######## design 1 ########
[src/rtl/ldb_pkg.sv]
// Shared encodings for the load block: FSM states, fixed AXI read attributes
// and the burst-code to arlen mapping.
package ldb_pkg;

    typedef enum logic [2:0] {
        ST_IDLE = 3'd0,
        ST_AR   = 3'd1,
        ST_RD   = 3'd2,
        ST_DONE = 3'd3
    } ldb_state_e;

    localparam logic [1:0] AXI_BURST_INCR = 2'b01;
    localparam logic [1:0] AXI_RESP_OKAY  = 2'b00;
    localparam logic [2:0] AXI_SIZE_16B   = 3'd4;

    // Burst code selects 1/2/4/8 beats; arlen is beats minus one.
    function automatic logic [3:0] brst_to_arlen(input logic [1:0] brst);
        case (brst)
            2'b00:   return 4'd0;
            2'b01:   return 4'd1;
            2'b10:   return 4'd3;
            default: return 4'd7;
        endcase
    endfunction

endpackage

[src/rtl/ldb_ur_wr_stage.sv]
// Registered UR write port: one write per accepted R beat, address is the
// first UR word plus the beat index, wrapping modulo the UR address space.
module ldb_ur_wr_stage #(
    parameter int UR_ADDR_WIDTH = 11,
    parameter int DATA_WIDTH    = 128
) (
    input  logic                     clk,
    input  logic                     rst_n,
    input  logic                     i_beat,
    input  logic [UR_ADDR_WIDTH-1:0] i_base,
    input  logic [2:0]               i_idx,
    input  logic [DATA_WIDTH-1:0]    i_data,
    output logic                     o_ur_we,
    output logic [UR_ADDR_WIDTH-1:0] o_ur_addr,
    output logic [DATA_WIDTH-1:0]    o_ur_wdata
);

    logic                     we_d, we_q;
    logic [UR_ADDR_WIDTH-1:0] addr_d, addr_q;
    logic [DATA_WIDTH-1:0]    wdata_d, wdata_q;

    always_comb begin
        we_d    = i_beat;
        addr_d  = addr_q;
        wdata_d = wdata_q;
        if (i_beat) begin
            addr_d  = i_base + UR_ADDR_WIDTH'(i_idx);
            wdata_d = i_data;
        end
    end

    always_ff @(posedge clk or negedge rst_n) begin
        if (!rst_n) begin
            we_q    <= 1'b0;
            addr_q  <= '0;
            wdata_q <= '0;
        end else begin
            we_q    <= we_d;
            addr_q  <= addr_d;
            wdata_q <= wdata_d;
        end
    end

    assign o_ur_we    = we_q;
    assign o_ur_addr  = addr_q;
    assign o_ur_wdata = wdata_q;

endmodule

[src/rtl/ldb_axi_rd.sv]
// Load block: one AXI4 INCR read burst per load instruction, each beat written
// to the UR file. Response checking (o_err) is built only with LDB_RESP_CHECK_EN.
module ldb_axi_rd
    import ldb_pkg::*;
#(
    parameter int UR_ADDR_WIDTH = 11,
    parameter int ADDR_WIDTH    = 32,
    parameter int DATA_WIDTH    = 128
) (
    input  logic                     clk,
    input  logic                     rst_n,
    input  logic                     i_micro_inst_u_valid,
    output logic                     o_micro_inst_u_ready,
    input  logic [1:0]               i_micro_inst_u_brst,
    input  logic [ADDR_WIDTH-1:0]    i_micro_inst_u_gr_base_addr,
    input  logic [3:0]               i_micro_inst_u_ur_id,
    input  logic [UR_ADDR_WIDTH-1:0] i_micro_inst_u_ur_addr,
    output logic                     o_micro_inst_d_valid,
    output logic                     o_micro_inst_d_done,
    output logic                     o_ur_we,
    output logic [UR_ADDR_WIDTH-1:0] o_ur_addr,
    output logic [DATA_WIDTH-1:0]    o_ur_wdata,
    output logic [3:0]               arid,
    output logic                     arvalid,
    output logic [ADDR_WIDTH-1:0]    araddr,
    output logic [3:0]               arlen,
    output logic [2:0]               arsize,
    output logic [1:0]               arburst,
    output logic                     arlock,
    output logic [3:0]               arcache,
    output logic [2:0]               arprot,
    input  logic                     arready,
    input  logic [3:0]               rid,
    input  logic                     rvalid,
    input  logic                     rlast,
    input  logic [DATA_WIDTH-1:0]    rdata,
    input  logic [1:0]               rresp,
    output logic                     rready,
    output logic                     o_err,
    output logic [2:0]               o_state
);

    ldb_state_e               state_d, state_q;
    logic [1:0]               brst_d, brst_q;
    logic [ADDR_WIDTH-1:0]    base_d, base_q;
    logic [3:0]               ur_id_d, ur_id_q;
    logic [UR_ADDR_WIDTH-1:0] ur_addr_d, ur_addr_q;
    logic [2:0]               beat_idx_d, beat_idx_q;
    logic [3:0]               arlen_c;
    logic                     accept;
    logic                     rd_beat;

    assign arlen_c = brst_to_arlen(brst_q);
    assign accept  = (state_q == ST_IDLE) && i_micro_inst_u_valid;
    assign rd_beat = (state_q == ST_RD) && rvalid;

    always_comb begin
        state_d    = state_q;
        brst_d     = brst_q;
        base_d     = base_q;
        ur_id_d    = ur_id_q;
        ur_addr_d  = ur_addr_q;
        beat_idx_d = beat_idx_q;
        case (state_q)
            ST_IDLE: begin
                if (i_micro_inst_u_valid) begin
                    brst_d     = i_micro_inst_u_brst;
                    base_d     = i_micro_inst_u_gr_base_addr;
                    ur_id_d    = i_micro_inst_u_ur_id;
                    ur_addr_d  = i_micro_inst_u_ur_addr;
                    beat_idx_d = 3'd0;
                    state_d    = ST_AR;
                end
            end
            ST_AR: begin
                if (arready) state_d = ST_RD;
            end
            ST_RD: begin
                // rlast alone ends the burst; a count mismatch is only flagged.
                if (rvalid) begin
                    beat_idx_d = beat_idx_q + 3'd1;
                    if (rlast) state_d = ST_DONE;
                end
            end
            ST_DONE: state_d = ST_IDLE;
            default: state_d = ST_IDLE;
        endcase
    end

    always_ff @(posedge clk or negedge rst_n) begin
        if (!rst_n) begin
            state_q    <= ST_IDLE;
            brst_q     <= 2'b00;
            base_q     <= '0;
            ur_id_q    <= 4'd0;
            ur_addr_q  <= '0;
            beat_idx_q <= 3'd0;
        end else begin
            state_q    <= state_d;
            brst_q     <= brst_d;
            base_q     <= base_d;
            ur_id_q    <= ur_id_d;
            ur_addr_q  <= ur_addr_d;
            beat_idx_q <= beat_idx_d;
        end
    end

`ifdef LDB_RESP_CHECK_EN
    logic err_d, err_q;
    logic beat_err;

    assign beat_err = rd_beat &&
                      ((rresp != AXI_RESP_OKAY) || (rid != ur_id_q) ||
                       (rlast && (beat_idx_q != arlen_c[2:0])) ||
                       (!rlast && (beat_idx_q == arlen_c[2:0])));

    always_comb begin
        err_d = err_q;
        if (accept)        err_d = 1'b0;
        else if (beat_err) err_d = 1'b1;
    end

    always_ff @(posedge clk or negedge rst_n) begin
        if (!rst_n) err_q <= 1'b0;
        else        err_q <= err_d;
    end

    assign o_err = err_q;
`else
    logic unused_rsp;
    assign unused_rsp = ^{rid, rresp, accept};
    assign o_err      = 1'b0;
`endif

    ldb_ur_wr_stage #(
        .UR_ADDR_WIDTH(UR_ADDR_WIDTH),
        .DATA_WIDTH   (DATA_WIDTH)
    ) u_wr_stage (
        .clk       (clk),
        .rst_n     (rst_n),
        .i_beat    (rd_beat),
        .i_base    (ur_addr_q),
        .i_idx     (beat_idx_q),
        .i_data    (rdata),
        .o_ur_we   (o_ur_we),
        .o_ur_addr (o_ur_addr),
        .o_ur_wdata(o_ur_wdata)
    );

    // Constant AR attributes are gated so every output reads 0 out of reset.
    assign o_micro_inst_u_ready = (state_q == ST_IDLE);
    assign o_micro_inst_d_valid = (state_q == ST_DONE);
    assign o_micro_inst_d_done  = (state_q == ST_DONE);
    assign arvalid = (state_q == ST_AR);
    assign araddr  = base_q;
    assign arlen   = arlen_c;
    assign arid    = ur_id_q;
    assign arsize  = arvalid ? AXI_SIZE_16B : 3'd0;
    assign arburst = arvalid ? AXI_BURST_INCR : 2'b00;
    assign arlock  = 1'b0;
    assign arcache = 4'b0000;
    assign arprot  = 3'b000;
    assign rready  = (state_q == ST_RD);
    assign o_state = state_q;

endmodule

[config.mk]
export PLATFORM = sky130hd
export DESIGN_NAME = ldb_axi_rd
export DESIGN_NICKNAME = d
export VERILOG_FILES = /design/src/rtl/ldb_pkg.sv /design/src/rtl/ldb_ur_wr_stage.sv /design/src/rtl/ldb_axi_rd.sv
export SDC_FILE = /design/constraint.sdc
export NUM_CORES = 1
export LEC_CHECK = 0
export CAP_MARGIN = 5
export CORE_ASPECT_RATIO = 0.5
export CORE_MARGIN = 1.5
export CORE_UTILIZATION = 37
export CTS_BUF_LIST = sky130_fd_sc_hd__clkbuf_4
export CTS_CLUSTER_SIZE = 16
export DETAILED_ROUTE_END_ITERATION = 7
export HOLD_SLACK_MARGIN = 0.02
export MAX_ROUTING_LAYER = met4
export PLACE_DENSITY = 0.78
export SLEW_MARGIN = 20
export SYNTH_ARGS = -nofsm -noshare
export SYNTH_HDL_FRONTEND = slang
export SYNTH_HIERARCHICAL = 1
export SYNTH_SLANG_ARGS = --single-unit
export TNS_END_PERCENT = 5
[constraint.sdc]
create_clock -name clk -period 1.7 [get_ports clk]
set_input_delay 0.255 -clock clk [delete_from_list [all_inputs] [get_ports clk]]
set_output_delay 0.255 -clock clk [all_outputs]
set_load 0.02 [all_outputs]
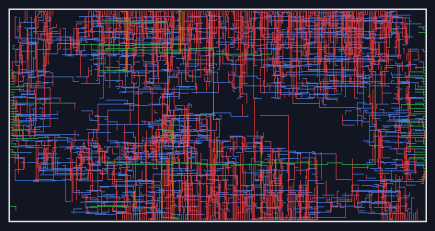
Fig. 1. Routed metal, one colour a layer (design 1).
Drawn at 2 px/µm.
legend:
  red:
    layer: M2
    wire_length: 11400 µm
  blue:
    layer: M1
    wire_length: 8440 µm
  orange:
    layer: M4
    wire_length: 450 µm
  green:
    layer: M3
    wire_length: 855 µm
Via Count: 5510
routed wire length per instance: 17.9 µm
drt total wl: 21200 µm

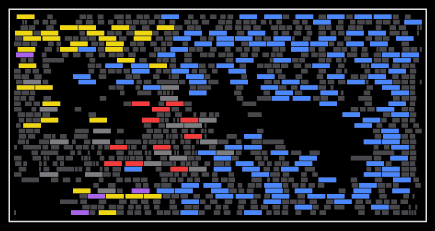
Fig. 2. Sequential cells grouped by signal name (design 1).
Drawn at 2 px/µm. Other sequential cells in the stronger grey, the rest of the logic in the fainter grey.
legend:
  red:
    name_in_the_netlist: ur_addr_q
    sequential_cells: 11
  yellow:
    name_in_the_netlist: araddr
    sequential_cells: 32
  blue:
    name_in_the_netlist: u_wr_stage/o_ur_wdata
    sequential_cells: 128
  purple:
    name_in_the_netlist: arid
    sequential_cells: 4

-- per-layer routing --
layer,up-vias,routed length (µm),track usage (%)
met1,2825,8440,22.7
met2,130,11400,34.8
li1,2525,-,-
met4,0,449,6.88
met3,30,854,5.24
met5,-,0,-
-- worst register-to-register path: stages (launching register included) --
cell,delay (ns)
sky130_fd_sc_hd__dfrtp_2,0.45
sky130_fd_sc_hd__buf_6,0.13
sky130_fd_sc_hd__ha_4,0.13
sky130_fd_sc_hd__and2_4,0.31
sky130_fd_sc_hd__buf_12,0.25
sky130_fd_sc_hd__mux2_2,0.40
-- registers in the layout, indices dropped and copies added, names as in the netlist --
register	cells
araddr	32
arid	4
beat_idx_q	3
brst_q	2
o_state	2
u_wr_stage/o_ur_addr	11
u_wr_stage/o_ur_wdata	128
u_wr_stage/o_ur_we	1
ur_addr_q	11
-- placed cells by master, fill, tap and decap left out, drive strengths merged, types with 4 or more instances in the layout --
cell type / n
dfrtp: 194
clkdlybuf4s50: 181
mux2: 181
dlygate4sd2: 147
buf: 42
clkbuf: 26
clkdlybuf4s15: 22
conb: 14
ha: 11
nand2: 9
inv: 9
a21oi: 7
clkinv: 7
nor2: 6
bufinv: 5
o21ai: 5
xnor2: 4
==> design notes <==
The number of clock buffers added by TritonCTS is 17. The worst setup path is captured at a flip-flop. The and-or/or-and share of the synthesized area came out at 2.34%. The share of total power dissipated in the clock network is 12.3%. The synthesis run shows the most used standard cells to be 194 x sky130_fd_sc_hd__dfrtp_1, 170 x sky130_fd_sc_hd__mux2_2, 18 x sky130_fd_sc_hd__buf_2. Pins over their slew limit in the final report were tallied at 0. For the core utilization at floorplan, the log shows 37.7%.

The run gives 1669 as the tally of filler cells in the layout. The tools report the final worst setup slack as -0.0869 ns. In the synthesized netlist the async set-or-reset flop fraction comes to 100%. The flow ran to the end, but the final reports show violations. Time the final worst path needs with I/O delays and setup: 1.79 ns. The tightest hold path in the finished design has a slack of 0.137 ns.

The final setup violation count came out at 116. The final reports fail on negative setup slack. The critical path goes through buf_6 > ha_4 > and2_4 > buf_12 > mux2_2. Cell-internal power: 14.1 mW. The run gives 0.820 as the routability-driven placement congestion ratio. Sequential power for this build is 8.25 mW.

The tools report the filler-free cell count of the finished design as 1183. The synthesis report lists the most area-consuming cells as sky130_fd_sc_hd__dfrtp_1 63%, sky130_fd_sc_hd__mux2_2 25%, sky130_fd_sc_hd__ha_1 1.8%, sky130_fd_sc_hd__buf_4 1.6%, sky130_fd_sc_hd__mux2_1 1.5%. The biggest slice of the total power is consumed by combinational logic.

######## design 2 ########
Fig. 3: design 2, I/O nets highlighted
Drawn at 4 px/µm.
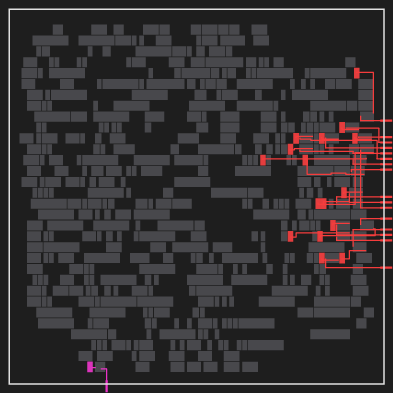
Fig. 4: design 2, gate-type map
Drawn at 4 px/µm.
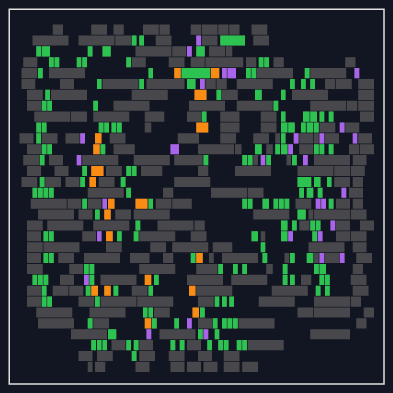
Fig. 5: design 2, routed metal, one colour a layer
Drawn at 4 px/µm.
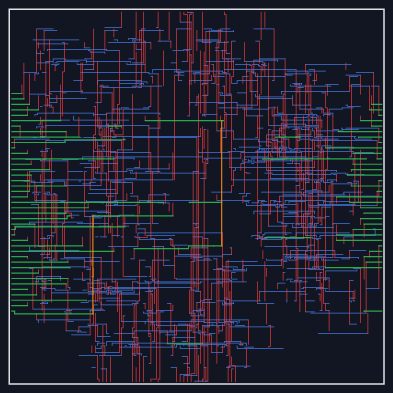
File: config.mk
export PLATFORM = sky130hd
export DESIGN_NAME = mem_port
export DESIGN_NICKNAME = d
export VERILOG_FILES = /design/src/rtl/mem_port.sv
export SDC_FILE = /design/constraint.sdc
export NUM_CORES = 1
export LEC_CHECK = 0
export ABC_AREA = 1
export ABC_CLOCK_PERIOD_IN_PS = 1200
export CAP_MARGIN = 20
export CORE_MARGIN = 2
export CORE_UTILIZATION = 30
export CTS_CLUSTER_SIZE = 28
export DETAILED_ROUTE_END_ITERATION = 7
export GPL_TIMING_DRIVEN = 0
export SLEW_MARGIN = 20
export SYNTH_ARGS = -nofsm -noshare
export SYNTH_HDL_FRONTEND = slang
export SYNTH_SLANG_ARGS = --single-unit
File: constraint.sdc
create_clock -name clk -period 1.2 [get_ports clk]
set_input_delay 0.36 -clock clk [delete_from_list [all_inputs] [get_ports clk]]
set_output_delay 0.36 -clock clk [all_outputs]
set_load 0.02 [all_outputs]
File: src/rtl/mem_port.sv
// Memory access unit: one registered read/write at a time, byte-lane steering,
// core stall while busy. Optional ready-wait abort enabled by MEM_PORT_TIMEOUT_EN.
module mem_port #(
  parameter int TIMEOUT = 15
) (
  input  logic        clk,
  input  logic        rst_n,
  input  logic [15:0] addr_in,
  input  logic [15:0] wdata_in,
  input  logic        bytemode,
  input  logic        rd_req,
  input  logic        wr_req,
  output logic        stall,
  output logic [15:0] rdata_out,
  output logic        rdata_valid,
  output logic        bus_err,
  output logic [14:0] mem_addr,
  output logic [15:0] mem_wdata,
  output logic [1:0]  mem_be,
  output logic        mem_en,
  output logic        mem_we,
  input  logic [15:0] mem_rdata,
  input  logic        mem_ready
);

  localparam logic [1:0] ST_IDLE  = 2'd0;
  localparam logic [1:0] ST_READ  = 2'd1;
  localparam logic [1:0] ST_WRITE = 2'd2;

  logic [1:0] state_reg;
  logic       byte_reg;
  logic       odd_reg;
  logic       done;
  logic       abort;

  if (TIMEOUT < 1 || TIMEOUT > 255) begin : g_timeout_range
    $error("mem_port: TIMEOUT must be in 1..255");
  end

  function automatic logic [15:0] fmt_rdata(input logic [15:0] d, input logic b, input logic odd);
    if (!b)
      return d;
    else if (odd)
      return {8'h00, d[15:8]};
    else
      return {8'h00, d[7:0]};
  endfunction

  assign done  = mem_en && mem_ready;
  assign stall = (state_reg != ST_IDLE);

`ifdef MEM_PORT_TIMEOUT_EN
  logic [7:0] cnt_reg;

  // Abort on the wait cycle that would bring the count up to TIMEOUT; a ready wins.
  assign abort = mem_en && !mem_ready && (cnt_reg == 8'(TIMEOUT - 1));

  always_ff @(posedge clk or negedge rst_n) begin
    if (!rst_n) begin
      cnt_reg <= 8'd0;
      bus_err <= 1'b0;
    end else begin
      bus_err <= abort;
      if (state_reg == ST_IDLE)
        cnt_reg <= 8'd0;
      else if (mem_en && !mem_ready)
        cnt_reg <= cnt_reg + 8'd1;
    end
  end
`else
  assign abort   = 1'b0;
  assign bus_err = 1'b0;
`endif

  always_ff @(posedge clk or negedge rst_n) begin
    if (!rst_n) begin
      state_reg   <= ST_IDLE;
      byte_reg    <= 1'b0;
      odd_reg     <= 1'b0;
      rdata_out   <= 16'h0000;
      rdata_valid <= 1'b0;
      mem_addr    <= 15'h0000;
      mem_wdata   <= 16'h0000;
      mem_be      <= 2'b00;
      mem_en      <= 1'b0;
      mem_we      <= 1'b0;
    end else begin
      rdata_valid <= 1'b0;
      case (state_reg)
        ST_IDLE: begin
          if (wr_req || rd_req) begin
            state_reg <= wr_req ? ST_WRITE : ST_READ;
            mem_en    <= 1'b1;
            mem_we    <= wr_req;
            mem_addr  <= addr_in[15:1];
            byte_reg  <= bytemode;
            odd_reg   <= addr_in[0];
            if (bytemode) begin
              mem_be    <= addr_in[0] ? 2'b10 : 2'b01;
              mem_wdata <= {wdata_in[7:0], wdata_in[7:0]};
            end else begin
              mem_be    <= 2'b11;
              mem_wdata <= wdata_in;
            end
          end
        end
        default: begin
          if (done || abort) begin
            state_reg <= ST_IDLE;
            mem_en    <= 1'b0;
            mem_we    <= 1'b0;
            if (state_reg == ST_READ) begin
              rdata_out   <= fmt_rdata(done ? mem_rdata : 16'h3FFF, byte_reg, odd_reg);
              rdata_valid <= 1'b1;
            end
          end
        end
      endcase
    end
  end

endmodule

==> design notes <==
The final reports fail on negative setup slack. Final setup violation count: 92. Along the critical path, the tally of buffer and inverter instances is 2.

The fraction of registers with async set or reset after synthesis came out at 100%. The skew report gives the latency at the later pin of the worst-skew pair as 0.31 ns. The run finished, with violations left.

According to the floorplan report, the die width is 93.3 µm. The worst setup path is launched from a flip-flop. The mean number of vias per cell was 4.37; the synthesis-to-finish area growth was 77.1%.

Of all the cell area in the finished design, non-clock buffers hold 38.7%. Timing would allow up to 717 MHz. The routed layout has 2397 vias. The run gives 0.826 as the routability-driven placement congestion ratio.

The iteration count recorded for the first detailed-route pass is 4. The largest fanout of any net on the critical path came out at 3. The final worst setup slack is -0.195 ns. Per the GRT log, the top usage layer is met2. TritonCTS built the clock tree.

After filler insertion, the fill cell instance count of the layout stands at 726.
Notes on Fig. 3 above:
legend:
  red:
    port: mem_rdata
    direction: input
    end_cells: 16
    wire: 382 µm
  magenta:
    port: bus_err
    direction: output
    end_cells: 1
    wire: 5.50 µm
Buffers on Ports: 106
I/O pin count: 108

Notes on Fig. 4 above:
legend:
  green:
    family: nand cells
    cells: 171
    most_used: nand2_1
    where: widely spread
  orange:
    family: aoi and oai cells
    cells: 19
    most_used: o21ai_1
  purple:
    family: inv cells
    cells: 30
    most_used: inv_1
combinational share of cell area: 20.9%
Layout Cells excl Fill: 549
most used logic cell in the final layout: sky130_fd_sc_hd__nand2_1

Notes on Fig. 5 above:
legend:
  green:
    layer: M3
    wire_length: 767 µm
  orange:
    layer: M4
    wire_length: 55.8 µm
  blue:
    layer: M1
    wire_length: 3070 µm
  red:
    layer: M2
    wire_length: 3460 µm
drt total wl: 7350 µm
total routing resource utilization after global routing: 16.4%

==> power by group through the flow <==
stage                     Combinational [mW]  Sequential, mW  Clock [mW]
after floorplan                       0.0586            1.89           0
after global placement                 0.287            1.89           0
after detailed placement               0.296            1.89           0
after CTS                              0.302            1.85        1.09
after global routing                   0.336            1.85        1.19
final                                  0.302            1.85        1.06
==> logic make-up (layout without fill, tap and decap cells) <==
kind of cell,count (synthesis),count (layout),share of synthesized area (%)
buffers and inverters,44,190,8.79
AND-OR/OR-AND,19,19,4.03
flip-flops,55,55,57.5
other,1,1,0.157
AND/OR/NAND/NOR,181,182,29.5
==> final timing paths <==
kind                            endpoint         start  slack, ns  cells after the start
max reg2reg                 mem_wdata[2]        mem_we      -0.16                      8
min reg2reg                 mem_wdata[9]  mem_wdata[9]       0.51                      2
max                                stall        mem_we      -0.20                      3
min in group clk            mem_wdata[9]  mem_wdata[9]       0.51                      2
min                        rdata_out[15]         rst_n       0.02                      2
max in group asynchronous         mem_en         rst_n       0.91                      2
==> repair_timing <==
action,in CTS,in global routing
setup buffers,15,13
resized,335,25
pin swaps,2,2
endpoints found under the setup margin,107,106
cloned,0,6

######## design 3 ########
## src/rtl/mbledhesi_serial_pkg.sv

```systemverilog
// Shared definitions for the bit-serial adder: FSM state encoding and the
// width helper for the bit counter.
package mbledhesi_serial_pkg;

    typedef enum logic [1:0] {
        IDLE  = 2'd0,
        SHIFT = 2'd1,
        FIN   = 2'd2
    } state_t;

    // The counter only has to reach n-1, and it is never narrower than one bit.
    function automatic int cnt_width(input int n);
        return (n <= 1) ? 1 : $clog2(n);
    endfunction

endpackage

```

## src/rtl/mbledhesi_1b.sv

```systemverilog
// One-bit full adder cell, the arithmetic core of the serial adder.
module mbledhesi_1b (
    input  logic i_a,
    input  logic i_b,
    input  logic i_cin,
    output logic o_shuma,
    output logic o_cout
);

    assign o_shuma = i_a ^ i_b ^ i_cin;
    assign o_cout  = (i_a & i_b) | (i_a & i_cin) | (i_b & i_cin);

endmodule

```

## src/rtl/mbledhesi_serial.sv

```systemverilog
// Bit-serial N-bit adder: feeds one operand bit pair per clock, LSB first, to
// a single full-adder cell and reports the registered sum with a DONE pulse.
module mbledhesi_serial
    import mbledhesi_serial_pkg::*;
#(
    parameter int N = 8
) (
    input  logic         CLK,
    input  logic         RST_N,
    input  logic         START,
    input  logic [N-1:0] A,
    input  logic [N-1:0] B,
    input  logic         CIN0,
    output logic         BUSY,
    output logic         DONE,
    output logic [N-1:0] SHUMA,
    output logic         COUT,
    output state_t       o_dbg_state
);

    localparam int            CW   = cnt_width(N);
    localparam logic [CW-1:0] LAST = CW'(N - 1);

    state_t        r_state;
    state_t        w_next_state;
    logic [N-1:0]  r_opa;
    logic [N-1:0]  r_opb;
    logic          r_carry;
    logic [N-1:0]  r_result;
    logic [CW-1:0] r_cnt;
    logic [N-1:0]  r_shuma;
    logic          r_cout;
    logic          w_fa_sum;
    logic          w_fa_cout;
    logic [N-1:0]  w_result_next;
    logic          w_last;

    mbledhesi_1b u_fa (
        .i_a     (r_opa[0]),
        .i_b     (r_opb[0]),
        .i_cin   (r_carry),
        .o_shuma (w_fa_sum),
        .o_cout  (w_fa_cout)
    );

    // New sum bit enters at the MSB; after N shifts bit 0 holds the first sum bit.
    assign w_result_next = N'({w_fa_sum, r_result} >> 1);
    assign w_last        = (r_cnt == LAST);

    always_ff @(posedge CLK or negedge RST_N) begin
        if (!RST_N) begin
            r_state <= IDLE;
        end else begin
            r_state <= w_next_state;
        end
    end

    always_comb begin
        w_next_state = r_state;
        BUSY         = 1'b0;
        DONE         = 1'b0;
        case (r_state)
            IDLE: begin
                if (START) w_next_state = SHIFT;
            end
            SHIFT: begin
                BUSY = 1'b1;
                if (w_last) w_next_state = FIN;
            end
            FIN: begin
                DONE         = 1'b1;
                w_next_state = IDLE;
            end
            default: w_next_state = IDLE;
        endcase
    end

    always_ff @(posedge CLK or negedge RST_N) begin
        if (!RST_N) begin
            r_opa    <= '0;
            r_opb    <= '0;
            r_carry  <= 1'b0;
            r_result <= '0;
            r_cnt    <= '0;
            r_shuma  <= '0;
            r_cout   <= 1'b0;
        end else begin
            case (r_state)
                IDLE: begin
                    if (START) begin
                        r_opa    <= A;
                        r_opb    <= B;
                        r_carry  <= CIN0;
                        r_result <= '0;
                        r_cnt    <= '0;
                    end
                end
                SHIFT: begin
                    r_carry  <= w_fa_cout;
                    r_result <= w_result_next;
                    r_opa    <= r_opa >> 1;
                    r_opb    <= r_opb >> 1;
                    r_cnt    <= r_cnt + 1'b1;
                    // Outputs move only on the FIN-entry edge so they hold through SHIFT.
                    if (w_last) begin
                        r_shuma <= w_result_next;
                        r_cout  <= w_fa_cout;
                    end
                end
                default: ;
            endcase
        end
    end

    assign SHUMA       = r_shuma;
    assign COUT        = r_cout;
    assign o_dbg_state = r_state;

endmodule

```

## config.mk

```make
export PLATFORM = sky130hd
export DESIGN_NAME = mbledhesi_serial
export DESIGN_NICKNAME = d
export VERILOG_FILES = /design/src/rtl/mbledhesi_serial_pkg.sv /design/src/rtl/mbledhesi_1b.sv /design/src/rtl/mbledhesi_serial.sv
export SDC_FILE = /design/constraint.sdc
export NUM_CORES = 1
export LEC_CHECK = 0
export ABC_AREA = 1
export CORE_MARGIN = 8
export CORE_UTILIZATION = 50
export CTS_CLUSTER_SIZE = 25
export DETAILED_ROUTE_END_ITERATION = 7
export GPL_ROUTABILITY_DRIVEN = 0
export PLACE_DENSITY_LB_ADDON = 0.08
export SETUP_SLACK_MARGIN = 0.2
export SYNTH_ARGS = -nofsm -noshare
export SYNTH_HDL_FRONTEND = slang
export SYNTH_SLANG_ARGS = --single-unit
```

## constraint.sdc

```tcl
create_clock -name CLK -period 1.6 [get_ports CLK]
set_input_delay 0.24 -clock CLK [delete_from_list [all_inputs] [get_ports CLK]]
set_output_delay 0.24 -clock CLK [all_outputs]
set_load 0.01 [all_outputs]
```

==> design notes <==
Yosys reports that the leading cell type by area covers 50.7% of the netlist area. After layout, the inverter instance count without clock inverters stands at 38. The number of nets handed over by synthesis was 239. The core region area is 3630 µm², and the number of storage elements in the synthesis netlist is 38. The layout report lists the multi-input gate area as 716 µm². The tools report the startpoint type of the worst setup path as a flip-flop.

The tools report the chip footprint as 5960 µm². The register area share after synthesis is 50.7%, and the largest fanout of any net on the critical path is 3. The final critical path takes up 86.5% of the cycle. For this block, wires on met1 add up to 1980 µm.

The later pin in the worst-skew pair is clocked with a latency of 0.29 ns. The simple logic cell fraction of the synthesized area is 27.5%. The global routing met3 resource utilization is 5.48%, and the maximum vdd drop is 0.994 mV. The final timing report derives a shortest allowable period of 1.38 ns. The first-pass GRT wire length is 6890 µm. Per the area breakdown, the dominant cell category is registers. Sorting the Yosys area breakdown by cell type puts at the top sky130_fd_sc_hd__dfrtp_1.

Post-synthesis, Yosys gives the total cell area as 1870 µm². The most common cell in the synthesized netlist is sky130_fd_sc_hd__nand2_1. The synthesized design contains 0 enable-type register cells. The number of search-and-repair iterations in the first detailed-routing pass was 4; the warning count from the yosys run was 0.

The flow ran to the end, and the final reports show no timing, DRC or antenna violations. The tools report the clock distribution power as 0.816 mW. The run gives 17.2% for the non-clock buffer share of cell area.
## stage by stage
| stage | std cells | util [%] | worst slack, ns | hold WS (ns) | power, mW |
|---|---|---|---|---|---|
| floorplan | 216 | - | 0.392 | -0.0556 | 3.11 |
| global placement | 296 | 61.8 | 0.151 | 0.225 | 3.71 |
| detailed placement | 296 | 61.8 | 0.127 | 0.225 | 3.76 |
| CTS | 307 | 65.5 | 0.0970 | 0.441 | 4.56 |
| global route | 308 | 66.0 | 0.162 | 0.471 | 4.98 |
| finish | 308 | 66.0 | 0.216 | 0.461 | 4.56 |
## path summary, 6_finish.rpt
kind / from / end / slack (ns) / cells after the start
setup / recovery: o_dbg_state[0] / DONE / 0.22 / 3
hold / removal: RST_N / r_opa[0] / 0.46 / 3
setup reg to reg: r_cnt[0] / SHUMA[7] / 0.25 / 6
hold reg to reg: SHUMA[1] / SHUMA[1] / 0.48 / 2
max in group asynchronous: RST_N / o_dbg_state[1] / 0.94 / 3
min in group CLK: SHUMA[1] / SHUMA[1] / 0.48 / 2
## state kept, by name (all words and copies together) (netlist names)
name / count
r_result: 7
o_dbg_state: 2
r_opa: 8
COUT: 1
r_carry: 1
r_cnt: 3
r_opb: 8
SHUMA: 8
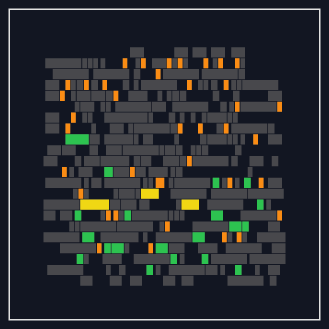
Fig. 6. Gate-type map (design 3).
Drawn at 4 px/µm.
legend:
  green:
    family: aoi and oai cells
    cells: 20
    most_used: o21ai_0
  orange:
    family: inv cells
    cells: 38
    most_used: inv_1
  yellow:
    family: fa/ha/maj cells
    cells: 3
    most_used: ha_1
combinational share of cell area: 29.9%
Layout Cells excl Fill: 308
most used logic cell in the final layout: sky130_fd_sc_hd__nand2_1


######## design 4 ########
Fig. 7: design 4, clock nets
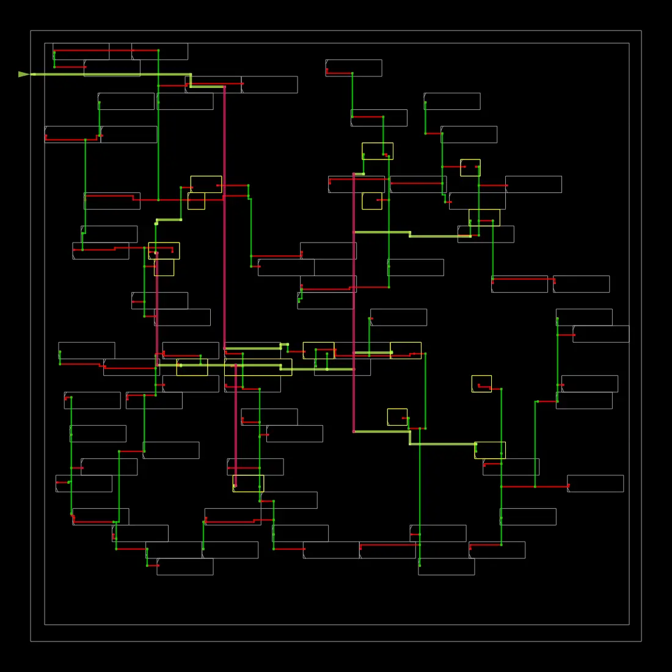
Fig. 8: design 4, sequential cells grouped by signal name
Drawn at 3 px/µm. Other sequential cells in the stronger grey, the rest of the logic in the fainter grey.
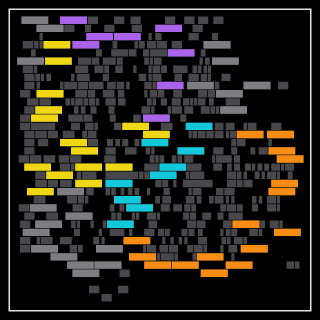
$ cat src/rtl/script_pkg.sv
// Shared constants for the script sequencer: opcodes, funcs,
// FSM states and strobe/feedback bit positions.
package script_pkg;

  localparam logic [2:0] OP_SYS  = 3'b000;
  localparam logic [2:0] OP_ACT  = 3'b001;
  localparam logic [2:0] OP_JMP  = 3'b010;
  localparam logic [2:0] OP_WAIT = 3'b011;
  localparam logic [2:0] OP_GAME = 3'b100;

  localparam logic [1:0] F_NOP   = 2'b00;
  localparam logic [1:0] F_HALT  = 2'b11;
  localparam logic [1:0] F_TGT   = 2'b00;
  localparam logic [1:0] F_OPER  = 2'b01;
  localparam logic [1:0] F_JMP   = 2'b00;
  localparam logic [1:0] F_JNZ   = 2'b01;
  localparam logic [1:0] F_JZ    = 2'b10;
  localparam logic [1:0] F_WTIME = 2'b00;
  localparam logic [1:0] F_WHI   = 2'b01;
  localparam logic [1:0] F_WLO   = 2'b10;

  typedef logic [2:0] state_t;

  localparam state_t S_FETCH = 3'd0;
  localparam state_t S_EXEC  = 3'd1;
  localparam state_t S_WAIT  = 3'd2;
  localparam state_t S_GATE  = 3'd3;
  localparam state_t S_HALT  = 3'd4;

  localparam int OPS_MOVE     = 0;
  localparam int OPS_GET      = 1;
  localparam int OPS_PUT      = 2;
  localparam int OPS_INTERACT = 3;
  localparam int OPS_THROW    = 4;

  localparam int FB_FRONT   = 0;
  localparam int FB_HAND    = 1;
  localparam int FB_PROC    = 2;
  localparam int FB_MACHINE = 3;

endpackage

$ cat src/rtl/ms_wait_counter.sv
// Millisecond tick counter shared by timed waits and
// condition-wait timeouts.
module ms_wait_counter #(
  parameter int CNT_W = 16
) (
  input  logic             clk,
  input  logic             res,
  input  logic             load,
  input  logic [CNT_W-1:0] limit,
  input  logic             cond_mode,
  input  logic             en,
  input  logic             ms_tick,
  output logic             done,
  output logic             timeout
);

  logic [CNT_W-1:0] cnt;
  logic [CNT_W-1:0] lim;
  logic             mode;
  logic             reach;

  always_ff @(posedge clk or negedge res) begin
    if (!res) begin
      cnt  <= '0;
      lim  <= '0;
      mode <= 1'b0;
    end else if (load) begin
      cnt  <= '0;
      lim  <= limit;
      mode <= cond_mode;
    end else if (en && ms_tick) begin
      cnt <= cnt + CNT_W'(1);
    end
  end

  // A zero limit never fires, which disables the timeout
  assign reach = en && ms_tick && (lim != '0)
              && ((cnt + CNT_W'(1)) == lim);

  assign done    = reach && !mode;
  assign timeout = reach && mode;

endmodule

$ cat src/rtl/script_sequencer.sv
// Fetch/execute sequencer for 16-bit script words: actions,
// jumps, waits and game commands with halt/error trapping.
module script_sequencer #(
  parameter int PC_W       = 8,
  parameter int PC_STEP    = 2,
  parameter int TIMEOUT_MS = 10000,
  parameter int CNT_W      = 16
) (
  input  logic            clk,
  input  logic            res,
  input  logic [15:0]     instr,
  input  logic            run_mode,
  input  logic            step,
  input  logic            ms_tick,
  input  logic [3:0]      feedback,
  output logic [PC_W-1:0] pc,
  output logic [4:0]      target_id,
  output logic            target_stb,
  output logic [4:0]      op_stb,
  output logic [1:0]      game_cmd,
  output logic            game_stb,
  output logic            busy,
  output logic            halted,
  output logic            error
);

  import script_pkg::*;

  state_t state, state_n;

  logic [15:0]     ir;
  logic [7:0]      i_num;
  logic [1:0]      sel;
  logic [1:0]      func;
  logic [2:0]      op;
  logic            cond;
  logic [PC_W-1:0] pc_inc;
  logic [PC_W-1:0] tgt;
  logic            misalign;

  assign i_num    = ir[15:8];
  assign sel      = ir[6:5];
  assign func     = ir[4:3];
  assign op       = ir[2:0];
  assign cond     = feedback[sel];
  assign pc_inc   = pc + PC_W'(PC_STEP);
  assign tgt      = PC_W'(i_num);
  assign misalign = (tgt % PC_W'(PC_STEP)) != '0;

  logic       illegal, do_halt, do_wait, take;
  logic       t_stb, g_stb;
  logic [4:0] o_stb;

  always_comb begin
    illegal = 1'b0;
    do_halt = 1'b0;
    do_wait = 1'b0;
    take    = 1'b0;
    t_stb   = 1'b0;
    g_stb   = 1'b0;
    o_stb   = '0;
    unique case (1'b1)
      (op == OP_SYS): begin
        do_halt = (func == F_HALT);
        illegal = (func != F_NOP) && (func != F_HALT);
      end
      (op == OP_ACT): begin
        if (func == F_TGT)
          t_stb = 1'b1;
        else if (func == F_OPER && i_num[2:0] <= 3'd4)
          o_stb = 5'b00001 << i_num[2:0];
        else
          illegal = 1'b1;
      end
      (op == OP_JMP): begin
        unique case (func)
          F_JMP:   take = 1'b1;
          F_JNZ:   take = cond;
          F_JZ:    take = !cond;
          default: illegal = 1'b1;
        endcase
        if (take && misalign)
          illegal = 1'b1;
      end
      (op == OP_WAIT): begin
        if (func == 2'b11)
          illegal = 1'b1;
        else
          do_wait = (func != F_WTIME) || (i_num != 8'd0);
      end
      (op == OP_GAME): g_stb = 1'b1;
      default: illegal = 1'b1;
    endcase
  end

  logic timed, cond_met, cnt_done, cnt_to;
  logic wait_ok, wait_to;

  assign timed    = (func == F_WTIME);
  assign cond_met = (func == F_WHI) ? cond : !cond;
  // The condition is checked first so it beats a same-cycle timeout
  assign wait_ok  = timed ? cnt_done : cond_met;
  assign wait_to  = !timed && cnt_to && !cond_met;

  ms_wait_counter #(
    .CNT_W(CNT_W)
  ) u_cnt (
    .clk      (clk),
    .res      (res),
    .load     (state == S_EXEC && do_wait),
    .limit    (timed ? CNT_W'(i_num) : CNT_W'(TIMEOUT_MS)),
    .cond_mode(!timed),
    .en       (state == S_WAIT),
    .ms_tick  (ms_tick),
    .done     (cnt_done),
    .timeout  (cnt_to)
  );

  always_comb begin
    state_n = state;
    unique case (state)
      S_FETCH: state_n = S_EXEC;
      S_EXEC: begin
        if (illegal || do_halt) state_n = S_HALT;
        else if (do_wait)       state_n = S_WAIT;
        else                    state_n = S_GATE;
      end
      S_WAIT: begin
        if (wait_ok)      state_n = S_GATE;
        else if (wait_to) state_n = S_HALT;
      end
      S_GATE: if (run_mode || step) state_n = S_FETCH;
      S_HALT: state_n = S_HALT;
      default: state_n = S_HALT;
    endcase
  end

  always_ff @(posedge clk or negedge res) begin
    if (!res) begin
      state      <= S_FETCH;
      ir         <= '0;
      pc         <= '0;
      target_id  <= '0;
      target_stb <= 1'b0;
      op_stb     <= '0;
      game_cmd   <= '0;
      game_stb   <= 1'b0;
      busy       <= 1'b0;
      halted     <= 1'b0;
      error      <= 1'b0;
    end else begin
      state      <= state_n;
      busy       <= (state_n != S_GATE) && (state_n != S_HALT);
      target_stb <= 1'b0;
      op_stb     <= '0;
      game_stb   <= 1'b0;
      if (state_n == S_HALT)
        halted <= 1'b1;
      if (state == S_FETCH)
        ir <= instr;
      if (state == S_EXEC) begin
        if (t_stb) begin
          target_id  <= i_num[4:0];
          target_stb <= 1'b1;
        end
        op_stb <= o_stb;
        if (g_stb) begin
          game_cmd <= func;
          game_stb <= 1'b1;
        end
        if (illegal)
          error <= 1'b1;
        else if (take)
          pc <= tgt;
        else if (!do_halt && !do_wait)
          pc <= pc_inc;
      end
      if (state == S_WAIT) begin
        if (wait_ok)
          pc <= pc_inc;
        else if (wait_to)
          error <= 1'b1;
      end
    end
  end

endmodule

$ cat config.mk
export PLATFORM = sky130hd
export DESIGN_NAME = script_sequencer
export DESIGN_NICKNAME = d
export VERILOG_FILES = /design/src/rtl/script_pkg.sv /design/src/rtl/ms_wait_counter.sv /design/src/rtl/script_sequencer.sv
export SDC_FILE = /design/constraint.sdc
export NUM_CORES = 1
export LEC_CHECK = 0
export CORE_MARGIN = 2
export CORE_UTILIZATION = 40
export CTS_CLUSTER_DIAMETER = 50
export CTS_CLUSTER_SIZE = 30
export DETAILED_ROUTE_END_ITERATION = 16
export PLACE_DENSITY = 0.62
export SLEW_MARGIN = 0
export SYNTH_ARGS = -nofsm -noshare
export SYNTH_HDL_FRONTEND = slang
export SYNTH_SLANG_ARGS = --single-unit
$ cat constraint.sdc
create_clock -name clk -period 6.9 [get_ports clk]
set_input_delay 1.38 -clock clk [delete_from_list [all_inputs] [get_ports clk]]
set_output_delay 1.38 -clock clk [all_outputs]
set_load 0.02 [all_outputs]
==> design notes <==
Looking at area per cell type in the netlist, the leader is sky130_fd_sc_hd__dfrtp_1. STA classifies the critical path endpoint as a flip-flop. The logs give 0.479 ns for the worst hold slack across all endpoints and 0.205 mV for the maximum vdd drop. The routed design could run at a clock period as short as 3.78 ns.

The run gives 0 for the number of nets with antenna violations after detailed routing. After routing the design area is 4440 µm². For this run, the chip area from Yosys synthesis comes to 3680 µm². With the simple logic cell fraction of the synthesized area at 21.4%, the number of diodes added for antenna fixing is 0.

The CTS report gives the tree buffer count as 9. The cell class contributing the biggest share of worst-path delay was AND-OR/OR-AND gates. The via count of the first global-routing pass is 2790.

The run gives 264 MHz for the highest attainable clock frequency. The xor and xnor area share after synthesis works out to 7.37%. The number of antenna violations at the first check in global routing was 0; the average footprint of a synthesized cell was 9.83 µm².

The run gives 406 for the number of nets produced by synthesis. The cell area that synthesis handed to floorplanning was 3680 µm². The standard cell area after detailed placement is 4230 µm², and the warning count from the yosys run is 0.

Per the log, the first TritonRoute iteration ended with a DRC count of 138. The most common logic cell in the routed design is sky130_fd_sc_hd__dfrtp_1. On the reported timing paths, the clock transition at the registers reads 0.08 ns. Cell internal power was estimated by the tool at 0.906 mW.

The power report puts the net switching power at 0.544 mW. The run gives 448 for the layout net count. The run finished with clean final reports.
## Picture notes: Fig. 7
CLK BUF: 9
Sink Count: 68
worst-skew pair later-pin latency: 0.36 ns
maximum clock skew at final layout: 0.00907 ns
power attributed to the clock group: 0.346 mW

## Picture notes: Fig. 8
legend:
  yellow:
    name_in_the_netlist: ir
    sequential_cells: 15
    where: west
  cyan:
    name_in_the_netlist: u_cnt.lim
    sequential_cells: 9
    where: centre
  orange:
    name_in_the_netlist: u_cnt.cnt
    sequential_cells: 16
  purple:
    name_in_the_netlist: pc
    sequential_cells: 8
    where: north
not coloured: 20

-- layer usage --
metal  track usage [%]  wire length [µm]  up-vias
met5                 0                 0        -
met3              5.22               471       15
li1                  -                 -     1415
met4              7.38               167        0
met1              23.9              3760     1414
met2              26.5              3690       69
-- final timing paths --
kind,start,endpoint,depth (start not counted)
worst max-delay path,ms_tick,pc[5],8
worst min-delay path,halted,halted,1
worst max register to register,u_cnt.cnt[3],pc[5],8
worst min register to register,halted,halted,1
max in group asynchronous,res,op_stb[1],2
min in group asynchronous,res,u_cnt.cnt[9],2
-- area by class of cell --
| cell class | instances | area (µm²) | share of cell area, % |
|---|---|---|---|
| inverters | 15 | 56.3 | 1.27 |
| multi-input cells | 272 | 1840 | 41.4 |
| well taps | 111 | 139 | 3.13 |
| clock inverters | 7 | 81.3 | 1.83 |
| flip-flops and latches | 68 | 1700 | 38.3 |
| clock buffers | 9 | 124 | 2.79 |
| repair buffers | 51 | 498 | 11.2 |
-- flip-flops by register name (all words and copies together) (netlist names) --
name and cells:
u_cnt.cnt 16, ir 15, u_cnt.lim 9, pc 8, op_stb 5, target_id 5, state 3, game_cmd 2
busy 1, error 1, game_stb 1, halted 1, target_stb 1

######## design 5 ########
Fig. 9: design 5, I/O nets highlighted
Drawn at 10 px/µm.
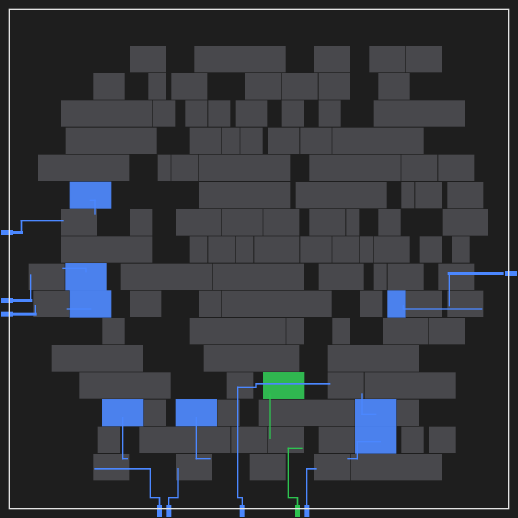
Fig. 10: design 5, clock nets
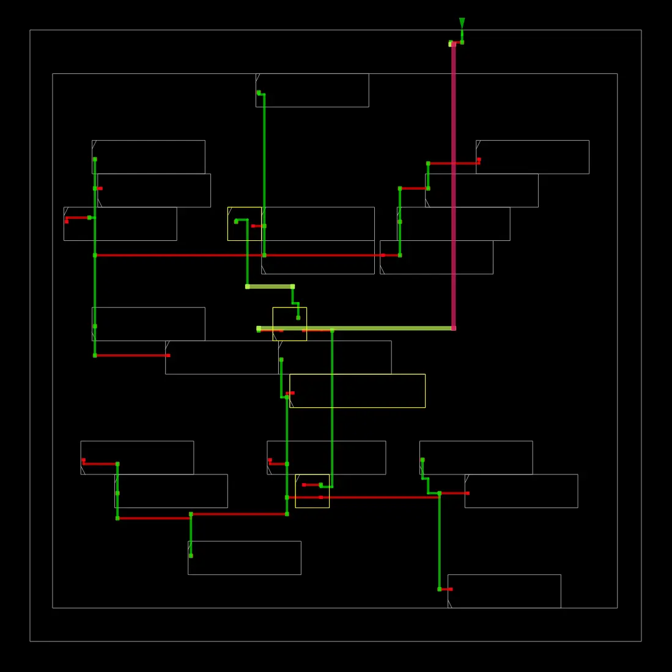
Fig. 11: design 5, gate-type map
Drawn at 8 px/µm.
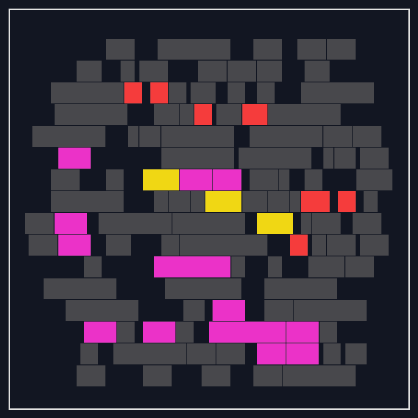
$ cat config.mk
export PLATFORM = sky130hd
export DESIGN_NAME = mux_serializer_flat
export DESIGN_NICKNAME = d
export VERILOG_FILES = /design/src/rtl/mux_serializer_pkg.sv /design/src/rtl/mux_serializer_if.sv /design/src/rtl/mux_serializer_mux8.sv /design/src/rtl/mux_serializer.sv /design/src/flat_wrapper.sv
export SDC_FILE = /design/constraint.sdc
export NUM_CORES = 1
export LEC_CHECK = 0
export CORE_MARGIN = 1.5
export CORE_UTILIZATION = 46
export DETAILED_ROUTE_END_ITERATION = 7
export PLACE_DENSITY = 0.79
export SYNTH_ARGS = -nofsm -noshare
export SYNTH_HDL_FRONTEND = slang
export SYNTH_SLANG_ARGS = --single-unit
export TNS_END_PERCENT = 5
$ cat constraint.sdc
create_clock -name clk -period 2.35 [get_ports clk]
set_input_delay 0.3525 -clock clk [delete_from_list [all_inputs] [get_ports clk]]
set_output_delay 0.3525 -clock clk [all_outputs]
set_load 0.03 [all_outputs]
$ cat src/rtl/mux_serializer_pkg.sv
// rtl/mux_serializer_pkg.sv - shared types and constants for the mux serializer
package mux_ser_pkg;

   localparam int WORD_W = 8;
   localparam int SEL_W  = 3;

   typedef enum logic {
      IDLE = 1'b0,
      SEND = 1'b1
   } state_t;

   typedef logic [0:SEL_W-1]  sel_t;
   typedef logic [0:WORD_W-1] word_t;

   // Select value of the first bit sent, and of the last one, for a given bit order
   function automatic sel_t first_sel(input bit lsb_first);
      return lsb_first ? sel_t'(WORD_W - 1) : sel_t'(0);
   endfunction

   function automatic sel_t last_sel(input bit lsb_first);
      return lsb_first ? sel_t'(0) : sel_t'(WORD_W - 1);
   endfunction

endpackage

$ cat src/rtl/mux_serializer_if.sv
// rtl/mux_serializer_if.sv - load and serial-bit handshake bundle
interface mux_serializer_if;
   import mux_ser_pkg::*;

   logic  load_valid;
   logic  load_ready;
   word_t load_data;
   logic  bit_out;
   logic  bit_valid;
   logic  bit_last;
   logic  bit_ready;

   modport master (
      output load_valid, load_data, bit_ready,
      input  load_ready, bit_out, bit_valid, bit_last
   );

   modport slave (
      input  load_valid, load_data, bit_ready,
      output load_ready, bit_out, bit_valid, bit_last
   );

endinterface

$ cat src/rtl/mux_serializer_mux8.sv
// rtl/mux_serializer_mux8.sv - 8:1 bit mux, index 0 is the leftmost word bit
module mux_serializer_mux8
   import mux_ser_pkg::*;
(
   input  word_t data_i,
   input  sel_t  sel_i,
   output logic  y_o
);

   assign y_o = data_i[sel_i];

endmodule

$ cat src/rtl/mux_serializer.sv
// rtl/mux_serializer.sv - parallel word to serial bit stream through an 8:1 mux
module mux_serializer
   import mux_ser_pkg::*;
#(
   parameter bit LSB_FIRST = 1'b0
) (
   input  logic            clk,
   input  logic            rst,
   input  logic            flush,
   mux_serializer_if.slave io,
   output sel_t            sel,
   output logic [7:0]      word_count
);

   localparam sel_t FIRST_SEL = first_sel(LSB_FIRST);
   localparam sel_t LAST_SEL  = last_sel(LSB_FIRST);

   state_t     state_q, state_d;
   sel_t       sel_q, sel_d;
   word_t      word_q, word_d;
   logic [7:0] count_q, count_d;
   logic       is_last, bit_fire, load_fire, mux_bit;

   assign is_last   = (sel_q == LAST_SEL);
   assign bit_fire  = (state_q == SEND) && io.bit_ready;
   assign load_fire = io.load_valid && io.load_ready;

   always_ff @(posedge clk or posedge rst) begin
      if (rst) begin
         state_q <= IDLE;
         sel_q   <= FIRST_SEL;
         word_q  <= '0;
         count_q <= '0;
      end else begin
         state_q <= state_d;
         sel_q   <= sel_d;
         word_q  <= word_d;
         count_q <= count_d;
      end
   end

   always_comb begin
      state_d = state_q;
      if (flush)
         state_d = IDLE;
      else if (load_fire)
         state_d = SEND;
      else if (bit_fire && is_last)
         state_d = IDLE;
   end

   // Stepping past the last select wraps back to the first one in 3 bits
   always_comb begin
      sel_d   = sel_q;
      word_d  = word_q;
      count_d = count_q;
      if (flush) begin
         sel_d  = FIRST_SEL;
         word_d = '0;
      end else begin
         if (bit_fire && is_last)
            count_d = count_q + 8'd1;
         if (load_fire) begin
            word_d = io.load_data;
            sel_d  = FIRST_SEL;
         end else if (bit_fire) begin
            sel_d = LSB_FIRST ? sel_q - sel_t'(1) : sel_q + sel_t'(1);
         end
      end
   end

   always_comb begin
      io.bit_valid  = (state_q == SEND);
      io.bit_last   = (state_q == SEND) && is_last;
      io.load_ready = !rst && !flush &&
                      ((state_q == IDLE) || (is_last && io.bit_ready));
   end

   mux_serializer_mux8 u_mux (
      .data_i (word_q),
      .sel_i  (sel_q),
      .y_o    (mux_bit)
   );

   assign io.bit_out = mux_bit;
   assign sel        = sel_q;
   assign word_count = count_q;

endmodule

$ cat src/flat_wrapper.sv
// flat-port wrapper written by rule: the top's interface ports become plain ports
module mux_serializer_flat import mux_ser_pkg::*;
#(
   parameter bit LSB_FIRST = 1'b0
)
  (clk, rst, flush, sel, word_count, io_load_valid, io_load_data, io_bit_ready, io_load_ready, io_bit_out, io_bit_valid, io_bit_last);
  mux_serializer_if io_i ();
  input  logic clk;
  input  logic rst;
  input  logic flush;
  output sel_t sel;
  output logic [7:0] word_count;
  input wire logic [$bits(io_i.load_valid)-1:0] io_load_valid;
  input wire logic [$bits(io_i.load_data)-1:0] io_load_data;
  input wire logic [$bits(io_i.bit_ready)-1:0] io_bit_ready;
  output wire logic [$bits(io_i.load_ready)-1:0] io_load_ready;
  output wire logic [$bits(io_i.bit_out)-1:0] io_bit_out;
  output wire logic [$bits(io_i.bit_valid)-1:0] io_bit_valid;
  output wire logic [$bits(io_i.bit_last)-1:0] io_bit_last;
  assign io_i.load_valid = io_load_valid;
  assign io_i.load_data = io_load_data;
  assign io_i.bit_ready = io_bit_ready;
  assign io_load_ready = io_i.load_ready;
  assign io_bit_out = io_i.bit_out;
  assign io_bit_valid = io_i.bit_valid;
  assign io_bit_last = io_i.bit_last;
  mux_serializer #(.LSB_FIRST(LSB_FIRST)) u_core (.clk(clk), .rst(rst), .flush(flush), .io(io_i), .sel(sel), .word_count(word_count));
endmodule
==> design notes <==
Among all flip-flop cells after synthesis, the most frequent one is sky130_fd_sc_hd__dfrtp_1. The clock buffer instance count of the final layout is 3, and the post-layout instance area is 1360 µm². The timing report gives the worst reg2reg path a setup slack of 0.56 ns. For the remaining max-slew budget at the tightest pin, the log shows 50.7%.

The run gives 0 as the number of diodes added for antenna fixing. Maximum vdd drop: 0.397 mV. In the layout the commonest cells are 24 x sky130_fd_sc_hd__clkdlybuf4s50_1, 19 x sky130_fd_sc_hd__dfrtp_1, 8 x sky130_fd_sc_hd__mux2_2. Leakage power of the design: 0.652 nW. The maximum root-to-sink buffer count was 2. The most critical setup path has its startpoint at u_core.sel[0]. For the footprint of the multi-input gates, the log shows 494 µm². Post-synthesis, Yosys gives the total cell area as 1010 µm².

STA puts the critical path data arrival time at 1.90 ns. The total power density per cell area was 528 nW/µm²; the via count of the first global-routing pass was 715. Warnings reported by Yosys during synthesis add up to 0. Per the CTS log, the root buffer master is sky130_fd_sc_hd__clkbuf_4. Walking the critical path from launch to capture passes 3 cell instances.

According to the tapcell log, the count of inserted taps is 27. The run gives 4 for the number of search-and-repair iterations in the first detailed-routing pass. Per the detail_route report, routed wire per instance is 14.1 µm. The run gives 0.484 ns for the worst hold slack across all endpoints.

The worst hold path belongs to the class reg2reg. The tools report the start of the worst register-to-register path as u_core.sel[0]. The flow ran to the end, and the final reports show no timing, DRC or antenna violations.
About Fig. 9:
legend:
  green:
    port: io_bit_out
    direction: output
    end_cells: 1
    wire: 12.3 µm
  blue:
    port: io_load_data
    direction: input
    end_cells: 8
    wire: 95.6 µm
Buffers on Ports: 27
I/O pin count: 28

About Fig. 10:
maximum clock skew at final layout: 0.000682 ns
worst-skew pair later-pin latency: 0.29 ns
power attributed to the clock group: 0.275 mW

About Fig. 11:
legend:
  red:
    family: and/or cells
    cells: 7
    most_used: and2_1
  magenta:
    family: mux cells
    cells: 13
    most_used: mux2_2
  yellow:
    family: fa/ha/maj cells
    cells: 3
    most_used: ha_1
most used logic cell in the final layout: sky130_fd_sc_hd__clkdlybuf4s50_1
combinational share of cell area: 36.3%
Layout Cells excl Fill: 138

[power breakdown]
| group | switching (mW) | total, mW | internal [mW] |
|---|---|---|---|
| clock | 0.103 | 0.275 | 0.172 |
| combinational | 0.0375 | 0.0824 | 0.0450 |
| sequential | 0.00724 | 0.361 | 0.354 |
[per-layer routing]
metal	wire [µm]	share of wire (%)	up-vias
met1	884	45	346
met2	968	50	19
met5	0	0	-
met4	23	1.2	0
li1	-	-	346
met3	67	3.4	2
[kinds of logic after synthesis]
group | count (synthesis) | share of synthesized area, %
AND-OR/OR-AND | 2 | 1.49
XOR/XNOR | 8 | 6.96
adder cells (fa/ha/maj) | 3 | 3.73
buffers and inverters | 3 | 1.24
flip-flops | 20 | 49.7
multiplexers | 13 | 17.3
AND/OR/NAND/NOR | 32 | 19.6
[what timing repair did]
item / in CTS / in global routing
resized: 2 / 6
pin swaps: 0 / 0
endpoints found under the setup margin: 2 / 3
gates cloned: 0 / 0
[sequential cells by signal, indices dropped and copies added (netlist names)]
signal / count
u_core.io.bit_valid: 1
u_core.sel: 3
u_core.word_count: 8
u_core.word_q: 8

######## design 6 ########
Fig. 12: design 6, routed metal, one colour a layer
Drawn at 4 px/µm.
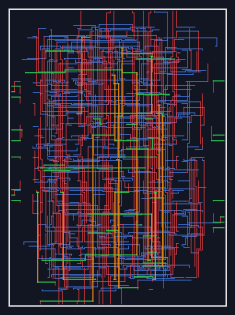
Fig. 13: design 6, gate-type map
Drawn at 4 px/µm.
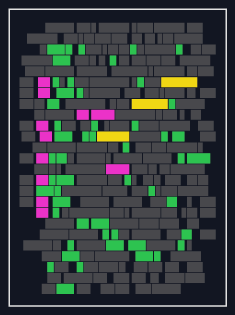
Fig. 14: design 6, sequential cells grouped by signal name
Drawn at 4 px/µm. Other sequential cells in the stronger grey, the rest of the logic in the fainter grey.
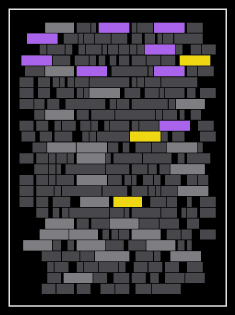
## src/rtl/add_serial_pkg.sv

```systemverilog
// add_serial_pkg
//   Shared definitions for the digit-serial adder/subtractor.
//   - state_t    : FSM state encoding (IDLE, ADD, DONE)
//   - cnt_width(): width of the digit counter for a WIDTH/DIGIT pair
package add_serial_pkg;

    typedef enum logic [1:0] {
        IDLE = 2'd0,
        ADD  = 2'd1,
        DONE = 2'd2
    } state_t;

    // Counter must reach NDIG-1; a single digit still needs one bit.
    function automatic int cnt_width(input int width, input int digit);
        int ndig;
        ndig = width / digit;
        return ($clog2(ndig) < 1) ? 1 : $clog2(ndig);
    endfunction

endpackage

```

## src/rtl/serial_digit_adder.sv

```systemverilog
// serial_digit_adder
//   Combinational DIGIT-wide ripple adder used once per cycle by the
//   serial datapath.
//   Ports:
//     a_d, b_d  in  DIGIT  operand digits
//     cin       in  1      carry into the digit LSB
//     s         out DIGIT  digit sum
//     cout      out 1      carry out of the digit MSB
//     c_msb_in  out 1      carry into the digit MSB (signed overflow detect)
module serial_digit_adder #(
    parameter int DIGIT = 1
) (
    input  logic [DIGIT-1:0] a_d,
    input  logic [DIGIT-1:0] b_d,
    input  logic             cin,
    output logic [DIGIT-1:0] s,
    output logic             cout,
    output logic             c_msb_in
);

    // c[i] is the carry into bit i; c[DIGIT] leaves the digit.
    logic [DIGIT:0] c;

    assign c[0] = cin;

    genvar i;
    generate
        for (i = 0; i < DIGIT; i++) begin : g_bit
            assign s[i]   = a_d[i] ^ b_d[i] ^ c[i];
            assign c[i+1] = (a_d[i] & b_d[i]) | (a_d[i] & c[i]) | (b_d[i] & c[i]);
        end
    endgenerate

    assign cout     = c[DIGIT];
    assign c_msb_in = c[DIGIT-1];

endmodule

```

## src/rtl/add_serial_param.sv

```systemverilog
// add_serial_param
//   Digit-serial adder/subtractor. Consumes DIGIT bits per cycle, LSB
//   first, and finishes a WIDTH-bit operation in WIDTH/DIGIT cycles.
//   Subtraction is a + ~b + ~cin, so the same adder serves both modes and
//   carry-out is inverted to report a borrow.
//   Ports:
//     clk, rst        clock (rising edge), synchronous active-high reset
//     start           request; taken only while ready=1
//     sub, cin, a, b  operation and operands, sampled on accept
//     ready           IDLE or DONE
//     busy            ADD
//     done            DONE, result valid and held
//     out, cout, ovf  result, carry/borrow out, signed overflow
module add_serial_param
    import add_serial_pkg::*;
#(
    parameter int WIDTH = 8,
    parameter int DIGIT = 1
) (
    input  logic             clk,
    input  logic             rst,
    input  logic             start,
    input  logic             sub,
    input  logic             cin,
    input  logic [WIDTH-1:0] a,
    input  logic [WIDTH-1:0] b,
    output logic             ready,
    output logic             busy,
    output logic             done,
    output logic [WIDTH-1:0] out,
    output logic             cout,
    output logic             ovf
);

    localparam int NDIG = WIDTH / DIGIT;
    localparam int CW   = cnt_width(WIDTH, DIGIT);
    localparam logic [CW-1:0] LAST = CW'(NDIG - 1);

    generate
        if (DIGIT < 1 || (WIDTH % DIGIT) != 0 || (WIDTH / DIGIT) < 2) begin : g_bad_param
            $error("add_serial_param: DIGIT must divide WIDTH with WIDTH/DIGIT >= 2");
        end
    endgenerate

    state_t          state;
    logic [WIDTH-1:0] a_reg;
    logic [WIDTH-1:0] b_reg;
    logic            carry;
    logic            sub_reg;
    logic [CW-1:0]   count;

    logic [DIGIT-1:0] dig_s;
    logic             dig_cout;
    logic             dig_cmsb;

    serial_digit_adder #(
        .DIGIT (DIGIT)
    ) u_digit (
        .a_d      (a_reg[DIGIT-1:0]),
        .b_d      (b_reg[DIGIT-1:0]),
        .cin      (carry),
        .s        (dig_s),
        .cout     (dig_cout),
        .c_msb_in (dig_cmsb)
    );

    always_ff @(posedge clk) begin
        if (rst) begin
            state   <= IDLE;
            a_reg   <= '0;
            b_reg   <= '0;
            carry   <= 1'b0;
            sub_reg <= 1'b0;
            count   <= '0;
            out     <= '0;
            cout    <= 1'b0;
            ovf     <= 1'b0;
            ready   <= 1'b1;
            busy    <= 1'b0;
            done    <= 1'b0;
        end else begin
            case (state)
                // DONE shares the load path so a restart skips IDLE.
                IDLE, DONE: begin
                    if (start) begin
                        a_reg   <= a;
                        b_reg   <= sub ? ~b : b;
                        carry   <= sub ? ~cin : cin;
                        sub_reg <= sub;
                        count   <= '0;
                        out     <= '0;
                        state   <= ADD;
                        ready   <= 1'b0;
                        busy    <= 1'b1;
                        done    <= 1'b0;
                    end
                end
                ADD: begin
                    // New digit enters at the top; after NDIG shifts the
                    // first digit has reached the LSBs.
                    out   <= {dig_s, out[WIDTH-1:DIGIT]};
                    a_reg <= a_reg >> DIGIT;
                    b_reg <= b_reg >> DIGIT;
                    carry <= dig_cout;
                    count <= count + 1'b1;
                    if (count == LAST) begin
                        cout  <= sub_reg ? ~dig_cout : dig_cout;
                        ovf   <= dig_cmsb ^ dig_cout;
                        state <= DONE;
                        ready <= 1'b1;
                        busy  <= 1'b0;
                        done  <= 1'b1;
                    end
                end
                default: begin
                    state <= IDLE;
                    ready <= 1'b1;
                    busy  <= 1'b0;
                    done  <= 1'b0;
                end
            endcase
        end
    end

endmodule

```

## config.mk

```make
export PLATFORM = sky130hd
export DESIGN_NAME = add_serial_param
export DESIGN_NICKNAME = d
export VERILOG_FILES = /design/src/rtl/add_serial_pkg.sv /design/src/rtl/serial_digit_adder.sv /design/src/rtl/add_serial_param.sv
export SDC_FILE = /design/constraint.sdc
export NUM_CORES = 1
export LEC_CHECK = 0
export CORE_ASPECT_RATIO = 1.4
export CORE_MARGIN = 2
export CORE_UTILIZATION = 44
export CTS_CLUSTER_DIAMETER = 50
export DETAILED_ROUTE_END_ITERATION = 10
export GPL_TIMING_DRIVEN = 1
export PLACE_DENSITY = 0.83
export SETUP_SLACK_MARGIN = 0.4
export SLEW_MARGIN = 20
export SYNTH_ARGS = -nofsm -noshare
export SYNTH_HDL_FRONTEND = slang
export SYNTH_SLANG_ARGS = --single-unit
```

## constraint.sdc

```tcl
create_clock -name clk -period 1.3 [get_ports clk]
set_input_delay 0.13 -clock clk [delete_from_list [all_inputs] [get_ports clk]]
set_output_delay 0.13 -clock clk [all_outputs]
set_load 0.03 [all_outputs]
```

==> design notes <==
The run finished, with violations left. The checks that failed: negative setup slack. The length in cells of the worst reg-to-reg path was 5. The flow reported a cell area power density of 975 nW/µm². For the layout net count, the log shows 267. The leakage power in the latest report is 1.04 nW.

In the layout the tool counted multi-input logic cells amounting to 125. The clock-pin slew reported for the worst setup and hold paths after clock tree synthesis works out to 0.07 ns. The clock root buffer is sky130_fd_sc_hd__clkbuf_8.

Per the skew report, the later register of the worst-skew pair sees a clock latency of 0.30 ns. Endpoints with negative setup slack in the final report add up to 2. STA classifies the critical path startpoint as a flip-flop. The timing report gives the biggest stage delay along the critical path as 0.44 ns. Setup repair after global routing could not meet its margin everywhere.

The buffer and inverter count on the worst path works out to 1. Summing over every cut layer, the via total after detailed routing is 1680. Actual slew at the worst max-slew pin: 0.288 ns.

Total global-route track usage over all layers is 28.7%. The kind of cell with the highest combined delay along the critical path is adder cells. Per the timing report, the most critical flop-to-flop path originates at carry. With the final worst setup slack at -0.00502 ns, the number of nets with antenna violations after detailed routing is 0. The synthesis stats list as the most numerous cell sky130_fd_sc_hd__dfxtp_1. The run gives 25 for the row count. The gate-level netlist out of Yosys references 22 unique cell types.

For the routability-driven placement congestion ratio, the log shows 0.701. The tools report the met1 layer usage reported by global route as 31.0%. Looking at hold timing, the worst path starts from start.
About Fig. 12:
legend:
  blue:
    layer: M1
    wire_length: 2140 µm
  red:
    layer: M2
    wire_length: 3070 µm
  green:
    layer: M3
    wire_length: 309 µm
  orange:
    layer: M4
    wire_length: 391 µm

About Fig. 13:
legend:
  magenta:
    family: xor and xnor cells
    cells: 11
    most_used: xor2_1
  yellow:
    family: fa/ha/maj cells
    cells: 3
    most_used: ha_4
  green:
    family: aoi and oai cells
    cells: 51
    most_used: a21oi_1

About Fig. 14:
legend:
  purple:
    name_in_the_netlist: out
    sequential_cells: 8
  yellow:
    name_in_the_netlist: count
    sequential_cells: 3

## power by group
group,internal (mW),switching [mW],total [mW]
sequential,1.13,0.0548,1.19
clock,0.376,0.407,0.783
combinational,0.395,0.343,0.739
## logic make-up after synthesis
kind of cell	synth area share, %
buf+inv	7.03
simple gates	18.0
compound gates	20.0
xor+xnor	6.29
fa+ha+maj	2.94
flops	45.8
## metrics by stage
step / TNS (ns) / hold WS, ns / instances / cell area, µm² / util [%]
global placement: -0.226 / 0.447 / 242 / 2020 / 60.3
CTS: 0 / 0.401 / 272 / 2570 / 76.7
detailed placement: -0.407 / 0.456 / 242 / 2020 / 60.3
global route: -0.174 / 0.486 / 284 / 2780 / 83.0
finish: -0.00907 / 0.460 / 284 / 2780 / 83.0
floorplan: 0 / 0.266 / 178 / 1650 / -
## worst max path at each step
stage	slack [ns]	start	to	depth (start not counted)
after floorplan	0.15	a_reg[0]	cout	5
after global placement	-0.03	start	a_reg[3]	5
after detailed placement	-0.06	start	b_reg[5]	5
after CTS	0.06	a_reg[0]	ovf	5
after global routing	-0.08	b_reg[0]	ovf	5
final	-0.005	carry	ovf	5

######## design 7 ########
Fig. 15: design 7, sequential cells grouped by signal name
Drawn at 2 px/µm. Other sequential cells in the stronger grey, the rest of the logic in the fainter grey.
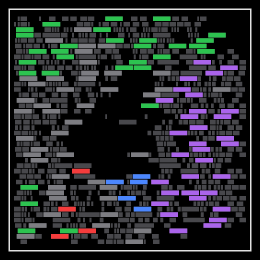
Fig. 16: design 7, clock nets
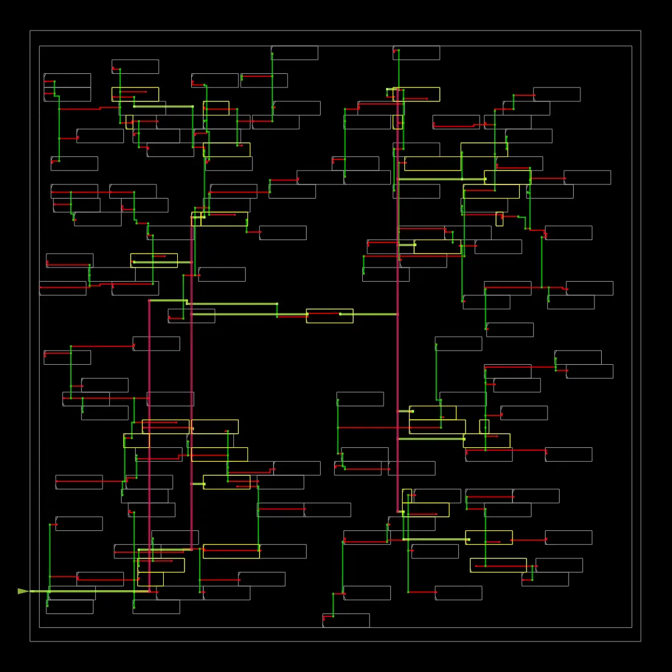
Fig. 17: design 7, gate-type map
Drawn at 3 px/µm.
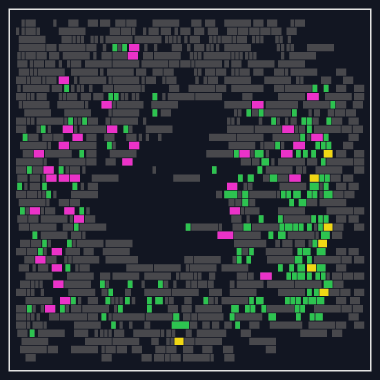
[src/rtl/md_pkg.sv]
// ============================================================================
// Module : md_pkg
// Brief  : Shared types, size codes and helpers for the data-memory controller.
// Rev    : 1.0
// ============================================================================
`default_nettype none

package md_pkg;

    typedef enum logic [1:0] {
        OCIOSO   = 2'd0,
        ACESSO   = 2'd1,
        RESPOSTA = 2'd2
    } estado_t;

    localparam logic [1:0] TAM_BYTE = 2'b00;
    localparam logic [1:0] TAM_HALF = 2'b01;
    localparam logic [1:0] TAM_WORD = 2'b10;

    function automatic int larg_cont(input int timeout);
        return $clog2(timeout + 1);
    endfunction

    // The illegal size code is treated as a misalignment so it never reaches memory.
    function automatic logic desalinhado(input logic [1:0] tam, input logic [1:0] k);
        logic r;
        case (tam)
            TAM_BYTE: r = 1'b0;
            TAM_HALF: r = k[0];
            TAM_WORD: r = |k;
            default:  r = 1'b1;
        endcase
        return r;
    endfunction

endpackage

`default_nettype wire

[src/rtl/controlador_md_formatador.sv]
// ============================================================================
// Module : formatador_md
// Brief  : Store lane/byte-enable generation and load lane select + extension.
// Rev    : 1.0
// ============================================================================
`default_nettype none

module formatador_md
    import md_pkg::*;
(
    input  logic [1:0]      i_tam_esc,
    input  logic [1:0]      i_k_esc,
    input  logic [31:0]     i_dado_esc,
    output logic [3:0]      o_be,
    output logic [3:0][7:0] o_dado_rep,
    input  logic [1:0]      i_tam_ler,
    input  logic [1:0]      i_k_ler,
    input  logic            i_sinal,
    input  logic [31:0]     i_dado_mem,
    output logic [31:0]     o_dado_fmt
);

    logic [7:0]  w_byte;
    logic [15:0] w_half;

    always_comb begin
        o_be       = 4'b1111;
        o_dado_rep = i_dado_esc;
        case (i_tam_esc)
            TAM_BYTE: begin
                o_be       = 4'b0001 << i_k_esc;
                o_dado_rep = {4{i_dado_esc[7:0]}};
            end
            TAM_HALF: begin
                o_be       = i_k_esc[1] ? 4'b1100 : 4'b0011;
                o_dado_rep = {2{i_dado_esc[15:0]}};
            end
            default: ;
        endcase
    end

    always_comb begin
        case (i_k_ler)
            2'd0:    w_byte = i_dado_mem[7:0];
            2'd1:    w_byte = i_dado_mem[15:8];
            2'd2:    w_byte = i_dado_mem[23:16];
            default: w_byte = i_dado_mem[31:24];
        endcase
        w_half = i_k_ler[1] ? i_dado_mem[31:16] : i_dado_mem[15:0];

        o_dado_fmt = i_dado_mem;
        case (i_tam_ler)
            TAM_BYTE: o_dado_fmt = {{24{i_sinal & w_byte[7]}}, w_byte};
            TAM_HALF: o_dado_fmt = {{16{i_sinal & w_half[15]}}, w_half};
            default:  ;
        endcase
    end

endmodule

`default_nettype wire

[src/rtl/controlador_md.sv]
// ============================================================================
// Module : controlador_md
// Brief  : Load/store req/ack controller with stall, formatting and writeback flag.
// Rev    : 1.0
// ============================================================================
`default_nettype none

module controlador_md
    import md_pkg::*;
#(
    parameter int LARGURA_END = 32,
    parameter int TIMEOUT     = 16
)(
    input  logic                   i_clock,
    input  logic                   i_reset,
    input  logic                   i_ler,
    input  logic                   i_escrever,
    input  logic [LARGURA_END-1:0] i_endereco,
    input  logic [31:0]            i_dado_escrita,
    input  logic [1:0]             i_tamanho,
    input  logic                   i_com_sinal,
    output logic                   o_ocupado,
    output logic [31:0]            o_dado_lido,
    output logic                   o_dado_valido,
    output logic                   o_flag_md,
    output logic                   o_erro_alinhamento,
    output logic                   o_erro_timeout,
    output logic                   o_mem_req,
    output logic                   o_mem_we,
    output logic [LARGURA_END-1:0] o_mem_end,
    output logic [3:0][7:0]        o_mem_dado_out,
    output logic [3:0]             o_mem_be,
    input  logic [31:0]            i_mem_dado_in,
    input  logic                   i_mem_ack
);

    localparam int                   LARG_CONT = larg_cont(TIMEOUT);
    localparam logic [LARG_CONT-1:0] c_limite  = LARG_CONT'(TIMEOUT - 1);

    estado_t                r_estado, w_prox;
    logic                   w_aceita, w_desal, w_fim_ack, w_fim_to;
    logic [LARG_CONT-1:0]   r_cont;
    logic                   r_we, r_sinal, r_mem_req;
    logic [1:0]             r_tam, r_k;
    logic [LARGURA_END-1:0] r_mem_end;
    logic [3:0]             r_mem_be, w_be;
    logic [3:0][7:0]        r_mem_dado, w_rep;
    logic [31:0]            r_dado_lido, w_fmt;
    logic                   r_dado_valido, r_flag, r_erro_al, r_erro_to;

    formatador_md u_formatador (
        .i_tam_esc  (i_tamanho),
        .i_k_esc    (i_endereco[1:0]),
        .i_dado_esc (i_dado_escrita),
        .o_be       (w_be),
        .o_dado_rep (w_rep),
        .i_tam_ler  (r_tam),
        .i_k_ler    (r_k),
        .i_sinal    (r_sinal),
        .i_dado_mem (i_mem_dado_in),
        .o_dado_fmt (w_fmt)
    );

    always_ff @(posedge i_clock or posedge i_reset) begin
        if (i_reset) r_estado <= OCIOSO;
        else         r_estado <= w_prox;
    end

    always_comb begin
        w_prox    = r_estado;
        w_aceita  = 1'b0;
        w_desal   = 1'b0;
        w_fim_ack = 1'b0;
        w_fim_to  = 1'b0;
        o_ocupado = 1'b0;
        case (r_estado)
            OCIOSO: begin
                if (i_ler | i_escrever) begin
                    w_aceita  = 1'b1;
                    o_ocupado = 1'b1;
                    w_desal   = desalinhado(i_tamanho, i_endereco[1:0]);
                    w_prox    = w_desal ? RESPOSTA : ACESSO;
                end
            end
            ACESSO: begin
                o_ocupado = 1'b1;
                if (i_mem_ack) begin
                    w_fim_ack = 1'b1;
                    w_prox    = RESPOSTA;
                end else if (r_cont == c_limite) begin
                    w_fim_to = 1'b1;
                    w_prox   = RESPOSTA;
                end
            end
            RESPOSTA: w_prox = OCIOSO;
            default:  w_prox = OCIOSO;
        endcase
        if (i_reset) o_ocupado = 1'b0;
    end

    always_ff @(posedge i_clock or posedge i_reset) begin
        if (i_reset) begin
            r_cont        <= '0;
            r_we          <= 1'b0;
            r_sinal       <= 1'b0;
            r_tam         <= 2'b00;
            r_k           <= 2'b00;
            r_mem_req     <= 1'b0;
            r_mem_end     <= '0;
            r_mem_be      <= 4'b0000;
            r_mem_dado    <= '0;
            r_dado_lido   <= 32'd0;
            r_dado_valido <= 1'b0;
            r_flag        <= 1'b0;
            r_erro_al     <= 1'b0;
            r_erro_to     <= 1'b0;
        end else begin
            r_dado_valido <= 1'b0;
            r_erro_al     <= 1'b0;
            r_erro_to     <= 1'b0;
            if (w_aceita) begin
                // Store takes priority when both request levels are high.
                r_flag     <= 1'b0;
                r_we       <= i_escrever;
                r_tam      <= i_tamanho;
                r_k        <= i_endereco[1:0];
                r_sinal    <= i_com_sinal;
                r_mem_end  <= {i_endereco[LARGURA_END-1:2], 2'b00};
                r_mem_be   <= w_be;
                r_mem_dado <= w_rep;
                r_cont     <= '0;
                r_mem_req  <= ~w_desal;
                r_erro_al  <= w_desal;
            end
            if (r_estado == ACESSO) begin
                if (w_fim_ack) begin
                    r_mem_req <= 1'b0;
                    if (!r_we) begin
                        r_dado_lido   <= w_fmt;
                        r_dado_valido <= 1'b1;
                        r_flag        <= 1'b1;
                    end
                end else if (w_fim_to) begin
                    r_mem_req <= 1'b0;
                    r_erro_to <= 1'b1;
                end else begin
                    r_cont <= r_cont + LARG_CONT'(1);
                end
            end
        end
    end

    assign o_dado_lido        = r_dado_lido;
    assign o_dado_valido      = r_dado_valido;
    assign o_flag_md          = r_flag;
    assign o_erro_alinhamento = r_erro_al;
    assign o_erro_timeout     = r_erro_to;
    assign o_mem_req          = r_mem_req;
    assign o_mem_we           = r_we;
    assign o_mem_end          = r_mem_end;
    assign o_mem_dado_out     = r_mem_dado;
    assign o_mem_be           = r_mem_be;

endmodule

`default_nettype wire

[config.mk]
export PLATFORM = sky130hd
export DESIGN_NAME = controlador_md
export DESIGN_NICKNAME = d
export VERILOG_FILES = /design/src/rtl/md_pkg.sv /design/src/rtl/controlador_md_formatador.sv /design/src/rtl/controlador_md.sv
export SDC_FILE = /design/constraint.sdc
export NUM_CORES = 1
export LEC_CHECK = 0
export CORE_MARGIN = 1.5
export CORE_UTILIZATION = 40
export CTS_CLUSTER_DIAMETER = 40
export DETAILED_ROUTE_END_ITERATION = 8
export PLACE_DENSITY = 0.79
export SLEW_MARGIN = 20
export SYNTH_ARGS = -nofsm -noshare
export SYNTH_HDL_FRONTEND = slang
export SYNTH_SLANG_ARGS = --single-unit
[constraint.sdc]
create_clock -name i_clock -period 5.7 [get_ports i_clock]
set_input_delay 1.425 -clock i_clock [delete_from_list [all_inputs] [get_ports i_clock]]
set_output_delay 1.425 -clock i_clock [all_outputs]
set_load 0.05 [all_outputs]
==> design notes <==
In the Yosys report the total cell count is 595. Cells fill 62.3% of the core in the end. The pin closest to its max-slew limit shows a slew of 0.989 ns. The most used routing layer is met2. Yosys instantiated no cell more often than sky130_fd_sc_hd__nand2_1. The run finished with clean final reports. The average footprint of a synthesized cell is 9.20 µm².

The run gives 28.5% as the met1 layer usage reported by global route. The mean number of vias per cell is 5.22, and the y dimension of the die is 120 µm. The tools report the global routing met3 resource utilization as 8.75%. The class of the worst hold path was reg2reg. STA classifies the critical path endpoint as an output port. The time the final worst path needs with I/O delays and setup works out to 4.49 ns. In the placement report, post-DP HPWL is listed as 11000 µm. The run gives 1680 µm for the routed wire length on met3. The primary flip-flop cell chosen by synthesis mapping is sky130_fd_sc_hd__dfrtp_1.
Notes on Fig. 15 above:
legend:
  purple:
    name_in_the_netlist: o_dado_lido
    sequential_cells: 32
  green:
    name_in_the_netlist: o_mem_end
    sequential_cells: 30
    where: widely spread
  red:
    name_in_the_netlist: o_mem_be
    sequential_cells: 4
    where: south-west
  blue:
    name_in_the_netlist: r_cont
    sequential_cells: 5
    where: south
not coloured: 45
share of the final layout cell area in sequential cells: 35.1%
FF/Latch Area: 2900 µm²

Notes on Fig. 16 above:
worst-skew pair later-pin latency: 0.41 ns
Sink Count: 116

Notes on Fig. 17 above:
legend:
  green:
    family: aoi and oai cells
    cells: 150
    most_used: o21ai_0
  magenta:
    family: mux cells
    cells: 36
    most_used: mux2i_1
  yellow:
    family: non-inverting ao/oa cells
    cells: 7
    most_used: a22o_1
Layout Cells excl Fill: 974
combinational share of cell area: 28.0%
most used logic cell in the final layout: sky130_fd_sc_hd__clkdlybuf4s50_1

-- flip-flops by register name (all words and copies together), names as in the netlist, 2 cells and up --
name and cells:
r_estado 2, o_mem_dado_out 32, o_mem_end 30, r_tam 2
o_dado_lido 32, o_mem_be 4, r_k 2, r_cont 5
-- kinds of logic after synthesis --
family / share of synthesized area, %
fa+ha+maj: 0.457
buf+inv: 5.01
compound gates: 16.4
simple gates: 17.9
flops: 53.0
other cells: 0.0685
xor+xnor: 0.320
mux: 6.86
-- cell type report --
cell class / instances / area [µm²] / share of cell area (%)
timing repair buffer: 214 / 2130 / 25.7
sequential: 116 / 2900 / 35.1
clock buffer: 22 / 474 / 5.73
multi-input combinational: 427 / 2320 / 28.0
clock inverter: 10 / 200 / 2.42
tap: 176 / 220 / 2.66
inverter: 9 / 36.3 / 0.438
-- worst paths after layout --
path,startpoint,to,slack [ns],cells past startpoint
setup / recovery,i_escrever,o_ocupado,1.21,4
hold / removal,o_mem_be[3],o_mem_be[3],0.47,2
setup reg to reg,r_tam[1],o_dado_lido[30],3.29,4
hold reg to reg,o_mem_be[3],o_mem_be[3],0.47,2
max in group asynchronous,i_reset,o_mem_dado_out[17],3.38,3
min in group asynchronous,i_reset,o_mem_we,1.25,2

######## design 8 ########
Fig. 18: design 8, I/O nets highlighted
Drawn at 4 px/µm.
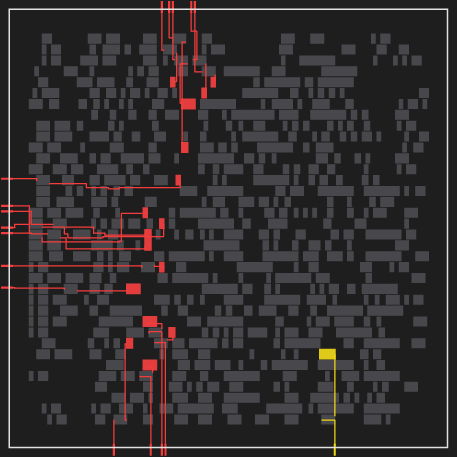
Fig. 19: design 8, clock nets
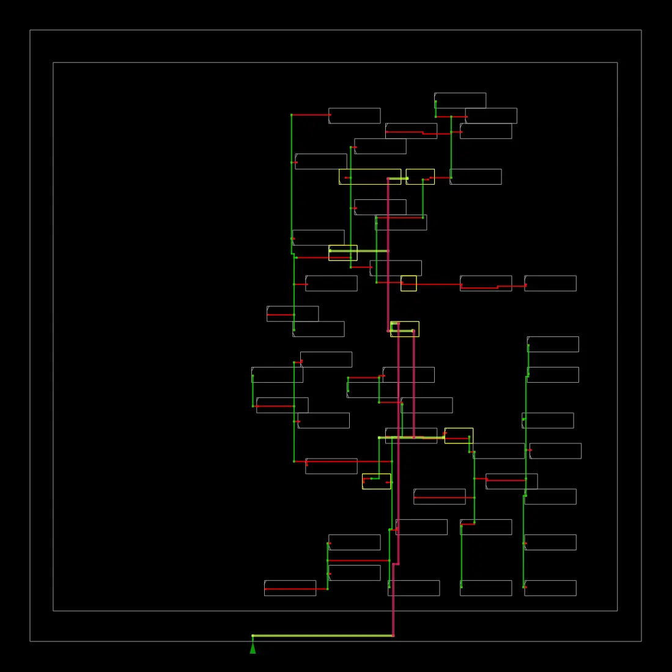
Fig. 20: design 8, sequential cells grouped by signal name
Drawn at 2 px/µm. Other sequential cells in the stronger grey, the rest of the logic in the fainter grey.
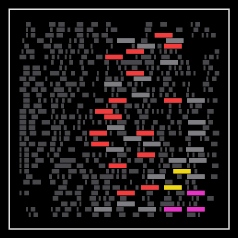
## src/rtl/branch_resolve_unit.sv

```systemverilog
`default_nettype none
// +----------------------------------------------------------------------------+
// | branch_resolve_unit                                                        |
// | Resolves branches/jumps from ALU flags, owns the fetch PC, and generates   |
// | flush pulses plus a pending-redirect buffer across fetch stalls.           |
// | Optional counters: define BRANCH_RESOLVE_STATS_EN.                         |
// | Revision: 1.0                                                              |
// +----------------------------------------------------------------------------+
module branch_resolve_unit #(
  parameter logic [15:0] RESET_PC     = 16'h0000,
  parameter logic [15:0] PC_STEP      = 16'd2,
  parameter int unsigned FLUSH_CYCLES = 2
) (
  input  logic        clock,
  input  logic        reset,
  input  logic        issue_valid,
  input  logic [3:0]  inst_id,
  input  logic [15:0] branch_pc,
  input  logic [15:0] offset,
  input  logic [15:0] alu_out,
  input  logic        alu_zero,
  input  logic        alu_pos,
  input  logic        stall,
  output logic [15:0] pc,
  output logic        pc_valid,
  output logic        taken,
  output logic        flush,
  output logic        flag_zero,
  output logic        flag_pos,
  output logic [15:0] stat_branches,
  output logic [15:0] stat_taken
);

  localparam logic [3:0] c_op_beq = 4'b0001;
  localparam logic [3:0] c_op_bne = 4'b0010;
  localparam logic [3:0] c_op_bgt = 4'b0011;
  localparam logic [3:0] c_op_jr  = 4'b0101;
  localparam logic [2:0] c_flush_load = 3'(FLUSH_CYCLES - 1);

  typedef enum logic [1:0] {
    ST_BOOT  = 2'd0,
    ST_RUN   = 2'd1,
    ST_FLUSH = 2'd2
  } state_t;

  state_t      r_state;
  logic [15:0] r_pc;
  logic        r_pc_valid;
  logic        r_taken;
  logic        r_flush;
  logic        r_flag_zero;
  logic        r_flag_pos;
  logic [2:0]  r_flush_cnt;
  logic        r_pend_valid;
  logic [15:0] r_pend_target;

  logic        w_is_branch;
  logic        w_cond;
  logic        w_redirect;
  logic [15:0] w_target;
  logic        w_apply;
  logic [15:0] w_apply_target;

  // Decode is only meaningful in RUN; BOOT and FLUSH ignore the issue port.
  always_comb begin
    w_is_branch = 1'b0;
    w_cond      = 1'b0;
    w_target    = branch_pc + offset;
    case (inst_id)
      c_op_beq: begin w_is_branch = 1'b1; w_cond = alu_zero; end
      c_op_bne: begin w_is_branch = 1'b1; w_cond = !alu_zero; end
      c_op_bgt: begin w_is_branch = 1'b1; w_cond = alu_pos && !alu_zero; end
      c_op_jr:  begin w_is_branch = 1'b1; w_cond = 1'b1; w_target = alu_out; end
      default:  begin w_is_branch = 1'b0; w_cond = 1'b0; end
    endcase
  end

  logic w_decode;
  assign w_decode   = issue_valid && (r_state == ST_RUN) && w_is_branch;
  assign w_redirect = w_decode && w_cond;
  // The branch issued this cycle is younger than anything already pending.
  assign w_apply        = (r_state == ST_RUN) && !stall && (w_redirect || r_pend_valid);
  assign w_apply_target = w_redirect ? w_target : r_pend_target;

  always_ff @(posedge clock or posedge reset) begin
    if (reset) begin
      r_state       <= ST_BOOT;
      r_pc          <= RESET_PC;
      r_pc_valid    <= 1'b0;
      r_taken       <= 1'b0;
      r_flush       <= 1'b0;
      r_flag_zero   <= 1'b0;
      r_flag_pos    <= 1'b0;
      r_flush_cnt   <= 3'd0;
      r_pend_valid  <= 1'b0;
      r_pend_target <= 16'h0000;
    end else begin
      r_taken <= 1'b0;
      case (r_state)
        ST_BOOT: begin
          r_pc_valid <= 1'b1;
          r_state    <= ST_RUN;
        end
        ST_RUN: begin
          if (issue_valid) begin
            r_flag_zero <= alu_zero;
            r_flag_pos  <= alu_pos;
          end
          if (w_apply) begin
            r_pc         <= w_apply_target;
            r_taken      <= 1'b1;
            r_flush      <= 1'b1;
            r_pc_valid   <= 1'b0;
            r_flush_cnt  <= c_flush_load;
            r_pend_valid <= 1'b0;
            r_state      <= ST_FLUSH;
          end else if (stall) begin
            if (w_redirect) begin
              r_pend_valid  <= 1'b1;
              r_pend_target <= w_target;
            end
          end else begin
            r_pc <= r_pc + PC_STEP;
          end
        end
        ST_FLUSH: begin
          if (r_flush_cnt == 3'd0) begin
            r_flush    <= 1'b0;
            r_pc_valid <= 1'b1;
            r_state    <= ST_RUN;
          end else begin
            r_flush_cnt <= r_flush_cnt - 3'd1;
          end
        end
        default: begin
          r_state <= ST_BOOT;
        end
      endcase
    end
  end

  assign pc        = r_pc;
  assign pc_valid  = r_pc_valid;
  assign taken     = r_taken;
  assign flush     = r_flush;
  assign flag_zero = r_flag_zero;
  assign flag_pos  = r_flag_pos;

`ifdef BRANCH_RESOLVE_STATS_EN
  logic [15:0] r_stat_branches;
  logic [15:0] r_stat_taken;

  // Saturating counters; stat_taken counts redirects applied, including deferred ones.
  always_ff @(posedge clock or posedge reset) begin
    if (reset) begin
      r_stat_branches <= 16'h0000;
      r_stat_taken    <= 16'h0000;
    end else begin
      if (w_decode && (r_stat_branches != 16'hFFFF)) begin
        r_stat_branches <= r_stat_branches + 16'd1;
      end
      if (w_apply && (r_stat_taken != 16'hFFFF)) begin
        r_stat_taken <= r_stat_taken + 16'd1;
      end
    end
  end

  assign stat_branches = r_stat_branches;
  assign stat_taken    = r_stat_taken;
`else
  assign stat_branches = 16'h0000;
  assign stat_taken    = 16'h0000;
`endif

endmodule
`default_nettype wire

```

## config.mk

```make
export PLATFORM = sky130hd
export DESIGN_NAME = branch_resolve_unit
export DESIGN_NICKNAME = d
export VERILOG_FILES = /design/src/rtl/branch_resolve_unit.sv
export SDC_FILE = /design/constraint.sdc
export NUM_CORES = 1
export LEC_CHECK = 0
export ABC_AREA = 0
export ABC_CLOCK_PERIOD_IN_PS = 2600
export CAP_MARGIN = 20
export CELL_PAD_IN_SITES_DETAIL_PLACEMENT = 1
export CELL_PAD_IN_SITES_GLOBAL_PLACEMENT = 1
export CORE_MARGIN = 4
export CORE_UTILIZATION = 35
export DETAILED_ROUTE_END_ITERATION = 8
export GPL_TIMING_DRIVEN = 0
export PLACE_DENSITY_LB_ADDON = 0.1
export SYNTH_ARGS = -nofsm -noshare
export SYNTH_HDL_FRONTEND = slang
export SYNTH_SLANG_ARGS = --single-unit
```

## constraint.sdc

```tcl
create_clock -name clock -period 2.6 [get_ports clock]
set_clock_uncertainty 0.1 [all_clocks]
set_input_delay 0.26 -clock clock [delete_from_list [all_inputs] [get_ports clock]]
set_output_delay 0.26 -clock clock [all_outputs]
set_load 0.02 [all_outputs]
```

==> design notes <==
The average footprint of a synthesized cell is 8.65 µm², and the final setup violation count is 0. The tools report the type of element capturing the critical path as a flip-flop. The tools report the via count of the first global-routing pass as 3594. Synthesis-to-finish area growth: 33.9%. The logs give 664 for the filler-free cell count of the finished design and 0 ns for the final sum of negative setup slack.

Topmost layer with routed signal wires: met4. The synthesized design contains 0 enable-type register cells. Setup repair after global routing left no endpoint under its margin. The H-tree generated during clock tree synthesis spans 2 levels. According to the timing report, the critical path is captured at r_pend_target[14]. In this run the register-to-register setup slack is 0.36 ns. Critical path's slowest cell: sky130_fd_sc_hd__clkdlybuf4s50_1. The highest attainable clock frequency is 404 MHz, and the leakage power of the design is 2.10 nW.

The flow reports that combinational logic draws 47.1% of the design power. The run finished with clean final reports.
## Picture notes: Fig. 18
legend:
  yellow:
    port: issue_valid
    direction: input
    end_cells: 1
    wire: 24.8 µm
  red:
    port: alu_out
    direction: input
    end_cells: 16
    wire: 498 µm
Buffers on Ports: 78
I/O pin count: 111

## Picture notes: Fig. 19
worst-skew pair later-pin latency: 0.30 ns
power attributed to the clock group: 0.518 mW
TritonCTS Buffers: 5
Sink Count: 43
CLK BUF: 5

## Picture notes: Fig. 20
legend:
  red:
    name_in_the_netlist: r_pend_target
    sequential_cells: 16
  yellow:
    name_in_the_netlist: r_state
    sequential_cells: 2
  magenta:
    name_in_the_netlist: r_flush_cnt
    sequential_cells: 3
not coloured: 22

==> area by class of cell <==
type	instances	area (µm²)
buffer	50	384
clock buffer	5	68.8
clock inverter	2	37.5
fill	1183	5070
inverter	10	38.8
multi-input combinational	342	2220
sequential	43	1080
tap	133	166
timing repair buffer	79	801
==> power groups by stage <==
stage               sequential, mW  combinational (mW)  clock [mW]
CTS                           1.13                1.47       0.533
finish                        1.12                1.46       0.518
detailed placement            1.14                1.46           0
floorplan                     1.24               0.759           0
global placement              1.13                1.41           0
global route                  1.16                1.61       0.560
==> kinds of logic after synthesis <==
group | Yosys count | synth area share, %
adders and majority gates | 19 | 6.85
and+or+nand+nor | 138 | 20.0
muxes | 15 | 4.37
other | 1 | 0.105
xor gates and xnor gates | 15 | 3.67
buffers and inverters | 60 | 11.8
AOI/OAI and AO/OA | 123 | 23.2
DFF | 43 | 30.0
==> worst max-delay path, delay by kind of cell <==
kind / cells / cell delay, ns
simple gates: 1 / 0.16
buf+inv: 1 / 0.42
compound gates: 4 / 0.62
mux: 1 / 0.28
fa+ha+maj: 2 / 0.64
xor+xnor: 1 / 0.17

######## design 9 ########
<file path="src/rtl/dual_crack_ctrl.sv">
// Dual crack-core scheduler: copies the ciphertext from ct_mem into both cores'
// private copies, starts both cores together, keeps the first valid key and
// aborts whichever core is still searching.
module dual_crack_ctrl #(
    parameter int unsigned KEY_W  = 24,
    parameter int unsigned ADDR_W = 8
) (
    input  logic              clk,
    input  logic              rst_n,
    input  logic              en,
    output logic              rdy,
    output logic [KEY_W-1:0]  key,
    output logic              key_valid,
    output logic [ADDR_W-1:0] ct_addr,
    input  logic [7:0]        ct_rddata,
    output logic [ADDR_W-1:0] cp_addr,
    output logic [7:0]        cp_wrdata,
    output logic              cp_wren,
    output logic              c0_en,
    output logic              c1_en,
    input  logic              c0_rdy,
    input  logic              c1_rdy,
    input  logic [KEY_W-1:0]  c0_key,
    input  logic [KEY_W-1:0]  c1_key,
    input  logic              c0_key_valid,
    input  logic              c1_key_valid,
    output logic              core_rst_n
);

    typedef enum logic [2:0] {
        StIdle,
        StCopy,
        StStart,
        StRun,
        StAbort,
        StDone
    } state_e;

    state_e             state_q, state_d;
    logic [ADDR_W-1:0]  rd_ptr_q, rd_ptr_d;
    logic [ADDR_W-1:0]  wr_ptr_q, wr_ptr_d;
    logic [7:0]         len_q, len_d;
    logic               copy_wr_q, copy_wr_d;   // read data is valid from the 2nd COPY cycle
    logic               run_first_q, run_first_d;
    logic               c0_done_q, c0_done_d;
    logic               c1_done_q, c1_done_d;
    logic [KEY_W-1:0]   key_q, key_d;
    logic               key_valid_q, key_valid_d;
    logic               abort;
    logic [7:0]         len_cur;
    logic               done0, done1;

    // State and datapath registers, synchronous active-low reset.
    always_ff @(posedge clk) begin
        if (!rst_n) begin
            state_q     <= StIdle;
            rd_ptr_q    <= '0;
            wr_ptr_q    <= '0;
            len_q       <= '0;
            copy_wr_q   <= 1'b0;
            run_first_q <= 1'b0;
            c0_done_q   <= 1'b0;
            c1_done_q   <= 1'b0;
            key_q       <= '0;
            key_valid_q <= 1'b0;
        end else begin
            state_q     <= state_d;
            rd_ptr_q    <= rd_ptr_d;
            wr_ptr_q    <= wr_ptr_d;
            len_q       <= len_d;
            copy_wr_q   <= copy_wr_d;
            run_first_q <= run_first_d;
            c0_done_q   <= c0_done_d;
            c1_done_q   <= c1_done_d;
            key_q       <= key_d;
            key_valid_q <= key_valid_d;
        end
    end

    // Next-state logic and decoded outputs.
    always_comb begin
        state_d     = state_q;
        rd_ptr_d    = rd_ptr_q;
        wr_ptr_d    = wr_ptr_q;
        len_d       = len_q;
        copy_wr_d   = copy_wr_q;
        run_first_d = run_first_q;
        c0_done_d   = c0_done_q;
        c1_done_d   = c1_done_q;
        key_d       = key_q;
        key_valid_d = key_valid_q;
        rdy         = 1'b0;
        ct_addr     = '0;
        cp_addr     = '0;
        cp_wrdata   = '0;
        cp_wren     = 1'b0;
        c0_en       = 1'b0;
        c1_en       = 1'b0;
        abort       = 1'b0;
        // The length byte is used in the same cycle it arrives.
        len_cur     = (wr_ptr_q == '0) ? ct_rddata : len_q;
        done0       = c0_done_q | c0_rdy;
        done1       = c1_done_q | c1_rdy;

        unique case (state_q)
            StIdle, StDone: begin
                rdy = 1'b1;
                if (en) begin
                    key_d       = '0;
                    key_valid_d = 1'b0;
                    rd_ptr_d    = '0;
                    wr_ptr_d    = '0;
                    copy_wr_d   = 1'b0;
                    state_d     = StCopy;
                end
            end
            StCopy: begin
                ct_addr   = rd_ptr_q;
                rd_ptr_d  = rd_ptr_q + ADDR_W'(1);
                copy_wr_d = 1'b1;
                if (copy_wr_q) begin
                    cp_wren   = 1'b1;
                    cp_addr   = wr_ptr_q;
                    cp_wrdata = ct_rddata;
                    wr_ptr_d  = wr_ptr_q + ADDR_W'(1);
                    if (wr_ptr_q == '0) len_d = ct_rddata;
                    if (wr_ptr_q == ADDR_W'(len_cur)) state_d = StStart;
                end
            end
            StStart: begin
                if (c0_rdy && c1_rdy) begin
                    c0_en       = 1'b1;
                    c1_en       = 1'b1;
                    run_first_d = 1'b1;
                    c0_done_d   = 1'b0;
                    c1_done_d   = 1'b0;
                    state_d     = StRun;
                end
            end
            StRun: begin
                run_first_d = 1'b0;
                // Core rdy may still reflect the pre-start idle level in the first cycle.
                if (!run_first_q) begin
                    c0_done_d = done0;
                    c1_done_d = done1;
                    if (c0_rdy && c0_key_valid) begin
                        key_d       = c0_key;
                        key_valid_d = 1'b1;
                        state_d     = done1 ? StDone : StAbort;
                    end else if (c1_rdy && c1_key_valid) begin
                        key_d       = c1_key;
                        key_valid_d = 1'b1;
                        state_d     = done0 ? StDone : StAbort;
                    end else if (done0 && done1) begin
                        key_valid_d = 1'b0;
                        state_d     = StDone;
                    end
                end
            end
            StAbort: begin
                abort   = 1'b1;
                state_d = StDone;
            end
            default: state_d = StIdle;
        endcase
    end

    assign key        = key_q;
    assign key_valid  = key_valid_q;
    assign core_rst_n = rst_n & ~abort;

endmodule

</file>
<file path="config.mk">
export PLATFORM = sky130hd
export DESIGN_NAME = dual_crack_ctrl
export DESIGN_NICKNAME = d
export VERILOG_FILES = /design/src/rtl/dual_crack_ctrl.sv
export SDC_FILE = /design/constraint.sdc
export NUM_CORES = 1
export LEC_CHECK = 0
export CAP_MARGIN = 20
export CORE_AREA = 2 2 58 101
export DETAILED_ROUTE_END_ITERATION = 16
export DIE_AREA = 0 0 60 103
export DONT_BUFFER_PORTS = 1
export PLACE_DENSITY = 0.74
export SYNTH_ARGS = -nofsm -noshare
export SYNTH_HDL_FRONTEND = slang
export SYNTH_SLANG_ARGS = --single-unit
</file>
<file path="constraint.sdc">
create_clock -name clk -period 3.8 [get_ports clk]
set_input_delay 0.76 -clock clk [delete_from_list [all_inputs] [get_ports clk]]
set_output_delay 0.76 -clock clk [all_outputs]
set_load 0.05 [all_outputs]
</file>
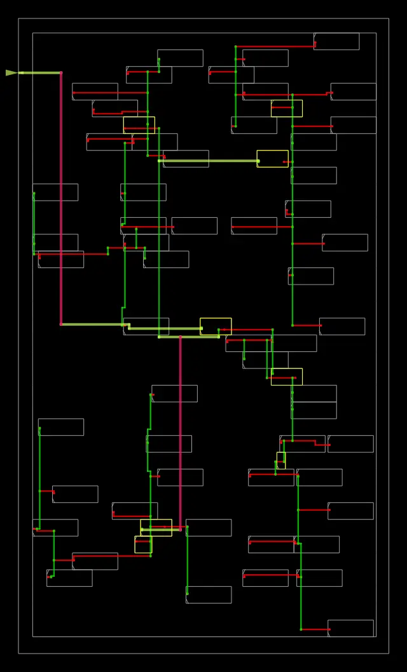
Fig. 21. Clock nets (design 9).
maximum clock skew at final layout: 0.00746 ns
power attributed to the clock group: 0.334 mW

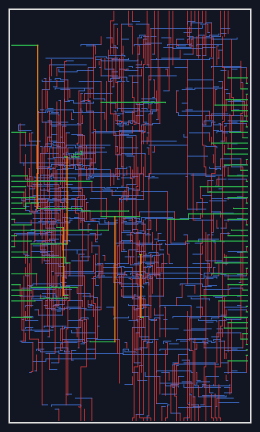
Fig. 22. Routed metal, one colour a layer (design 9).
Drawn at 4 px/µm.
legend:
  orange:
    layer: M4
    wire_length: 127 µm
  green:
    layer: M3
    wire_length: 460 µm
  blue:
    layer: M1
    wire_length: 2410 µm
  red:
    layer: M2
    wire_length: 3510 µm
Via Count: 2492
total routing resource utilization after global routing: 21.4%
routed wire length per instance: 15.4 µm

==> design notes <==
The transition time recorded at the tightest slew-check pin is 0.917 ns. The final setup violation count is 0, and the critical path data required time is 3.04 ns. The number of antenna violations at the first check in global routing was 0. The synthesis report lists the most area-consuming cells as sky130_fd_sc_hd__dfxtp_1 37%, sky130_fd_sc_hd__mux2i_1 10%, sky130_fd_sc_hd__and2_1 9.4%, sky130_fd_sc_hd__o2bb2ai_1 7.2%, sky130_fd_sc_hd__nor2_1 4.6%. In the synthesized netlist, the cells that appear most often are 56 x sky130_fd_sc_hd__dfxtp_1, 46 x sky130_fd_sc_hd__and2_1, 37 x sky130_fd_sc_hd__nor2_1. The sequential cells in the finished layout cover a total of 1120 µm². The last element of the critical path is cp_addr[3].

The run finished with clean final reports. After floorplanning, the die was sized to cover 6180 µm². Setup slack on the worst path after placement came out at 1.10 ns. The number of hold buffers added after CTS was 0.

Counting endpoints that fail hold in the final report gives 0. Tally of filler cells in the layout: 502. Utilization after layout: 58.3%. The cell family contributing the most delay on the critical path is simple AND/OR/NAND/NOR gates.

The initial utilization of the core area, before any placement, comes to 55.9%. Setup slack on the critical path of the routed design comes to 0.773 ns.
-- cells in the final DEF (no fill, tap or decap), types with 3 or more instances in the layout --
cell                         n
sky130_fd_sc_hd__buf_4       6
sky130_fd_sc_hd__dfxtp_1    56
sky130_fd_sc_hd__nor2_1     37
sky130_fd_sc_hd__o2111ai_1   3
sky130_fd_sc_hd__nand3b_1    3
sky130_fd_sc_hd__clkbuf_8    6
sky130_fd_sc_hd__nor3_1      5
sky130_fd_sc_hd__xnor2_1     9
sky130_fd_sc_hd__nand4_1     3
sky130_fd_sc_hd__nand2b_1    4
sky130_fd_sc_hd__o21ai_0     7
sky130_fd_sc_hd__o2bb2ai_1  25
sky130_fd_sc_hd__nand2_1    21
sky130_fd_sc_hd__inv_1      10
sky130_fd_sc_hd__a21oi_1    17
sky130_fd_sc_hd__and2_1     46
sky130_fd_sc_hd__mux2i_1    31
sky130_fd_sc_hd__and3_1      4
sky130_fd_sc_hd__nand3_1    13
sky130_fd_sc_hd__ha_1        3
-- kinds of logic after synthesis --
logic type               count (synthesis)
AND-OR/OR-AND                           71
XOR/XNOR                                 9
adder cells (fa/ha/maj)                  3
buffers and inverters                   33
flip-flops                              56
multiplexers                            31
AND/OR/NAND/NOR                        152

######## design 10 ########
Fig. 23: design 10, clock nets
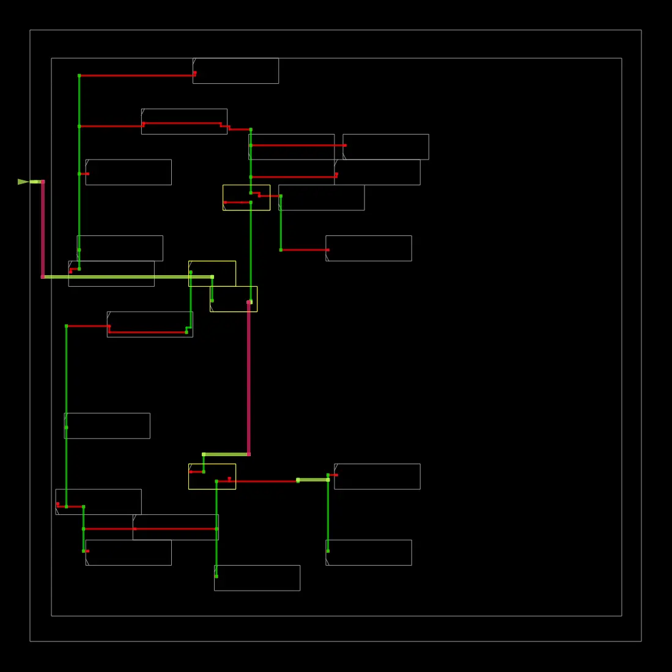
### src/rtl/softmax_pkg.sv
// softmax_pkg: shared definitions for the softmax sequencer.
//   state_t   : controller state encoding
//   PH_*      : phase codes reported on phase_o
//   sm_clog2  : width helper for address/counter sizing (never returns < 1)
package softmax_pkg;

   typedef enum logic [3:0] {
      S_IDLE,
      S_MAX_FEED,
      S_MAX_WAIT,
      S_EXP_FEED,
      S_EXP_WAIT,
      S_DIV_FEED,
      S_DIV_WAIT,
      S_DONE,
      S_ERR
   } state_t;

   localparam logic [1:0] PH_IDLE = 2'd0;
   localparam logic [1:0] PH_MAX  = 2'd1;
   localparam logic [1:0] PH_EXP  = 2'd2;
   localparam logic [1:0] PH_DIV  = 2'd3;

   function automatic int unsigned sm_clog2(input int unsigned value);
      int unsigned w;
      w = 1;
      while ((32'd1 << w) < value) w++;
      return w;
   endfunction

endpackage

### src/rtl/softmax_phase_feeder.sv
// softmax_phase_feeder: address counter and strobe generator shared by all
// three softmax passes.
//   i_clk, i_rst : clock, asynchronous active-high reset
//   i_clear      : restart the pass (phase entry) or flush everything (abort)
//   i_enable     : the controller will be in a FEED state next cycle
//   o_addr       : buffer read address, 0..number_of_data-1
//   o_rd_en      : buffer read enable
//   o_strobe     : o_rd_en delayed one cycle (aligned with read data)
//   o_last       : o_strobe for the word at address number_of_data-1
//   o_feed_end   : the final address of the pass is being issued this cycle
module softmax_phase_feeder
   import softmax_pkg::*;
#(
   parameter int unsigned number_of_data = 10,
   parameter int unsigned addr_size      = 4
) (
   input  logic                 i_clk,
   input  logic                 i_rst,
   input  logic                 i_clear,
   input  logic                 i_enable,
   output logic [addr_size-1:0] o_addr,
   output logic                 o_rd_en,
   output logic                 o_strobe,
   output logic                 o_last,
   output logic                 o_feed_end
);

   localparam logic [addr_size-1:0] LAST_ADDR = addr_size'(number_of_data - 1);

   logic [addr_size-1:0] r_addr;
   logic                 r_rd_en;
   logic                 r_strobe;
   logic                 r_last;
   logic                 w_at_end;

   assign w_at_end = r_rd_en && (r_addr == LAST_ADDR);

   // Clear serves both phase entry (enable=1: start at address 0) and abort
   // (enable=0: kill the read and the pending delayed strobe together).
   always_ff @(posedge i_clk or posedge i_rst) begin
      if (i_rst) begin
         r_addr   <= '0;
         r_rd_en  <= 1'b0;
         r_strobe <= 1'b0;
         r_last   <= 1'b0;
      end else if (i_clear) begin
         r_addr   <= '0;
         r_rd_en  <= i_enable;
         r_strobe <= 1'b0;
         r_last   <= 1'b0;
      end else begin
         r_rd_en  <= i_enable;
         r_addr   <= i_enable ? r_addr + addr_size'(1) : '0;
         r_strobe <= r_rd_en;
         r_last   <= w_at_end;
      end
   end

   assign o_addr     = r_addr;
   assign o_rd_en    = r_rd_en;
   assign o_strobe   = r_strobe;
   assign o_last     = r_last;
   assign o_feed_end = w_at_end;

endmodule

### src/rtl/softmax_controller.sv
// softmax_controller: three-pass sequencer for the softmax datapath
// (max_tree, exp/sum, divider).
//   clock_i, reset_i       : clock, asynchronous active-high reset
//   start_i, abort_i       : start request (IDLE only), synchronous abort
//   rd_en_o, rd_addr_o     : input buffer read port
//   max_start_o            : valid strobe to max_tree
//   exp_valid_o/exp_last_o : valid/last strobes to exp/sum stage
//   div_valid_o/div_last_o : valid/last strobes to divider
//   max_done_i, sum_done_i, div_done_i : per-stage completion
//   phase_o, busy_o, done_o, error_o   : status
module softmax_controller
   import softmax_pkg::*;
#(
   parameter int unsigned number_of_data = 10,
   parameter int unsigned addr_size      = sm_clog2(number_of_data),
   parameter int unsigned timeout_cycles = 64
) (
   input  logic                 clock_i,
   input  logic                 reset_i,
   input  logic                 start_i,
   input  logic                 abort_i,
   output logic                 rd_en_o,
   output logic [addr_size-1:0] rd_addr_o,
   output logic                 max_start_o,
   input  logic                 max_done_i,
   output logic                 exp_valid_o,
   output logic                 exp_last_o,
   input  logic                 sum_done_i,
   output logic                 div_valid_o,
   output logic                 div_last_o,
   input  logic                 div_done_i,
   output logic [1:0]           phase_o,
   output logic                 busy_o,
   output logic                 done_o,
   output logic                 error_o
);

   localparam int unsigned   TW   = sm_clog2(timeout_cycles);
   localparam logic [TW-1:0] TLIM = TW'(timeout_cycles - 1);

   state_t               r_state;
   state_t               w_next;
   logic [TW-1:0]        r_tcnt;
   logic                 r_error;
   logic                 w_timeout;
   logic                 w_abort;
   logic                 w_next_feed;
   logic                 w_clear;
   logic [addr_size-1:0] w_addr;
   logic                 w_rd_en;
   logic                 w_strobe;
   logic                 w_last;
   logic                 w_feed_end;
   logic [1:0]           w_phase;
   logic                 w_busy;
   logic                 w_done;

   assign w_timeout   = (r_tcnt == TLIM);
   assign w_abort     = abort_i && (r_state != S_IDLE);
   assign w_next_feed = w_next inside {S_MAX_FEED, S_EXP_FEED, S_DIV_FEED};
   assign w_clear     = w_abort || (w_next_feed && (w_next != r_state));

   softmax_phase_feeder #(
      .number_of_data (number_of_data),
      .addr_size      (addr_size)
   ) u_feeder (
      .i_clk      (clock_i),
      .i_rst      (reset_i),
      .i_clear    (w_clear),
      .i_enable   (w_next_feed),
      .o_addr     (w_addr),
      .o_rd_en    (w_rd_en),
      .o_strobe   (w_strobe),
      .o_last     (w_last),
      .o_feed_end (w_feed_end)
   );

   always_ff @(posedge clock_i or posedge reset_i) begin
      if (reset_i) r_state <= S_IDLE;
      else         r_state <= w_next;
   end

   // Done is tested before timeout so a coincident done still advances.
   always_comb begin
      w_next = r_state;
      if (w_abort) begin
         w_next = S_IDLE;
      end else begin
         case (r_state)
            S_IDLE:     if (start_i)    w_next = S_MAX_FEED;
            S_MAX_FEED: if (w_feed_end) w_next = S_MAX_WAIT;
            S_MAX_WAIT: if (max_done_i) w_next = S_EXP_FEED;
                        else if (w_timeout) w_next = S_ERR;
            S_EXP_FEED: if (w_feed_end) w_next = S_EXP_WAIT;
            S_EXP_WAIT: if (sum_done_i) w_next = S_DIV_FEED;
                        else if (w_timeout) w_next = S_ERR;
            S_DIV_FEED: if (w_feed_end) w_next = S_DIV_WAIT;
            S_DIV_WAIT: if (div_done_i) w_next = S_DONE;
                        else if (w_timeout) w_next = S_ERR;
            default:    w_next = S_IDLE;
         endcase
      end
   end

   always_comb begin
      w_phase = PH_IDLE;
      w_busy  = 1'b1;
      w_done  = 1'b0;
      case (r_state)
         S_IDLE:                 w_busy  = 1'b0;
         S_MAX_FEED, S_MAX_WAIT: w_phase = PH_MAX;
         S_EXP_FEED, S_EXP_WAIT: w_phase = PH_EXP;
         S_DIV_FEED, S_DIV_WAIT: w_phase = PH_DIV;
         S_DONE:                 w_done  = 1'b1;
         default:                ;
      endcase
   end

   // Timeout counter restarts on every state change; only WAIT states count.
   always_ff @(posedge clock_i or posedge reset_i) begin
      if (reset_i) begin
         r_tcnt <= '0;
      end else if (w_next != r_state) begin
         r_tcnt <= '0;
      end else if (r_state inside {S_MAX_WAIT, S_EXP_WAIT, S_DIV_WAIT}) begin
         r_tcnt <= r_tcnt + TW'(1);
      end
   end

   always_ff @(posedge clock_i or posedge reset_i) begin
      if (reset_i) begin
         r_error <= 1'b0;
      end else if ((r_state == S_IDLE) && start_i) begin
         r_error <= 1'b0;
      end else if (w_next == S_ERR) begin
         r_error <= 1'b1;
      end
   end

   // The final strobe lands in the first WAIT cycle, whose phase matches.
   assign max_start_o = w_strobe && (w_phase == PH_MAX);
   assign exp_valid_o = w_strobe && (w_phase == PH_EXP);
   assign exp_last_o  = w_last   && (w_phase == PH_EXP);
   assign div_valid_o = w_strobe && (w_phase == PH_DIV);
   assign div_last_o  = w_last   && (w_phase == PH_DIV);
   assign rd_en_o     = w_rd_en;
   assign rd_addr_o   = w_addr;
   assign phase_o     = w_phase;
   assign busy_o      = w_busy;
   assign done_o      = w_done;
   assign error_o     = r_error;

endmodule
### config.mk
export PLATFORM = sky130hd
export DESIGN_NAME = softmax_controller
export DESIGN_NICKNAME = d
export VERILOG_FILES = /design/src/rtl/softmax_pkg.sv /design/src/rtl/softmax_phase_feeder.sv /design/src/rtl/softmax_controller.sv
export SDC_FILE = /design/constraint.sdc
export NUM_CORES = 1
export LEC_CHECK = 0
export CELL_PAD_IN_SITES_DETAIL_PLACEMENT = 1
export CELL_PAD_IN_SITES_GLOBAL_PLACEMENT = 2
export CORE_MARGIN = 2
export CORE_UTILIZATION = 32
export CTS_BUF_LIST = sky130_fd_sc_hd__clkbuf_4 sky130_fd_sc_hd__clkbuf_8
export DETAILED_ROUTE_END_ITERATION = 8
export PLACE_DENSITY = 0.81
export SKIP_LAST_GASP = 1
export SYNTH_ARGS = -nofsm -noshare
export SYNTH_HDL_FRONTEND = slang
export SYNTH_SLANG_ARGS = --single-unit
### constraint.sdc
create_clock -name clock_i -period 2.6 [get_ports clock_i]
set_clock_uncertainty 0.2 [all_clocks]
set_input_delay 0.65 -clock clock_i [delete_from_list [all_inputs] [get_ports clock_i]]
set_output_delay 0.65 -clock clock_i [all_outputs]
set_load 0.03 [all_outputs]
==> design notes <==
The run finished with clean final reports. In this run the cell area measured after placement is 1570 µm². The cell count after synthesis is 140. Per the synthesis report, the AND-OR/OR-AND share of the synthesized area is 19.3%. Looking at the reg2reg group, the worst path ends at u_feeder.o_strobe.

The number of vias in the routed layout is 1173, and the time the final worst path needs with I/O delays and setup is 2.53 ns. The detailed router used layers up to and including met4. The run gives 0.665 mW as the cell-internal power. The type of element capturing the critical path was an output port. In this run, flip-flops and latches consume 31.3% of the power. In this run, power in combinational logic comes to 0.509 mW. Sequential cells were found to cover 37.1% of the synthesized design area.

The critical path crosses 8 cells after its start point. In the placement report, post-DP HPWL is listed as 2750 µm. The run gives 1 for the number of cells on the worst hold path.
## Picture notes: Fig. 23
TritonCTS Buffers: 3
worst-skew pair later-pin latency: 0.26 ns
flop count: 18
CLK BUF: 4

[area by class of cell]
cell class,instances,area share [%]
tap,48,3.70
clock buffer,4,3.39
inverter,7,1.77
multi-input combinational,109,43.3
timing repair buffer,38,20.2
sequential,18,27.7
[synthesized netlist by cell type (all sizes together) (2+ instances only)]
cell type / instances / area [µm²]
a21boi: 3 / 30.0
dfrtp: 18 / 450
nand2: 11 / 41.3
xnor2: 5 / 43.8
nor3: 2 / 15.0
nand3: 6 / 30.0
nor2b: 2 / 12.5
a211oi: 2 / 27.5
o22a: 2 / 17.5
nand2b: 5 / 38.8
o21ai: 7 / 38.8
ha: 3 / 37.5
a221oi: 2 / 17.5
mux2i: 3 / 30.0
inv: 7 / 26.3
nor2: 27 / 101
a21oi: 8 / 43.8
buf: 4 / 28.8
clkbuf: 2 / 7.51
nand4b: 2 / 17.5
xor2: 4 / 35.0
and2: 2 / 12.5
[timing repair]
item	4_1_cts	5_1_grt
resized	5	5
setup endpoints to repair	5	5
hold buffers	0	0
[routing by layer]
metal	vias to the layer above	global-route usage (%)
li1	555	-
met1	587	23.9
met2	27	30.9
met3	4	1.71
met4	0	4.69
met5	-	0

######## design 11 ########
### config.mk
export PLATFORM = sky130hd
export DESIGN_NAME = reg_file
export DESIGN_NICKNAME = d
export VERILOG_FILES = /design/src/rtl/reg_file_pkg.sv /design/src/rtl/reg_file_rd_port.sv /design/src/rtl/reg_file.sv
export SDC_FILE = /design/constraint.sdc
export NUM_CORES = 1
export LEC_CHECK = 0
export CAP_MARGIN = 20
export CORE_UTILIZATION = 50
export DETAILED_ROUTE_END_ITERATION = 12
export PLACE_DENSITY = 0.71
export SLEW_MARGIN = 20
export SYNTH_ARGS = -nofsm -noshare
export SYNTH_HDL_FRONTEND = slang
export SYNTH_SLANG_ARGS = --single-unit
### constraint.sdc
create_clock -name clk -period 2.5 [get_ports clk]
set_clock_uncertainty 0.2 [all_clocks]
set_input_delay 0.5 -clock clk [delete_from_list [all_inputs] [get_ports clk]]
set_output_delay 0.5 -clock clk [all_outputs]
set_load 0.01 [all_outputs]
### src/rtl/reg_file_pkg.sv
// Shared defaults and reset constant for the reg_file register array.
// Included by reg_file and reg_file_rd_port; REG_FILE_BYPASS_EN has no effect here.
package reg_file_pkg;

  localparam int DEF_DATA_W = 32;
  localparam int DEF_ADDR_W = 3;

  localparam logic [DEF_DATA_W-1:0] RESET_VALUE = '0;

endpackage : reg_file_pkg

### src/rtl/reg_file_rd_port.sv
// One combinational read port: selects an entry by address.
// With REG_FILE_BYPASS_EN defined, a same-cycle write to the read address is forwarded.
module reg_file_rd_port
  import reg_file_pkg::*;
#(
  parameter int DATA_W = DEF_DATA_W,
  parameter int ADDR_W = DEF_ADDR_W
) (
  input  logic [DATA_W-1:0] entries [2**ADDR_W],
  input  logic [ADDR_W-1:0] ra,
`ifdef REG_FILE_BYPASS_EN
  input  logic              fwd_en,
  input  logic [ADDR_W-1:0] wa,
  input  logic [DATA_W-1:0] wd,
`endif
  output logic [DATA_W-1:0] rd
);

`ifdef REG_FILE_BYPASS_EN
  assign rd = (fwd_en && (ra == wa)) ? wd : entries[ra];
`else
  assign rd = entries[ra];
`endif

endmodule : reg_file_rd_port

### src/rtl/reg_file.sv
// Two-read/one-write register array with synchronous active-high clear.
// Optional write-to-read forwarding is enabled by defining REG_FILE_BYPASS_EN.
module reg_file
  import reg_file_pkg::*;
#(
  parameter int DATA_W = DEF_DATA_W,
  parameter int ADDR_W = DEF_ADDR_W
) (
  input  logic              clk,
  input  logic              rst,
  input  logic              write_enabled,
  input  logic [ADDR_W-1:0] ra1,
  input  logic [ADDR_W-1:0] ra2,
  input  logic [ADDR_W-1:0] wa,
  input  logic [DATA_W-1:0] wd,
  output logic [DATA_W-1:0] rd1,
  output logic [DATA_W-1:0] rd2
);

  localparam int DEPTH = 2**ADDR_W;

  logic [DATA_W-1:0] entries [DEPTH];

  // Reset wins over a coincident write.
  always_ff @(posedge clk) begin
    if (rst) begin
      entries <= '{default: DATA_W'(RESET_VALUE)};
    end else if (write_enabled) begin
      entries[wa] <= wd;
    end
  end

`ifdef REG_FILE_BYPASS_EN
  logic fwd_en;
  assign fwd_en = write_enabled & ~rst;
`endif

  reg_file_rd_port #(
    .DATA_W (DATA_W),
    .ADDR_W (ADDR_W)
  ) u_rd_port1 (
    .entries (entries),
    .ra      (ra1),
`ifdef REG_FILE_BYPASS_EN
    .fwd_en  (fwd_en),
    .wa      (wa),
    .wd      (wd),
`endif
    .rd      (rd1)
  );

  reg_file_rd_port #(
    .DATA_W (DATA_W),
    .ADDR_W (ADDR_W)
  ) u_rd_port2 (
    .entries (entries),
    .ra      (ra2),
`ifdef REG_FILE_BYPASS_EN
    .fwd_en  (fwd_en),
    .wa      (wa),
    .wd      (wd),
`endif
    .rd      (rd2)
  );

endmodule : reg_file

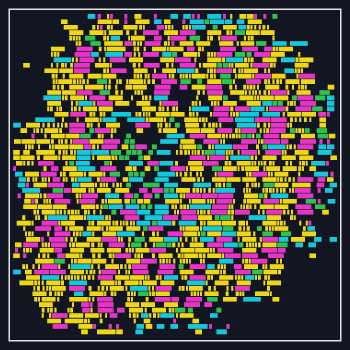
Fig. 24. Drive-strength map (design 11).
Drawn at 2 px/µm.
legend:
  yellow:
    size: x1 and smaller
    cells: 1060
    share: 71%
  green:
    size: x3 and x4
    cells: 101
    share: 6.7%
  cyan:
    size: x6 and larger
    cells: 124
    share: 8.3%
  magenta:
    size: x2
    cells: 215
    share: 14%
total of plain and repair buffers excluding clock buffers: 217
post-layout worst setup margin: -0.0479 ns

==> design notes <==
For this run, the final setup violation count is recorded as 11. The critical path maximum fanout is 7. The cell-mix breakdown from Yosys lists the XOR/XNOR area share as 0%. The tools report the worst reg2reg path endpoint as entries[213]. Looking at the area split, the leading class of cells is combinational gates. The final reports fail on negative setup slack. Clock root buffer: sky130_fd_sc_hd__clkbuf_16. After Yosys synthesis, AND-OR and OR-AND compound gates account for 9.64% of the synthesized area. The power report puts the net switching power at 2.33 mW. The total area inside the core boundary comes to 26100 µm². The flow ran to the end, but the final reports show violations.

The final worst setup slack came out at -0.0479 ns. Last element of the critical path: rd2[8]. For this block, the via count after detailed routing is 11265. The run gives 5160 µm² as the area occupied by registers.

After technology mapping, the gate count stands at 1391. After synthesis, the netlist uses 20 different library cells. The run gives 27200 µm² for the chip footprint.

The power of the sequential group is 4.23 mW, and the final HPWL from detailed placement is 24300 µm. The number of placed instances, taps included was 1755; the average footprint of a synthesized cell was 9.55 µm². Internal power comes to 7.22 mW.

The run gives 9.54 mW for the overall power consumption. The layout has 48 clock buffers. Post-synth the commonest register cell is sky130_fd_sc_hd__dfxtp_1. The leakage power of the design is 5.87 nW. Share of cell area taken by muxes after synthesis: 29.1%.
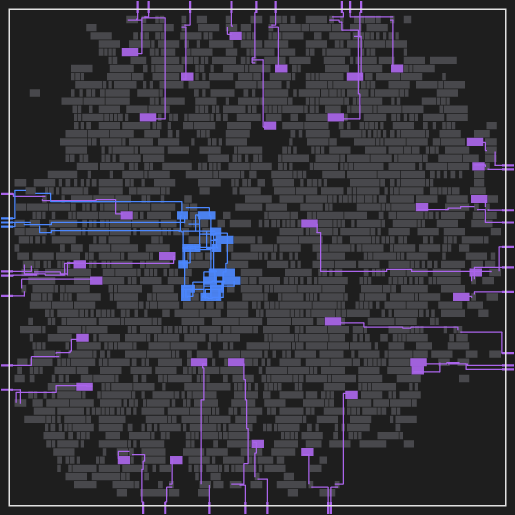
Fig. 25. I/O nets highlighted (design 11).
Drawn at 3 px/µm.
legend:
  purple:
    port: rd1
    direction: output
    end_cells: 32
    wire: 1060 µm
  blue:
    port: wa
    direction: input
    end_cells: 16
    wire: 462 µm
I/O pin count: 108
Buffers on Ports: 107

## layout by cell type (no fill, tap or decap), drive strengths merged
master,count
nand4bb,3
mux2,64
inv,1
clkinv,1
and4b,3
a21oi,256
nand4,1
buf,181
or4b,1
clkbuf,48
and4bb,3
nand2,512
mux4,128
clkdlybuf4s50,36
nand4b,3
and4,1
nor4b,1
dfxtp,256
bufinv,1
## layer usage
metal | up-vias | wire length, µm | share of wire (%) | GRT usage (%)
met5 | - | 0 | 0 | 0
met4 | 0 | 1300 | 3.2 | 12.7
met3 | 108 | 4130 | 10 | 5.12
met2 | 655 | 20100 | 49 | 50.8
met1 | 5495 | 15600 | 38 | 39.3
li1 | 5007 | - | - | -
## worst max-delay path: stages
cell	delay [ns]
sky130_fd_sc_hd__buf_16	0.12
sky130_fd_sc_hd__buf_12	0.14
sky130_fd_sc_hd__buf_12	0.15
sky130_fd_sc_hd__mux4_2	0.52
sky130_fd_sc_hd__mux2_4	0.29
sky130_fd_sc_hd__buf_6	0.12


==> notes/layouts.md <==
Pictures saved along the way, in no particular order.

Sequential cells grouped by signal name.
Plate I
Drawn at 4 px/µm. Other sequential cells in the stronger grey, the rest of the logic in the fainter grey.
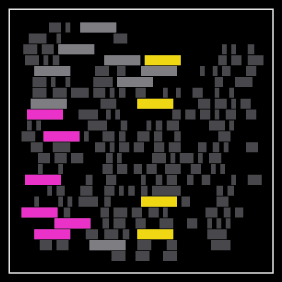
Plate II
Drawn at 6 px/µm. Other sequential cells in the stronger grey, the rest of the logic in the fainter grey.
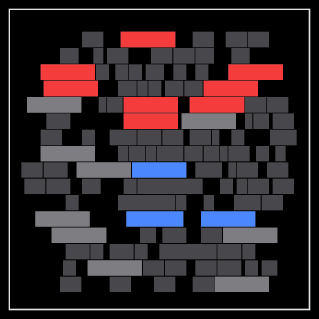
Plate III
Drawn at 3 px/µm. Other sequential cells in the stronger grey, the rest of the logic in the fainter grey.
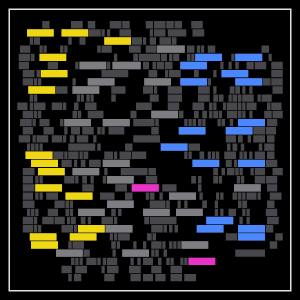
Plate IV
Drawn at 4 px/µm. Other sequential cells in the stronger grey, the rest of the logic in the fainter grey.
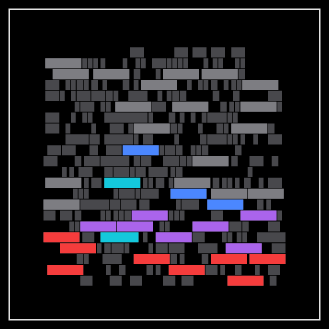
Plate V
Drawn at 4 px/µm. Other sequential cells in the stronger grey, the rest of the logic in the fainter grey.
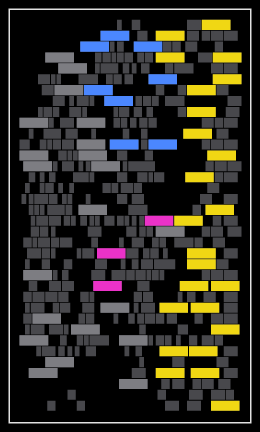
| from | picture |
|---|---|
| design 2 | Plate III |
| design 9 | Plate V |
| design 5 | Plate II |
| design 10 | Plate I |
| design 3 | Plate IV |
Of these, fewest cells: Plate II
Of these, most cells: Plate III

Key to Plate V:
legend:
  magenta:
    name_in_the_netlist: state_q
    sequential_cells: 3
  blue:
    name_in_the_netlist: rd_ptr_q
    sequential_cells: 8
    where: north
  yellow:
    name_in_the_netlist: key
    sequential_cells: 24
not coloured: 21


## Gallery

Clock nets.
picture 1
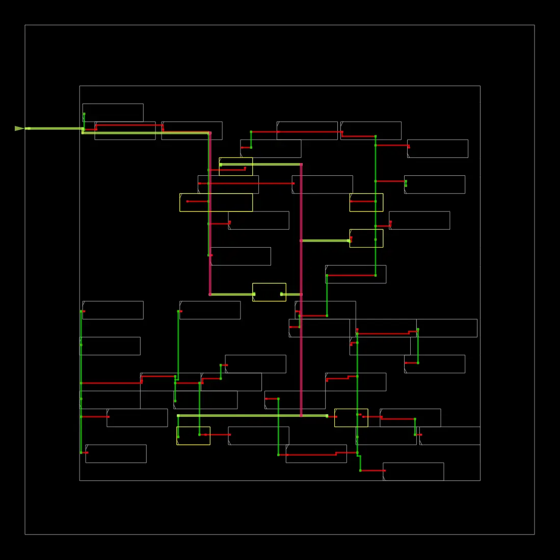
picture 2
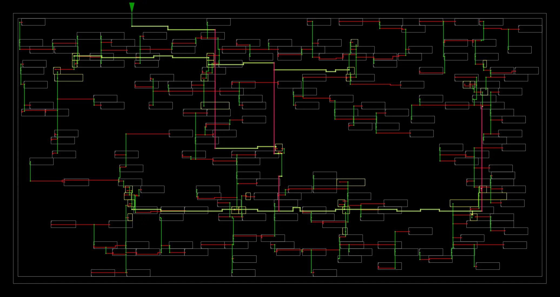
picture 3
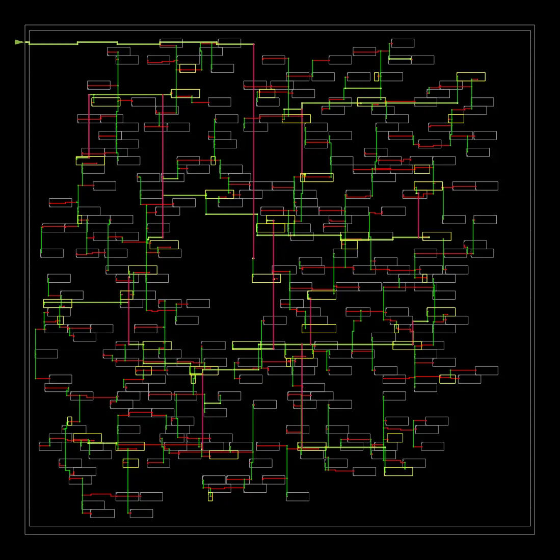
picture 4
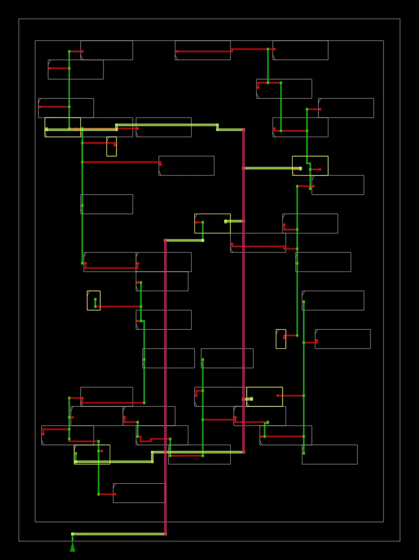
picture 5
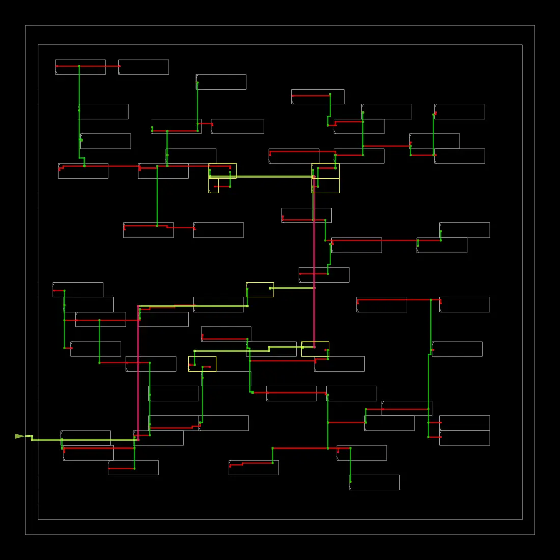
The one with the most clock buffers is picture 3.
The one with the most sequential cells is picture 3.
picture 1 -> design 3
picture 5 -> design 2
picture 2 -> design 1
picture 4 -> design 6
picture 3 -> design 11

Power and IR drop assume default switching activity.
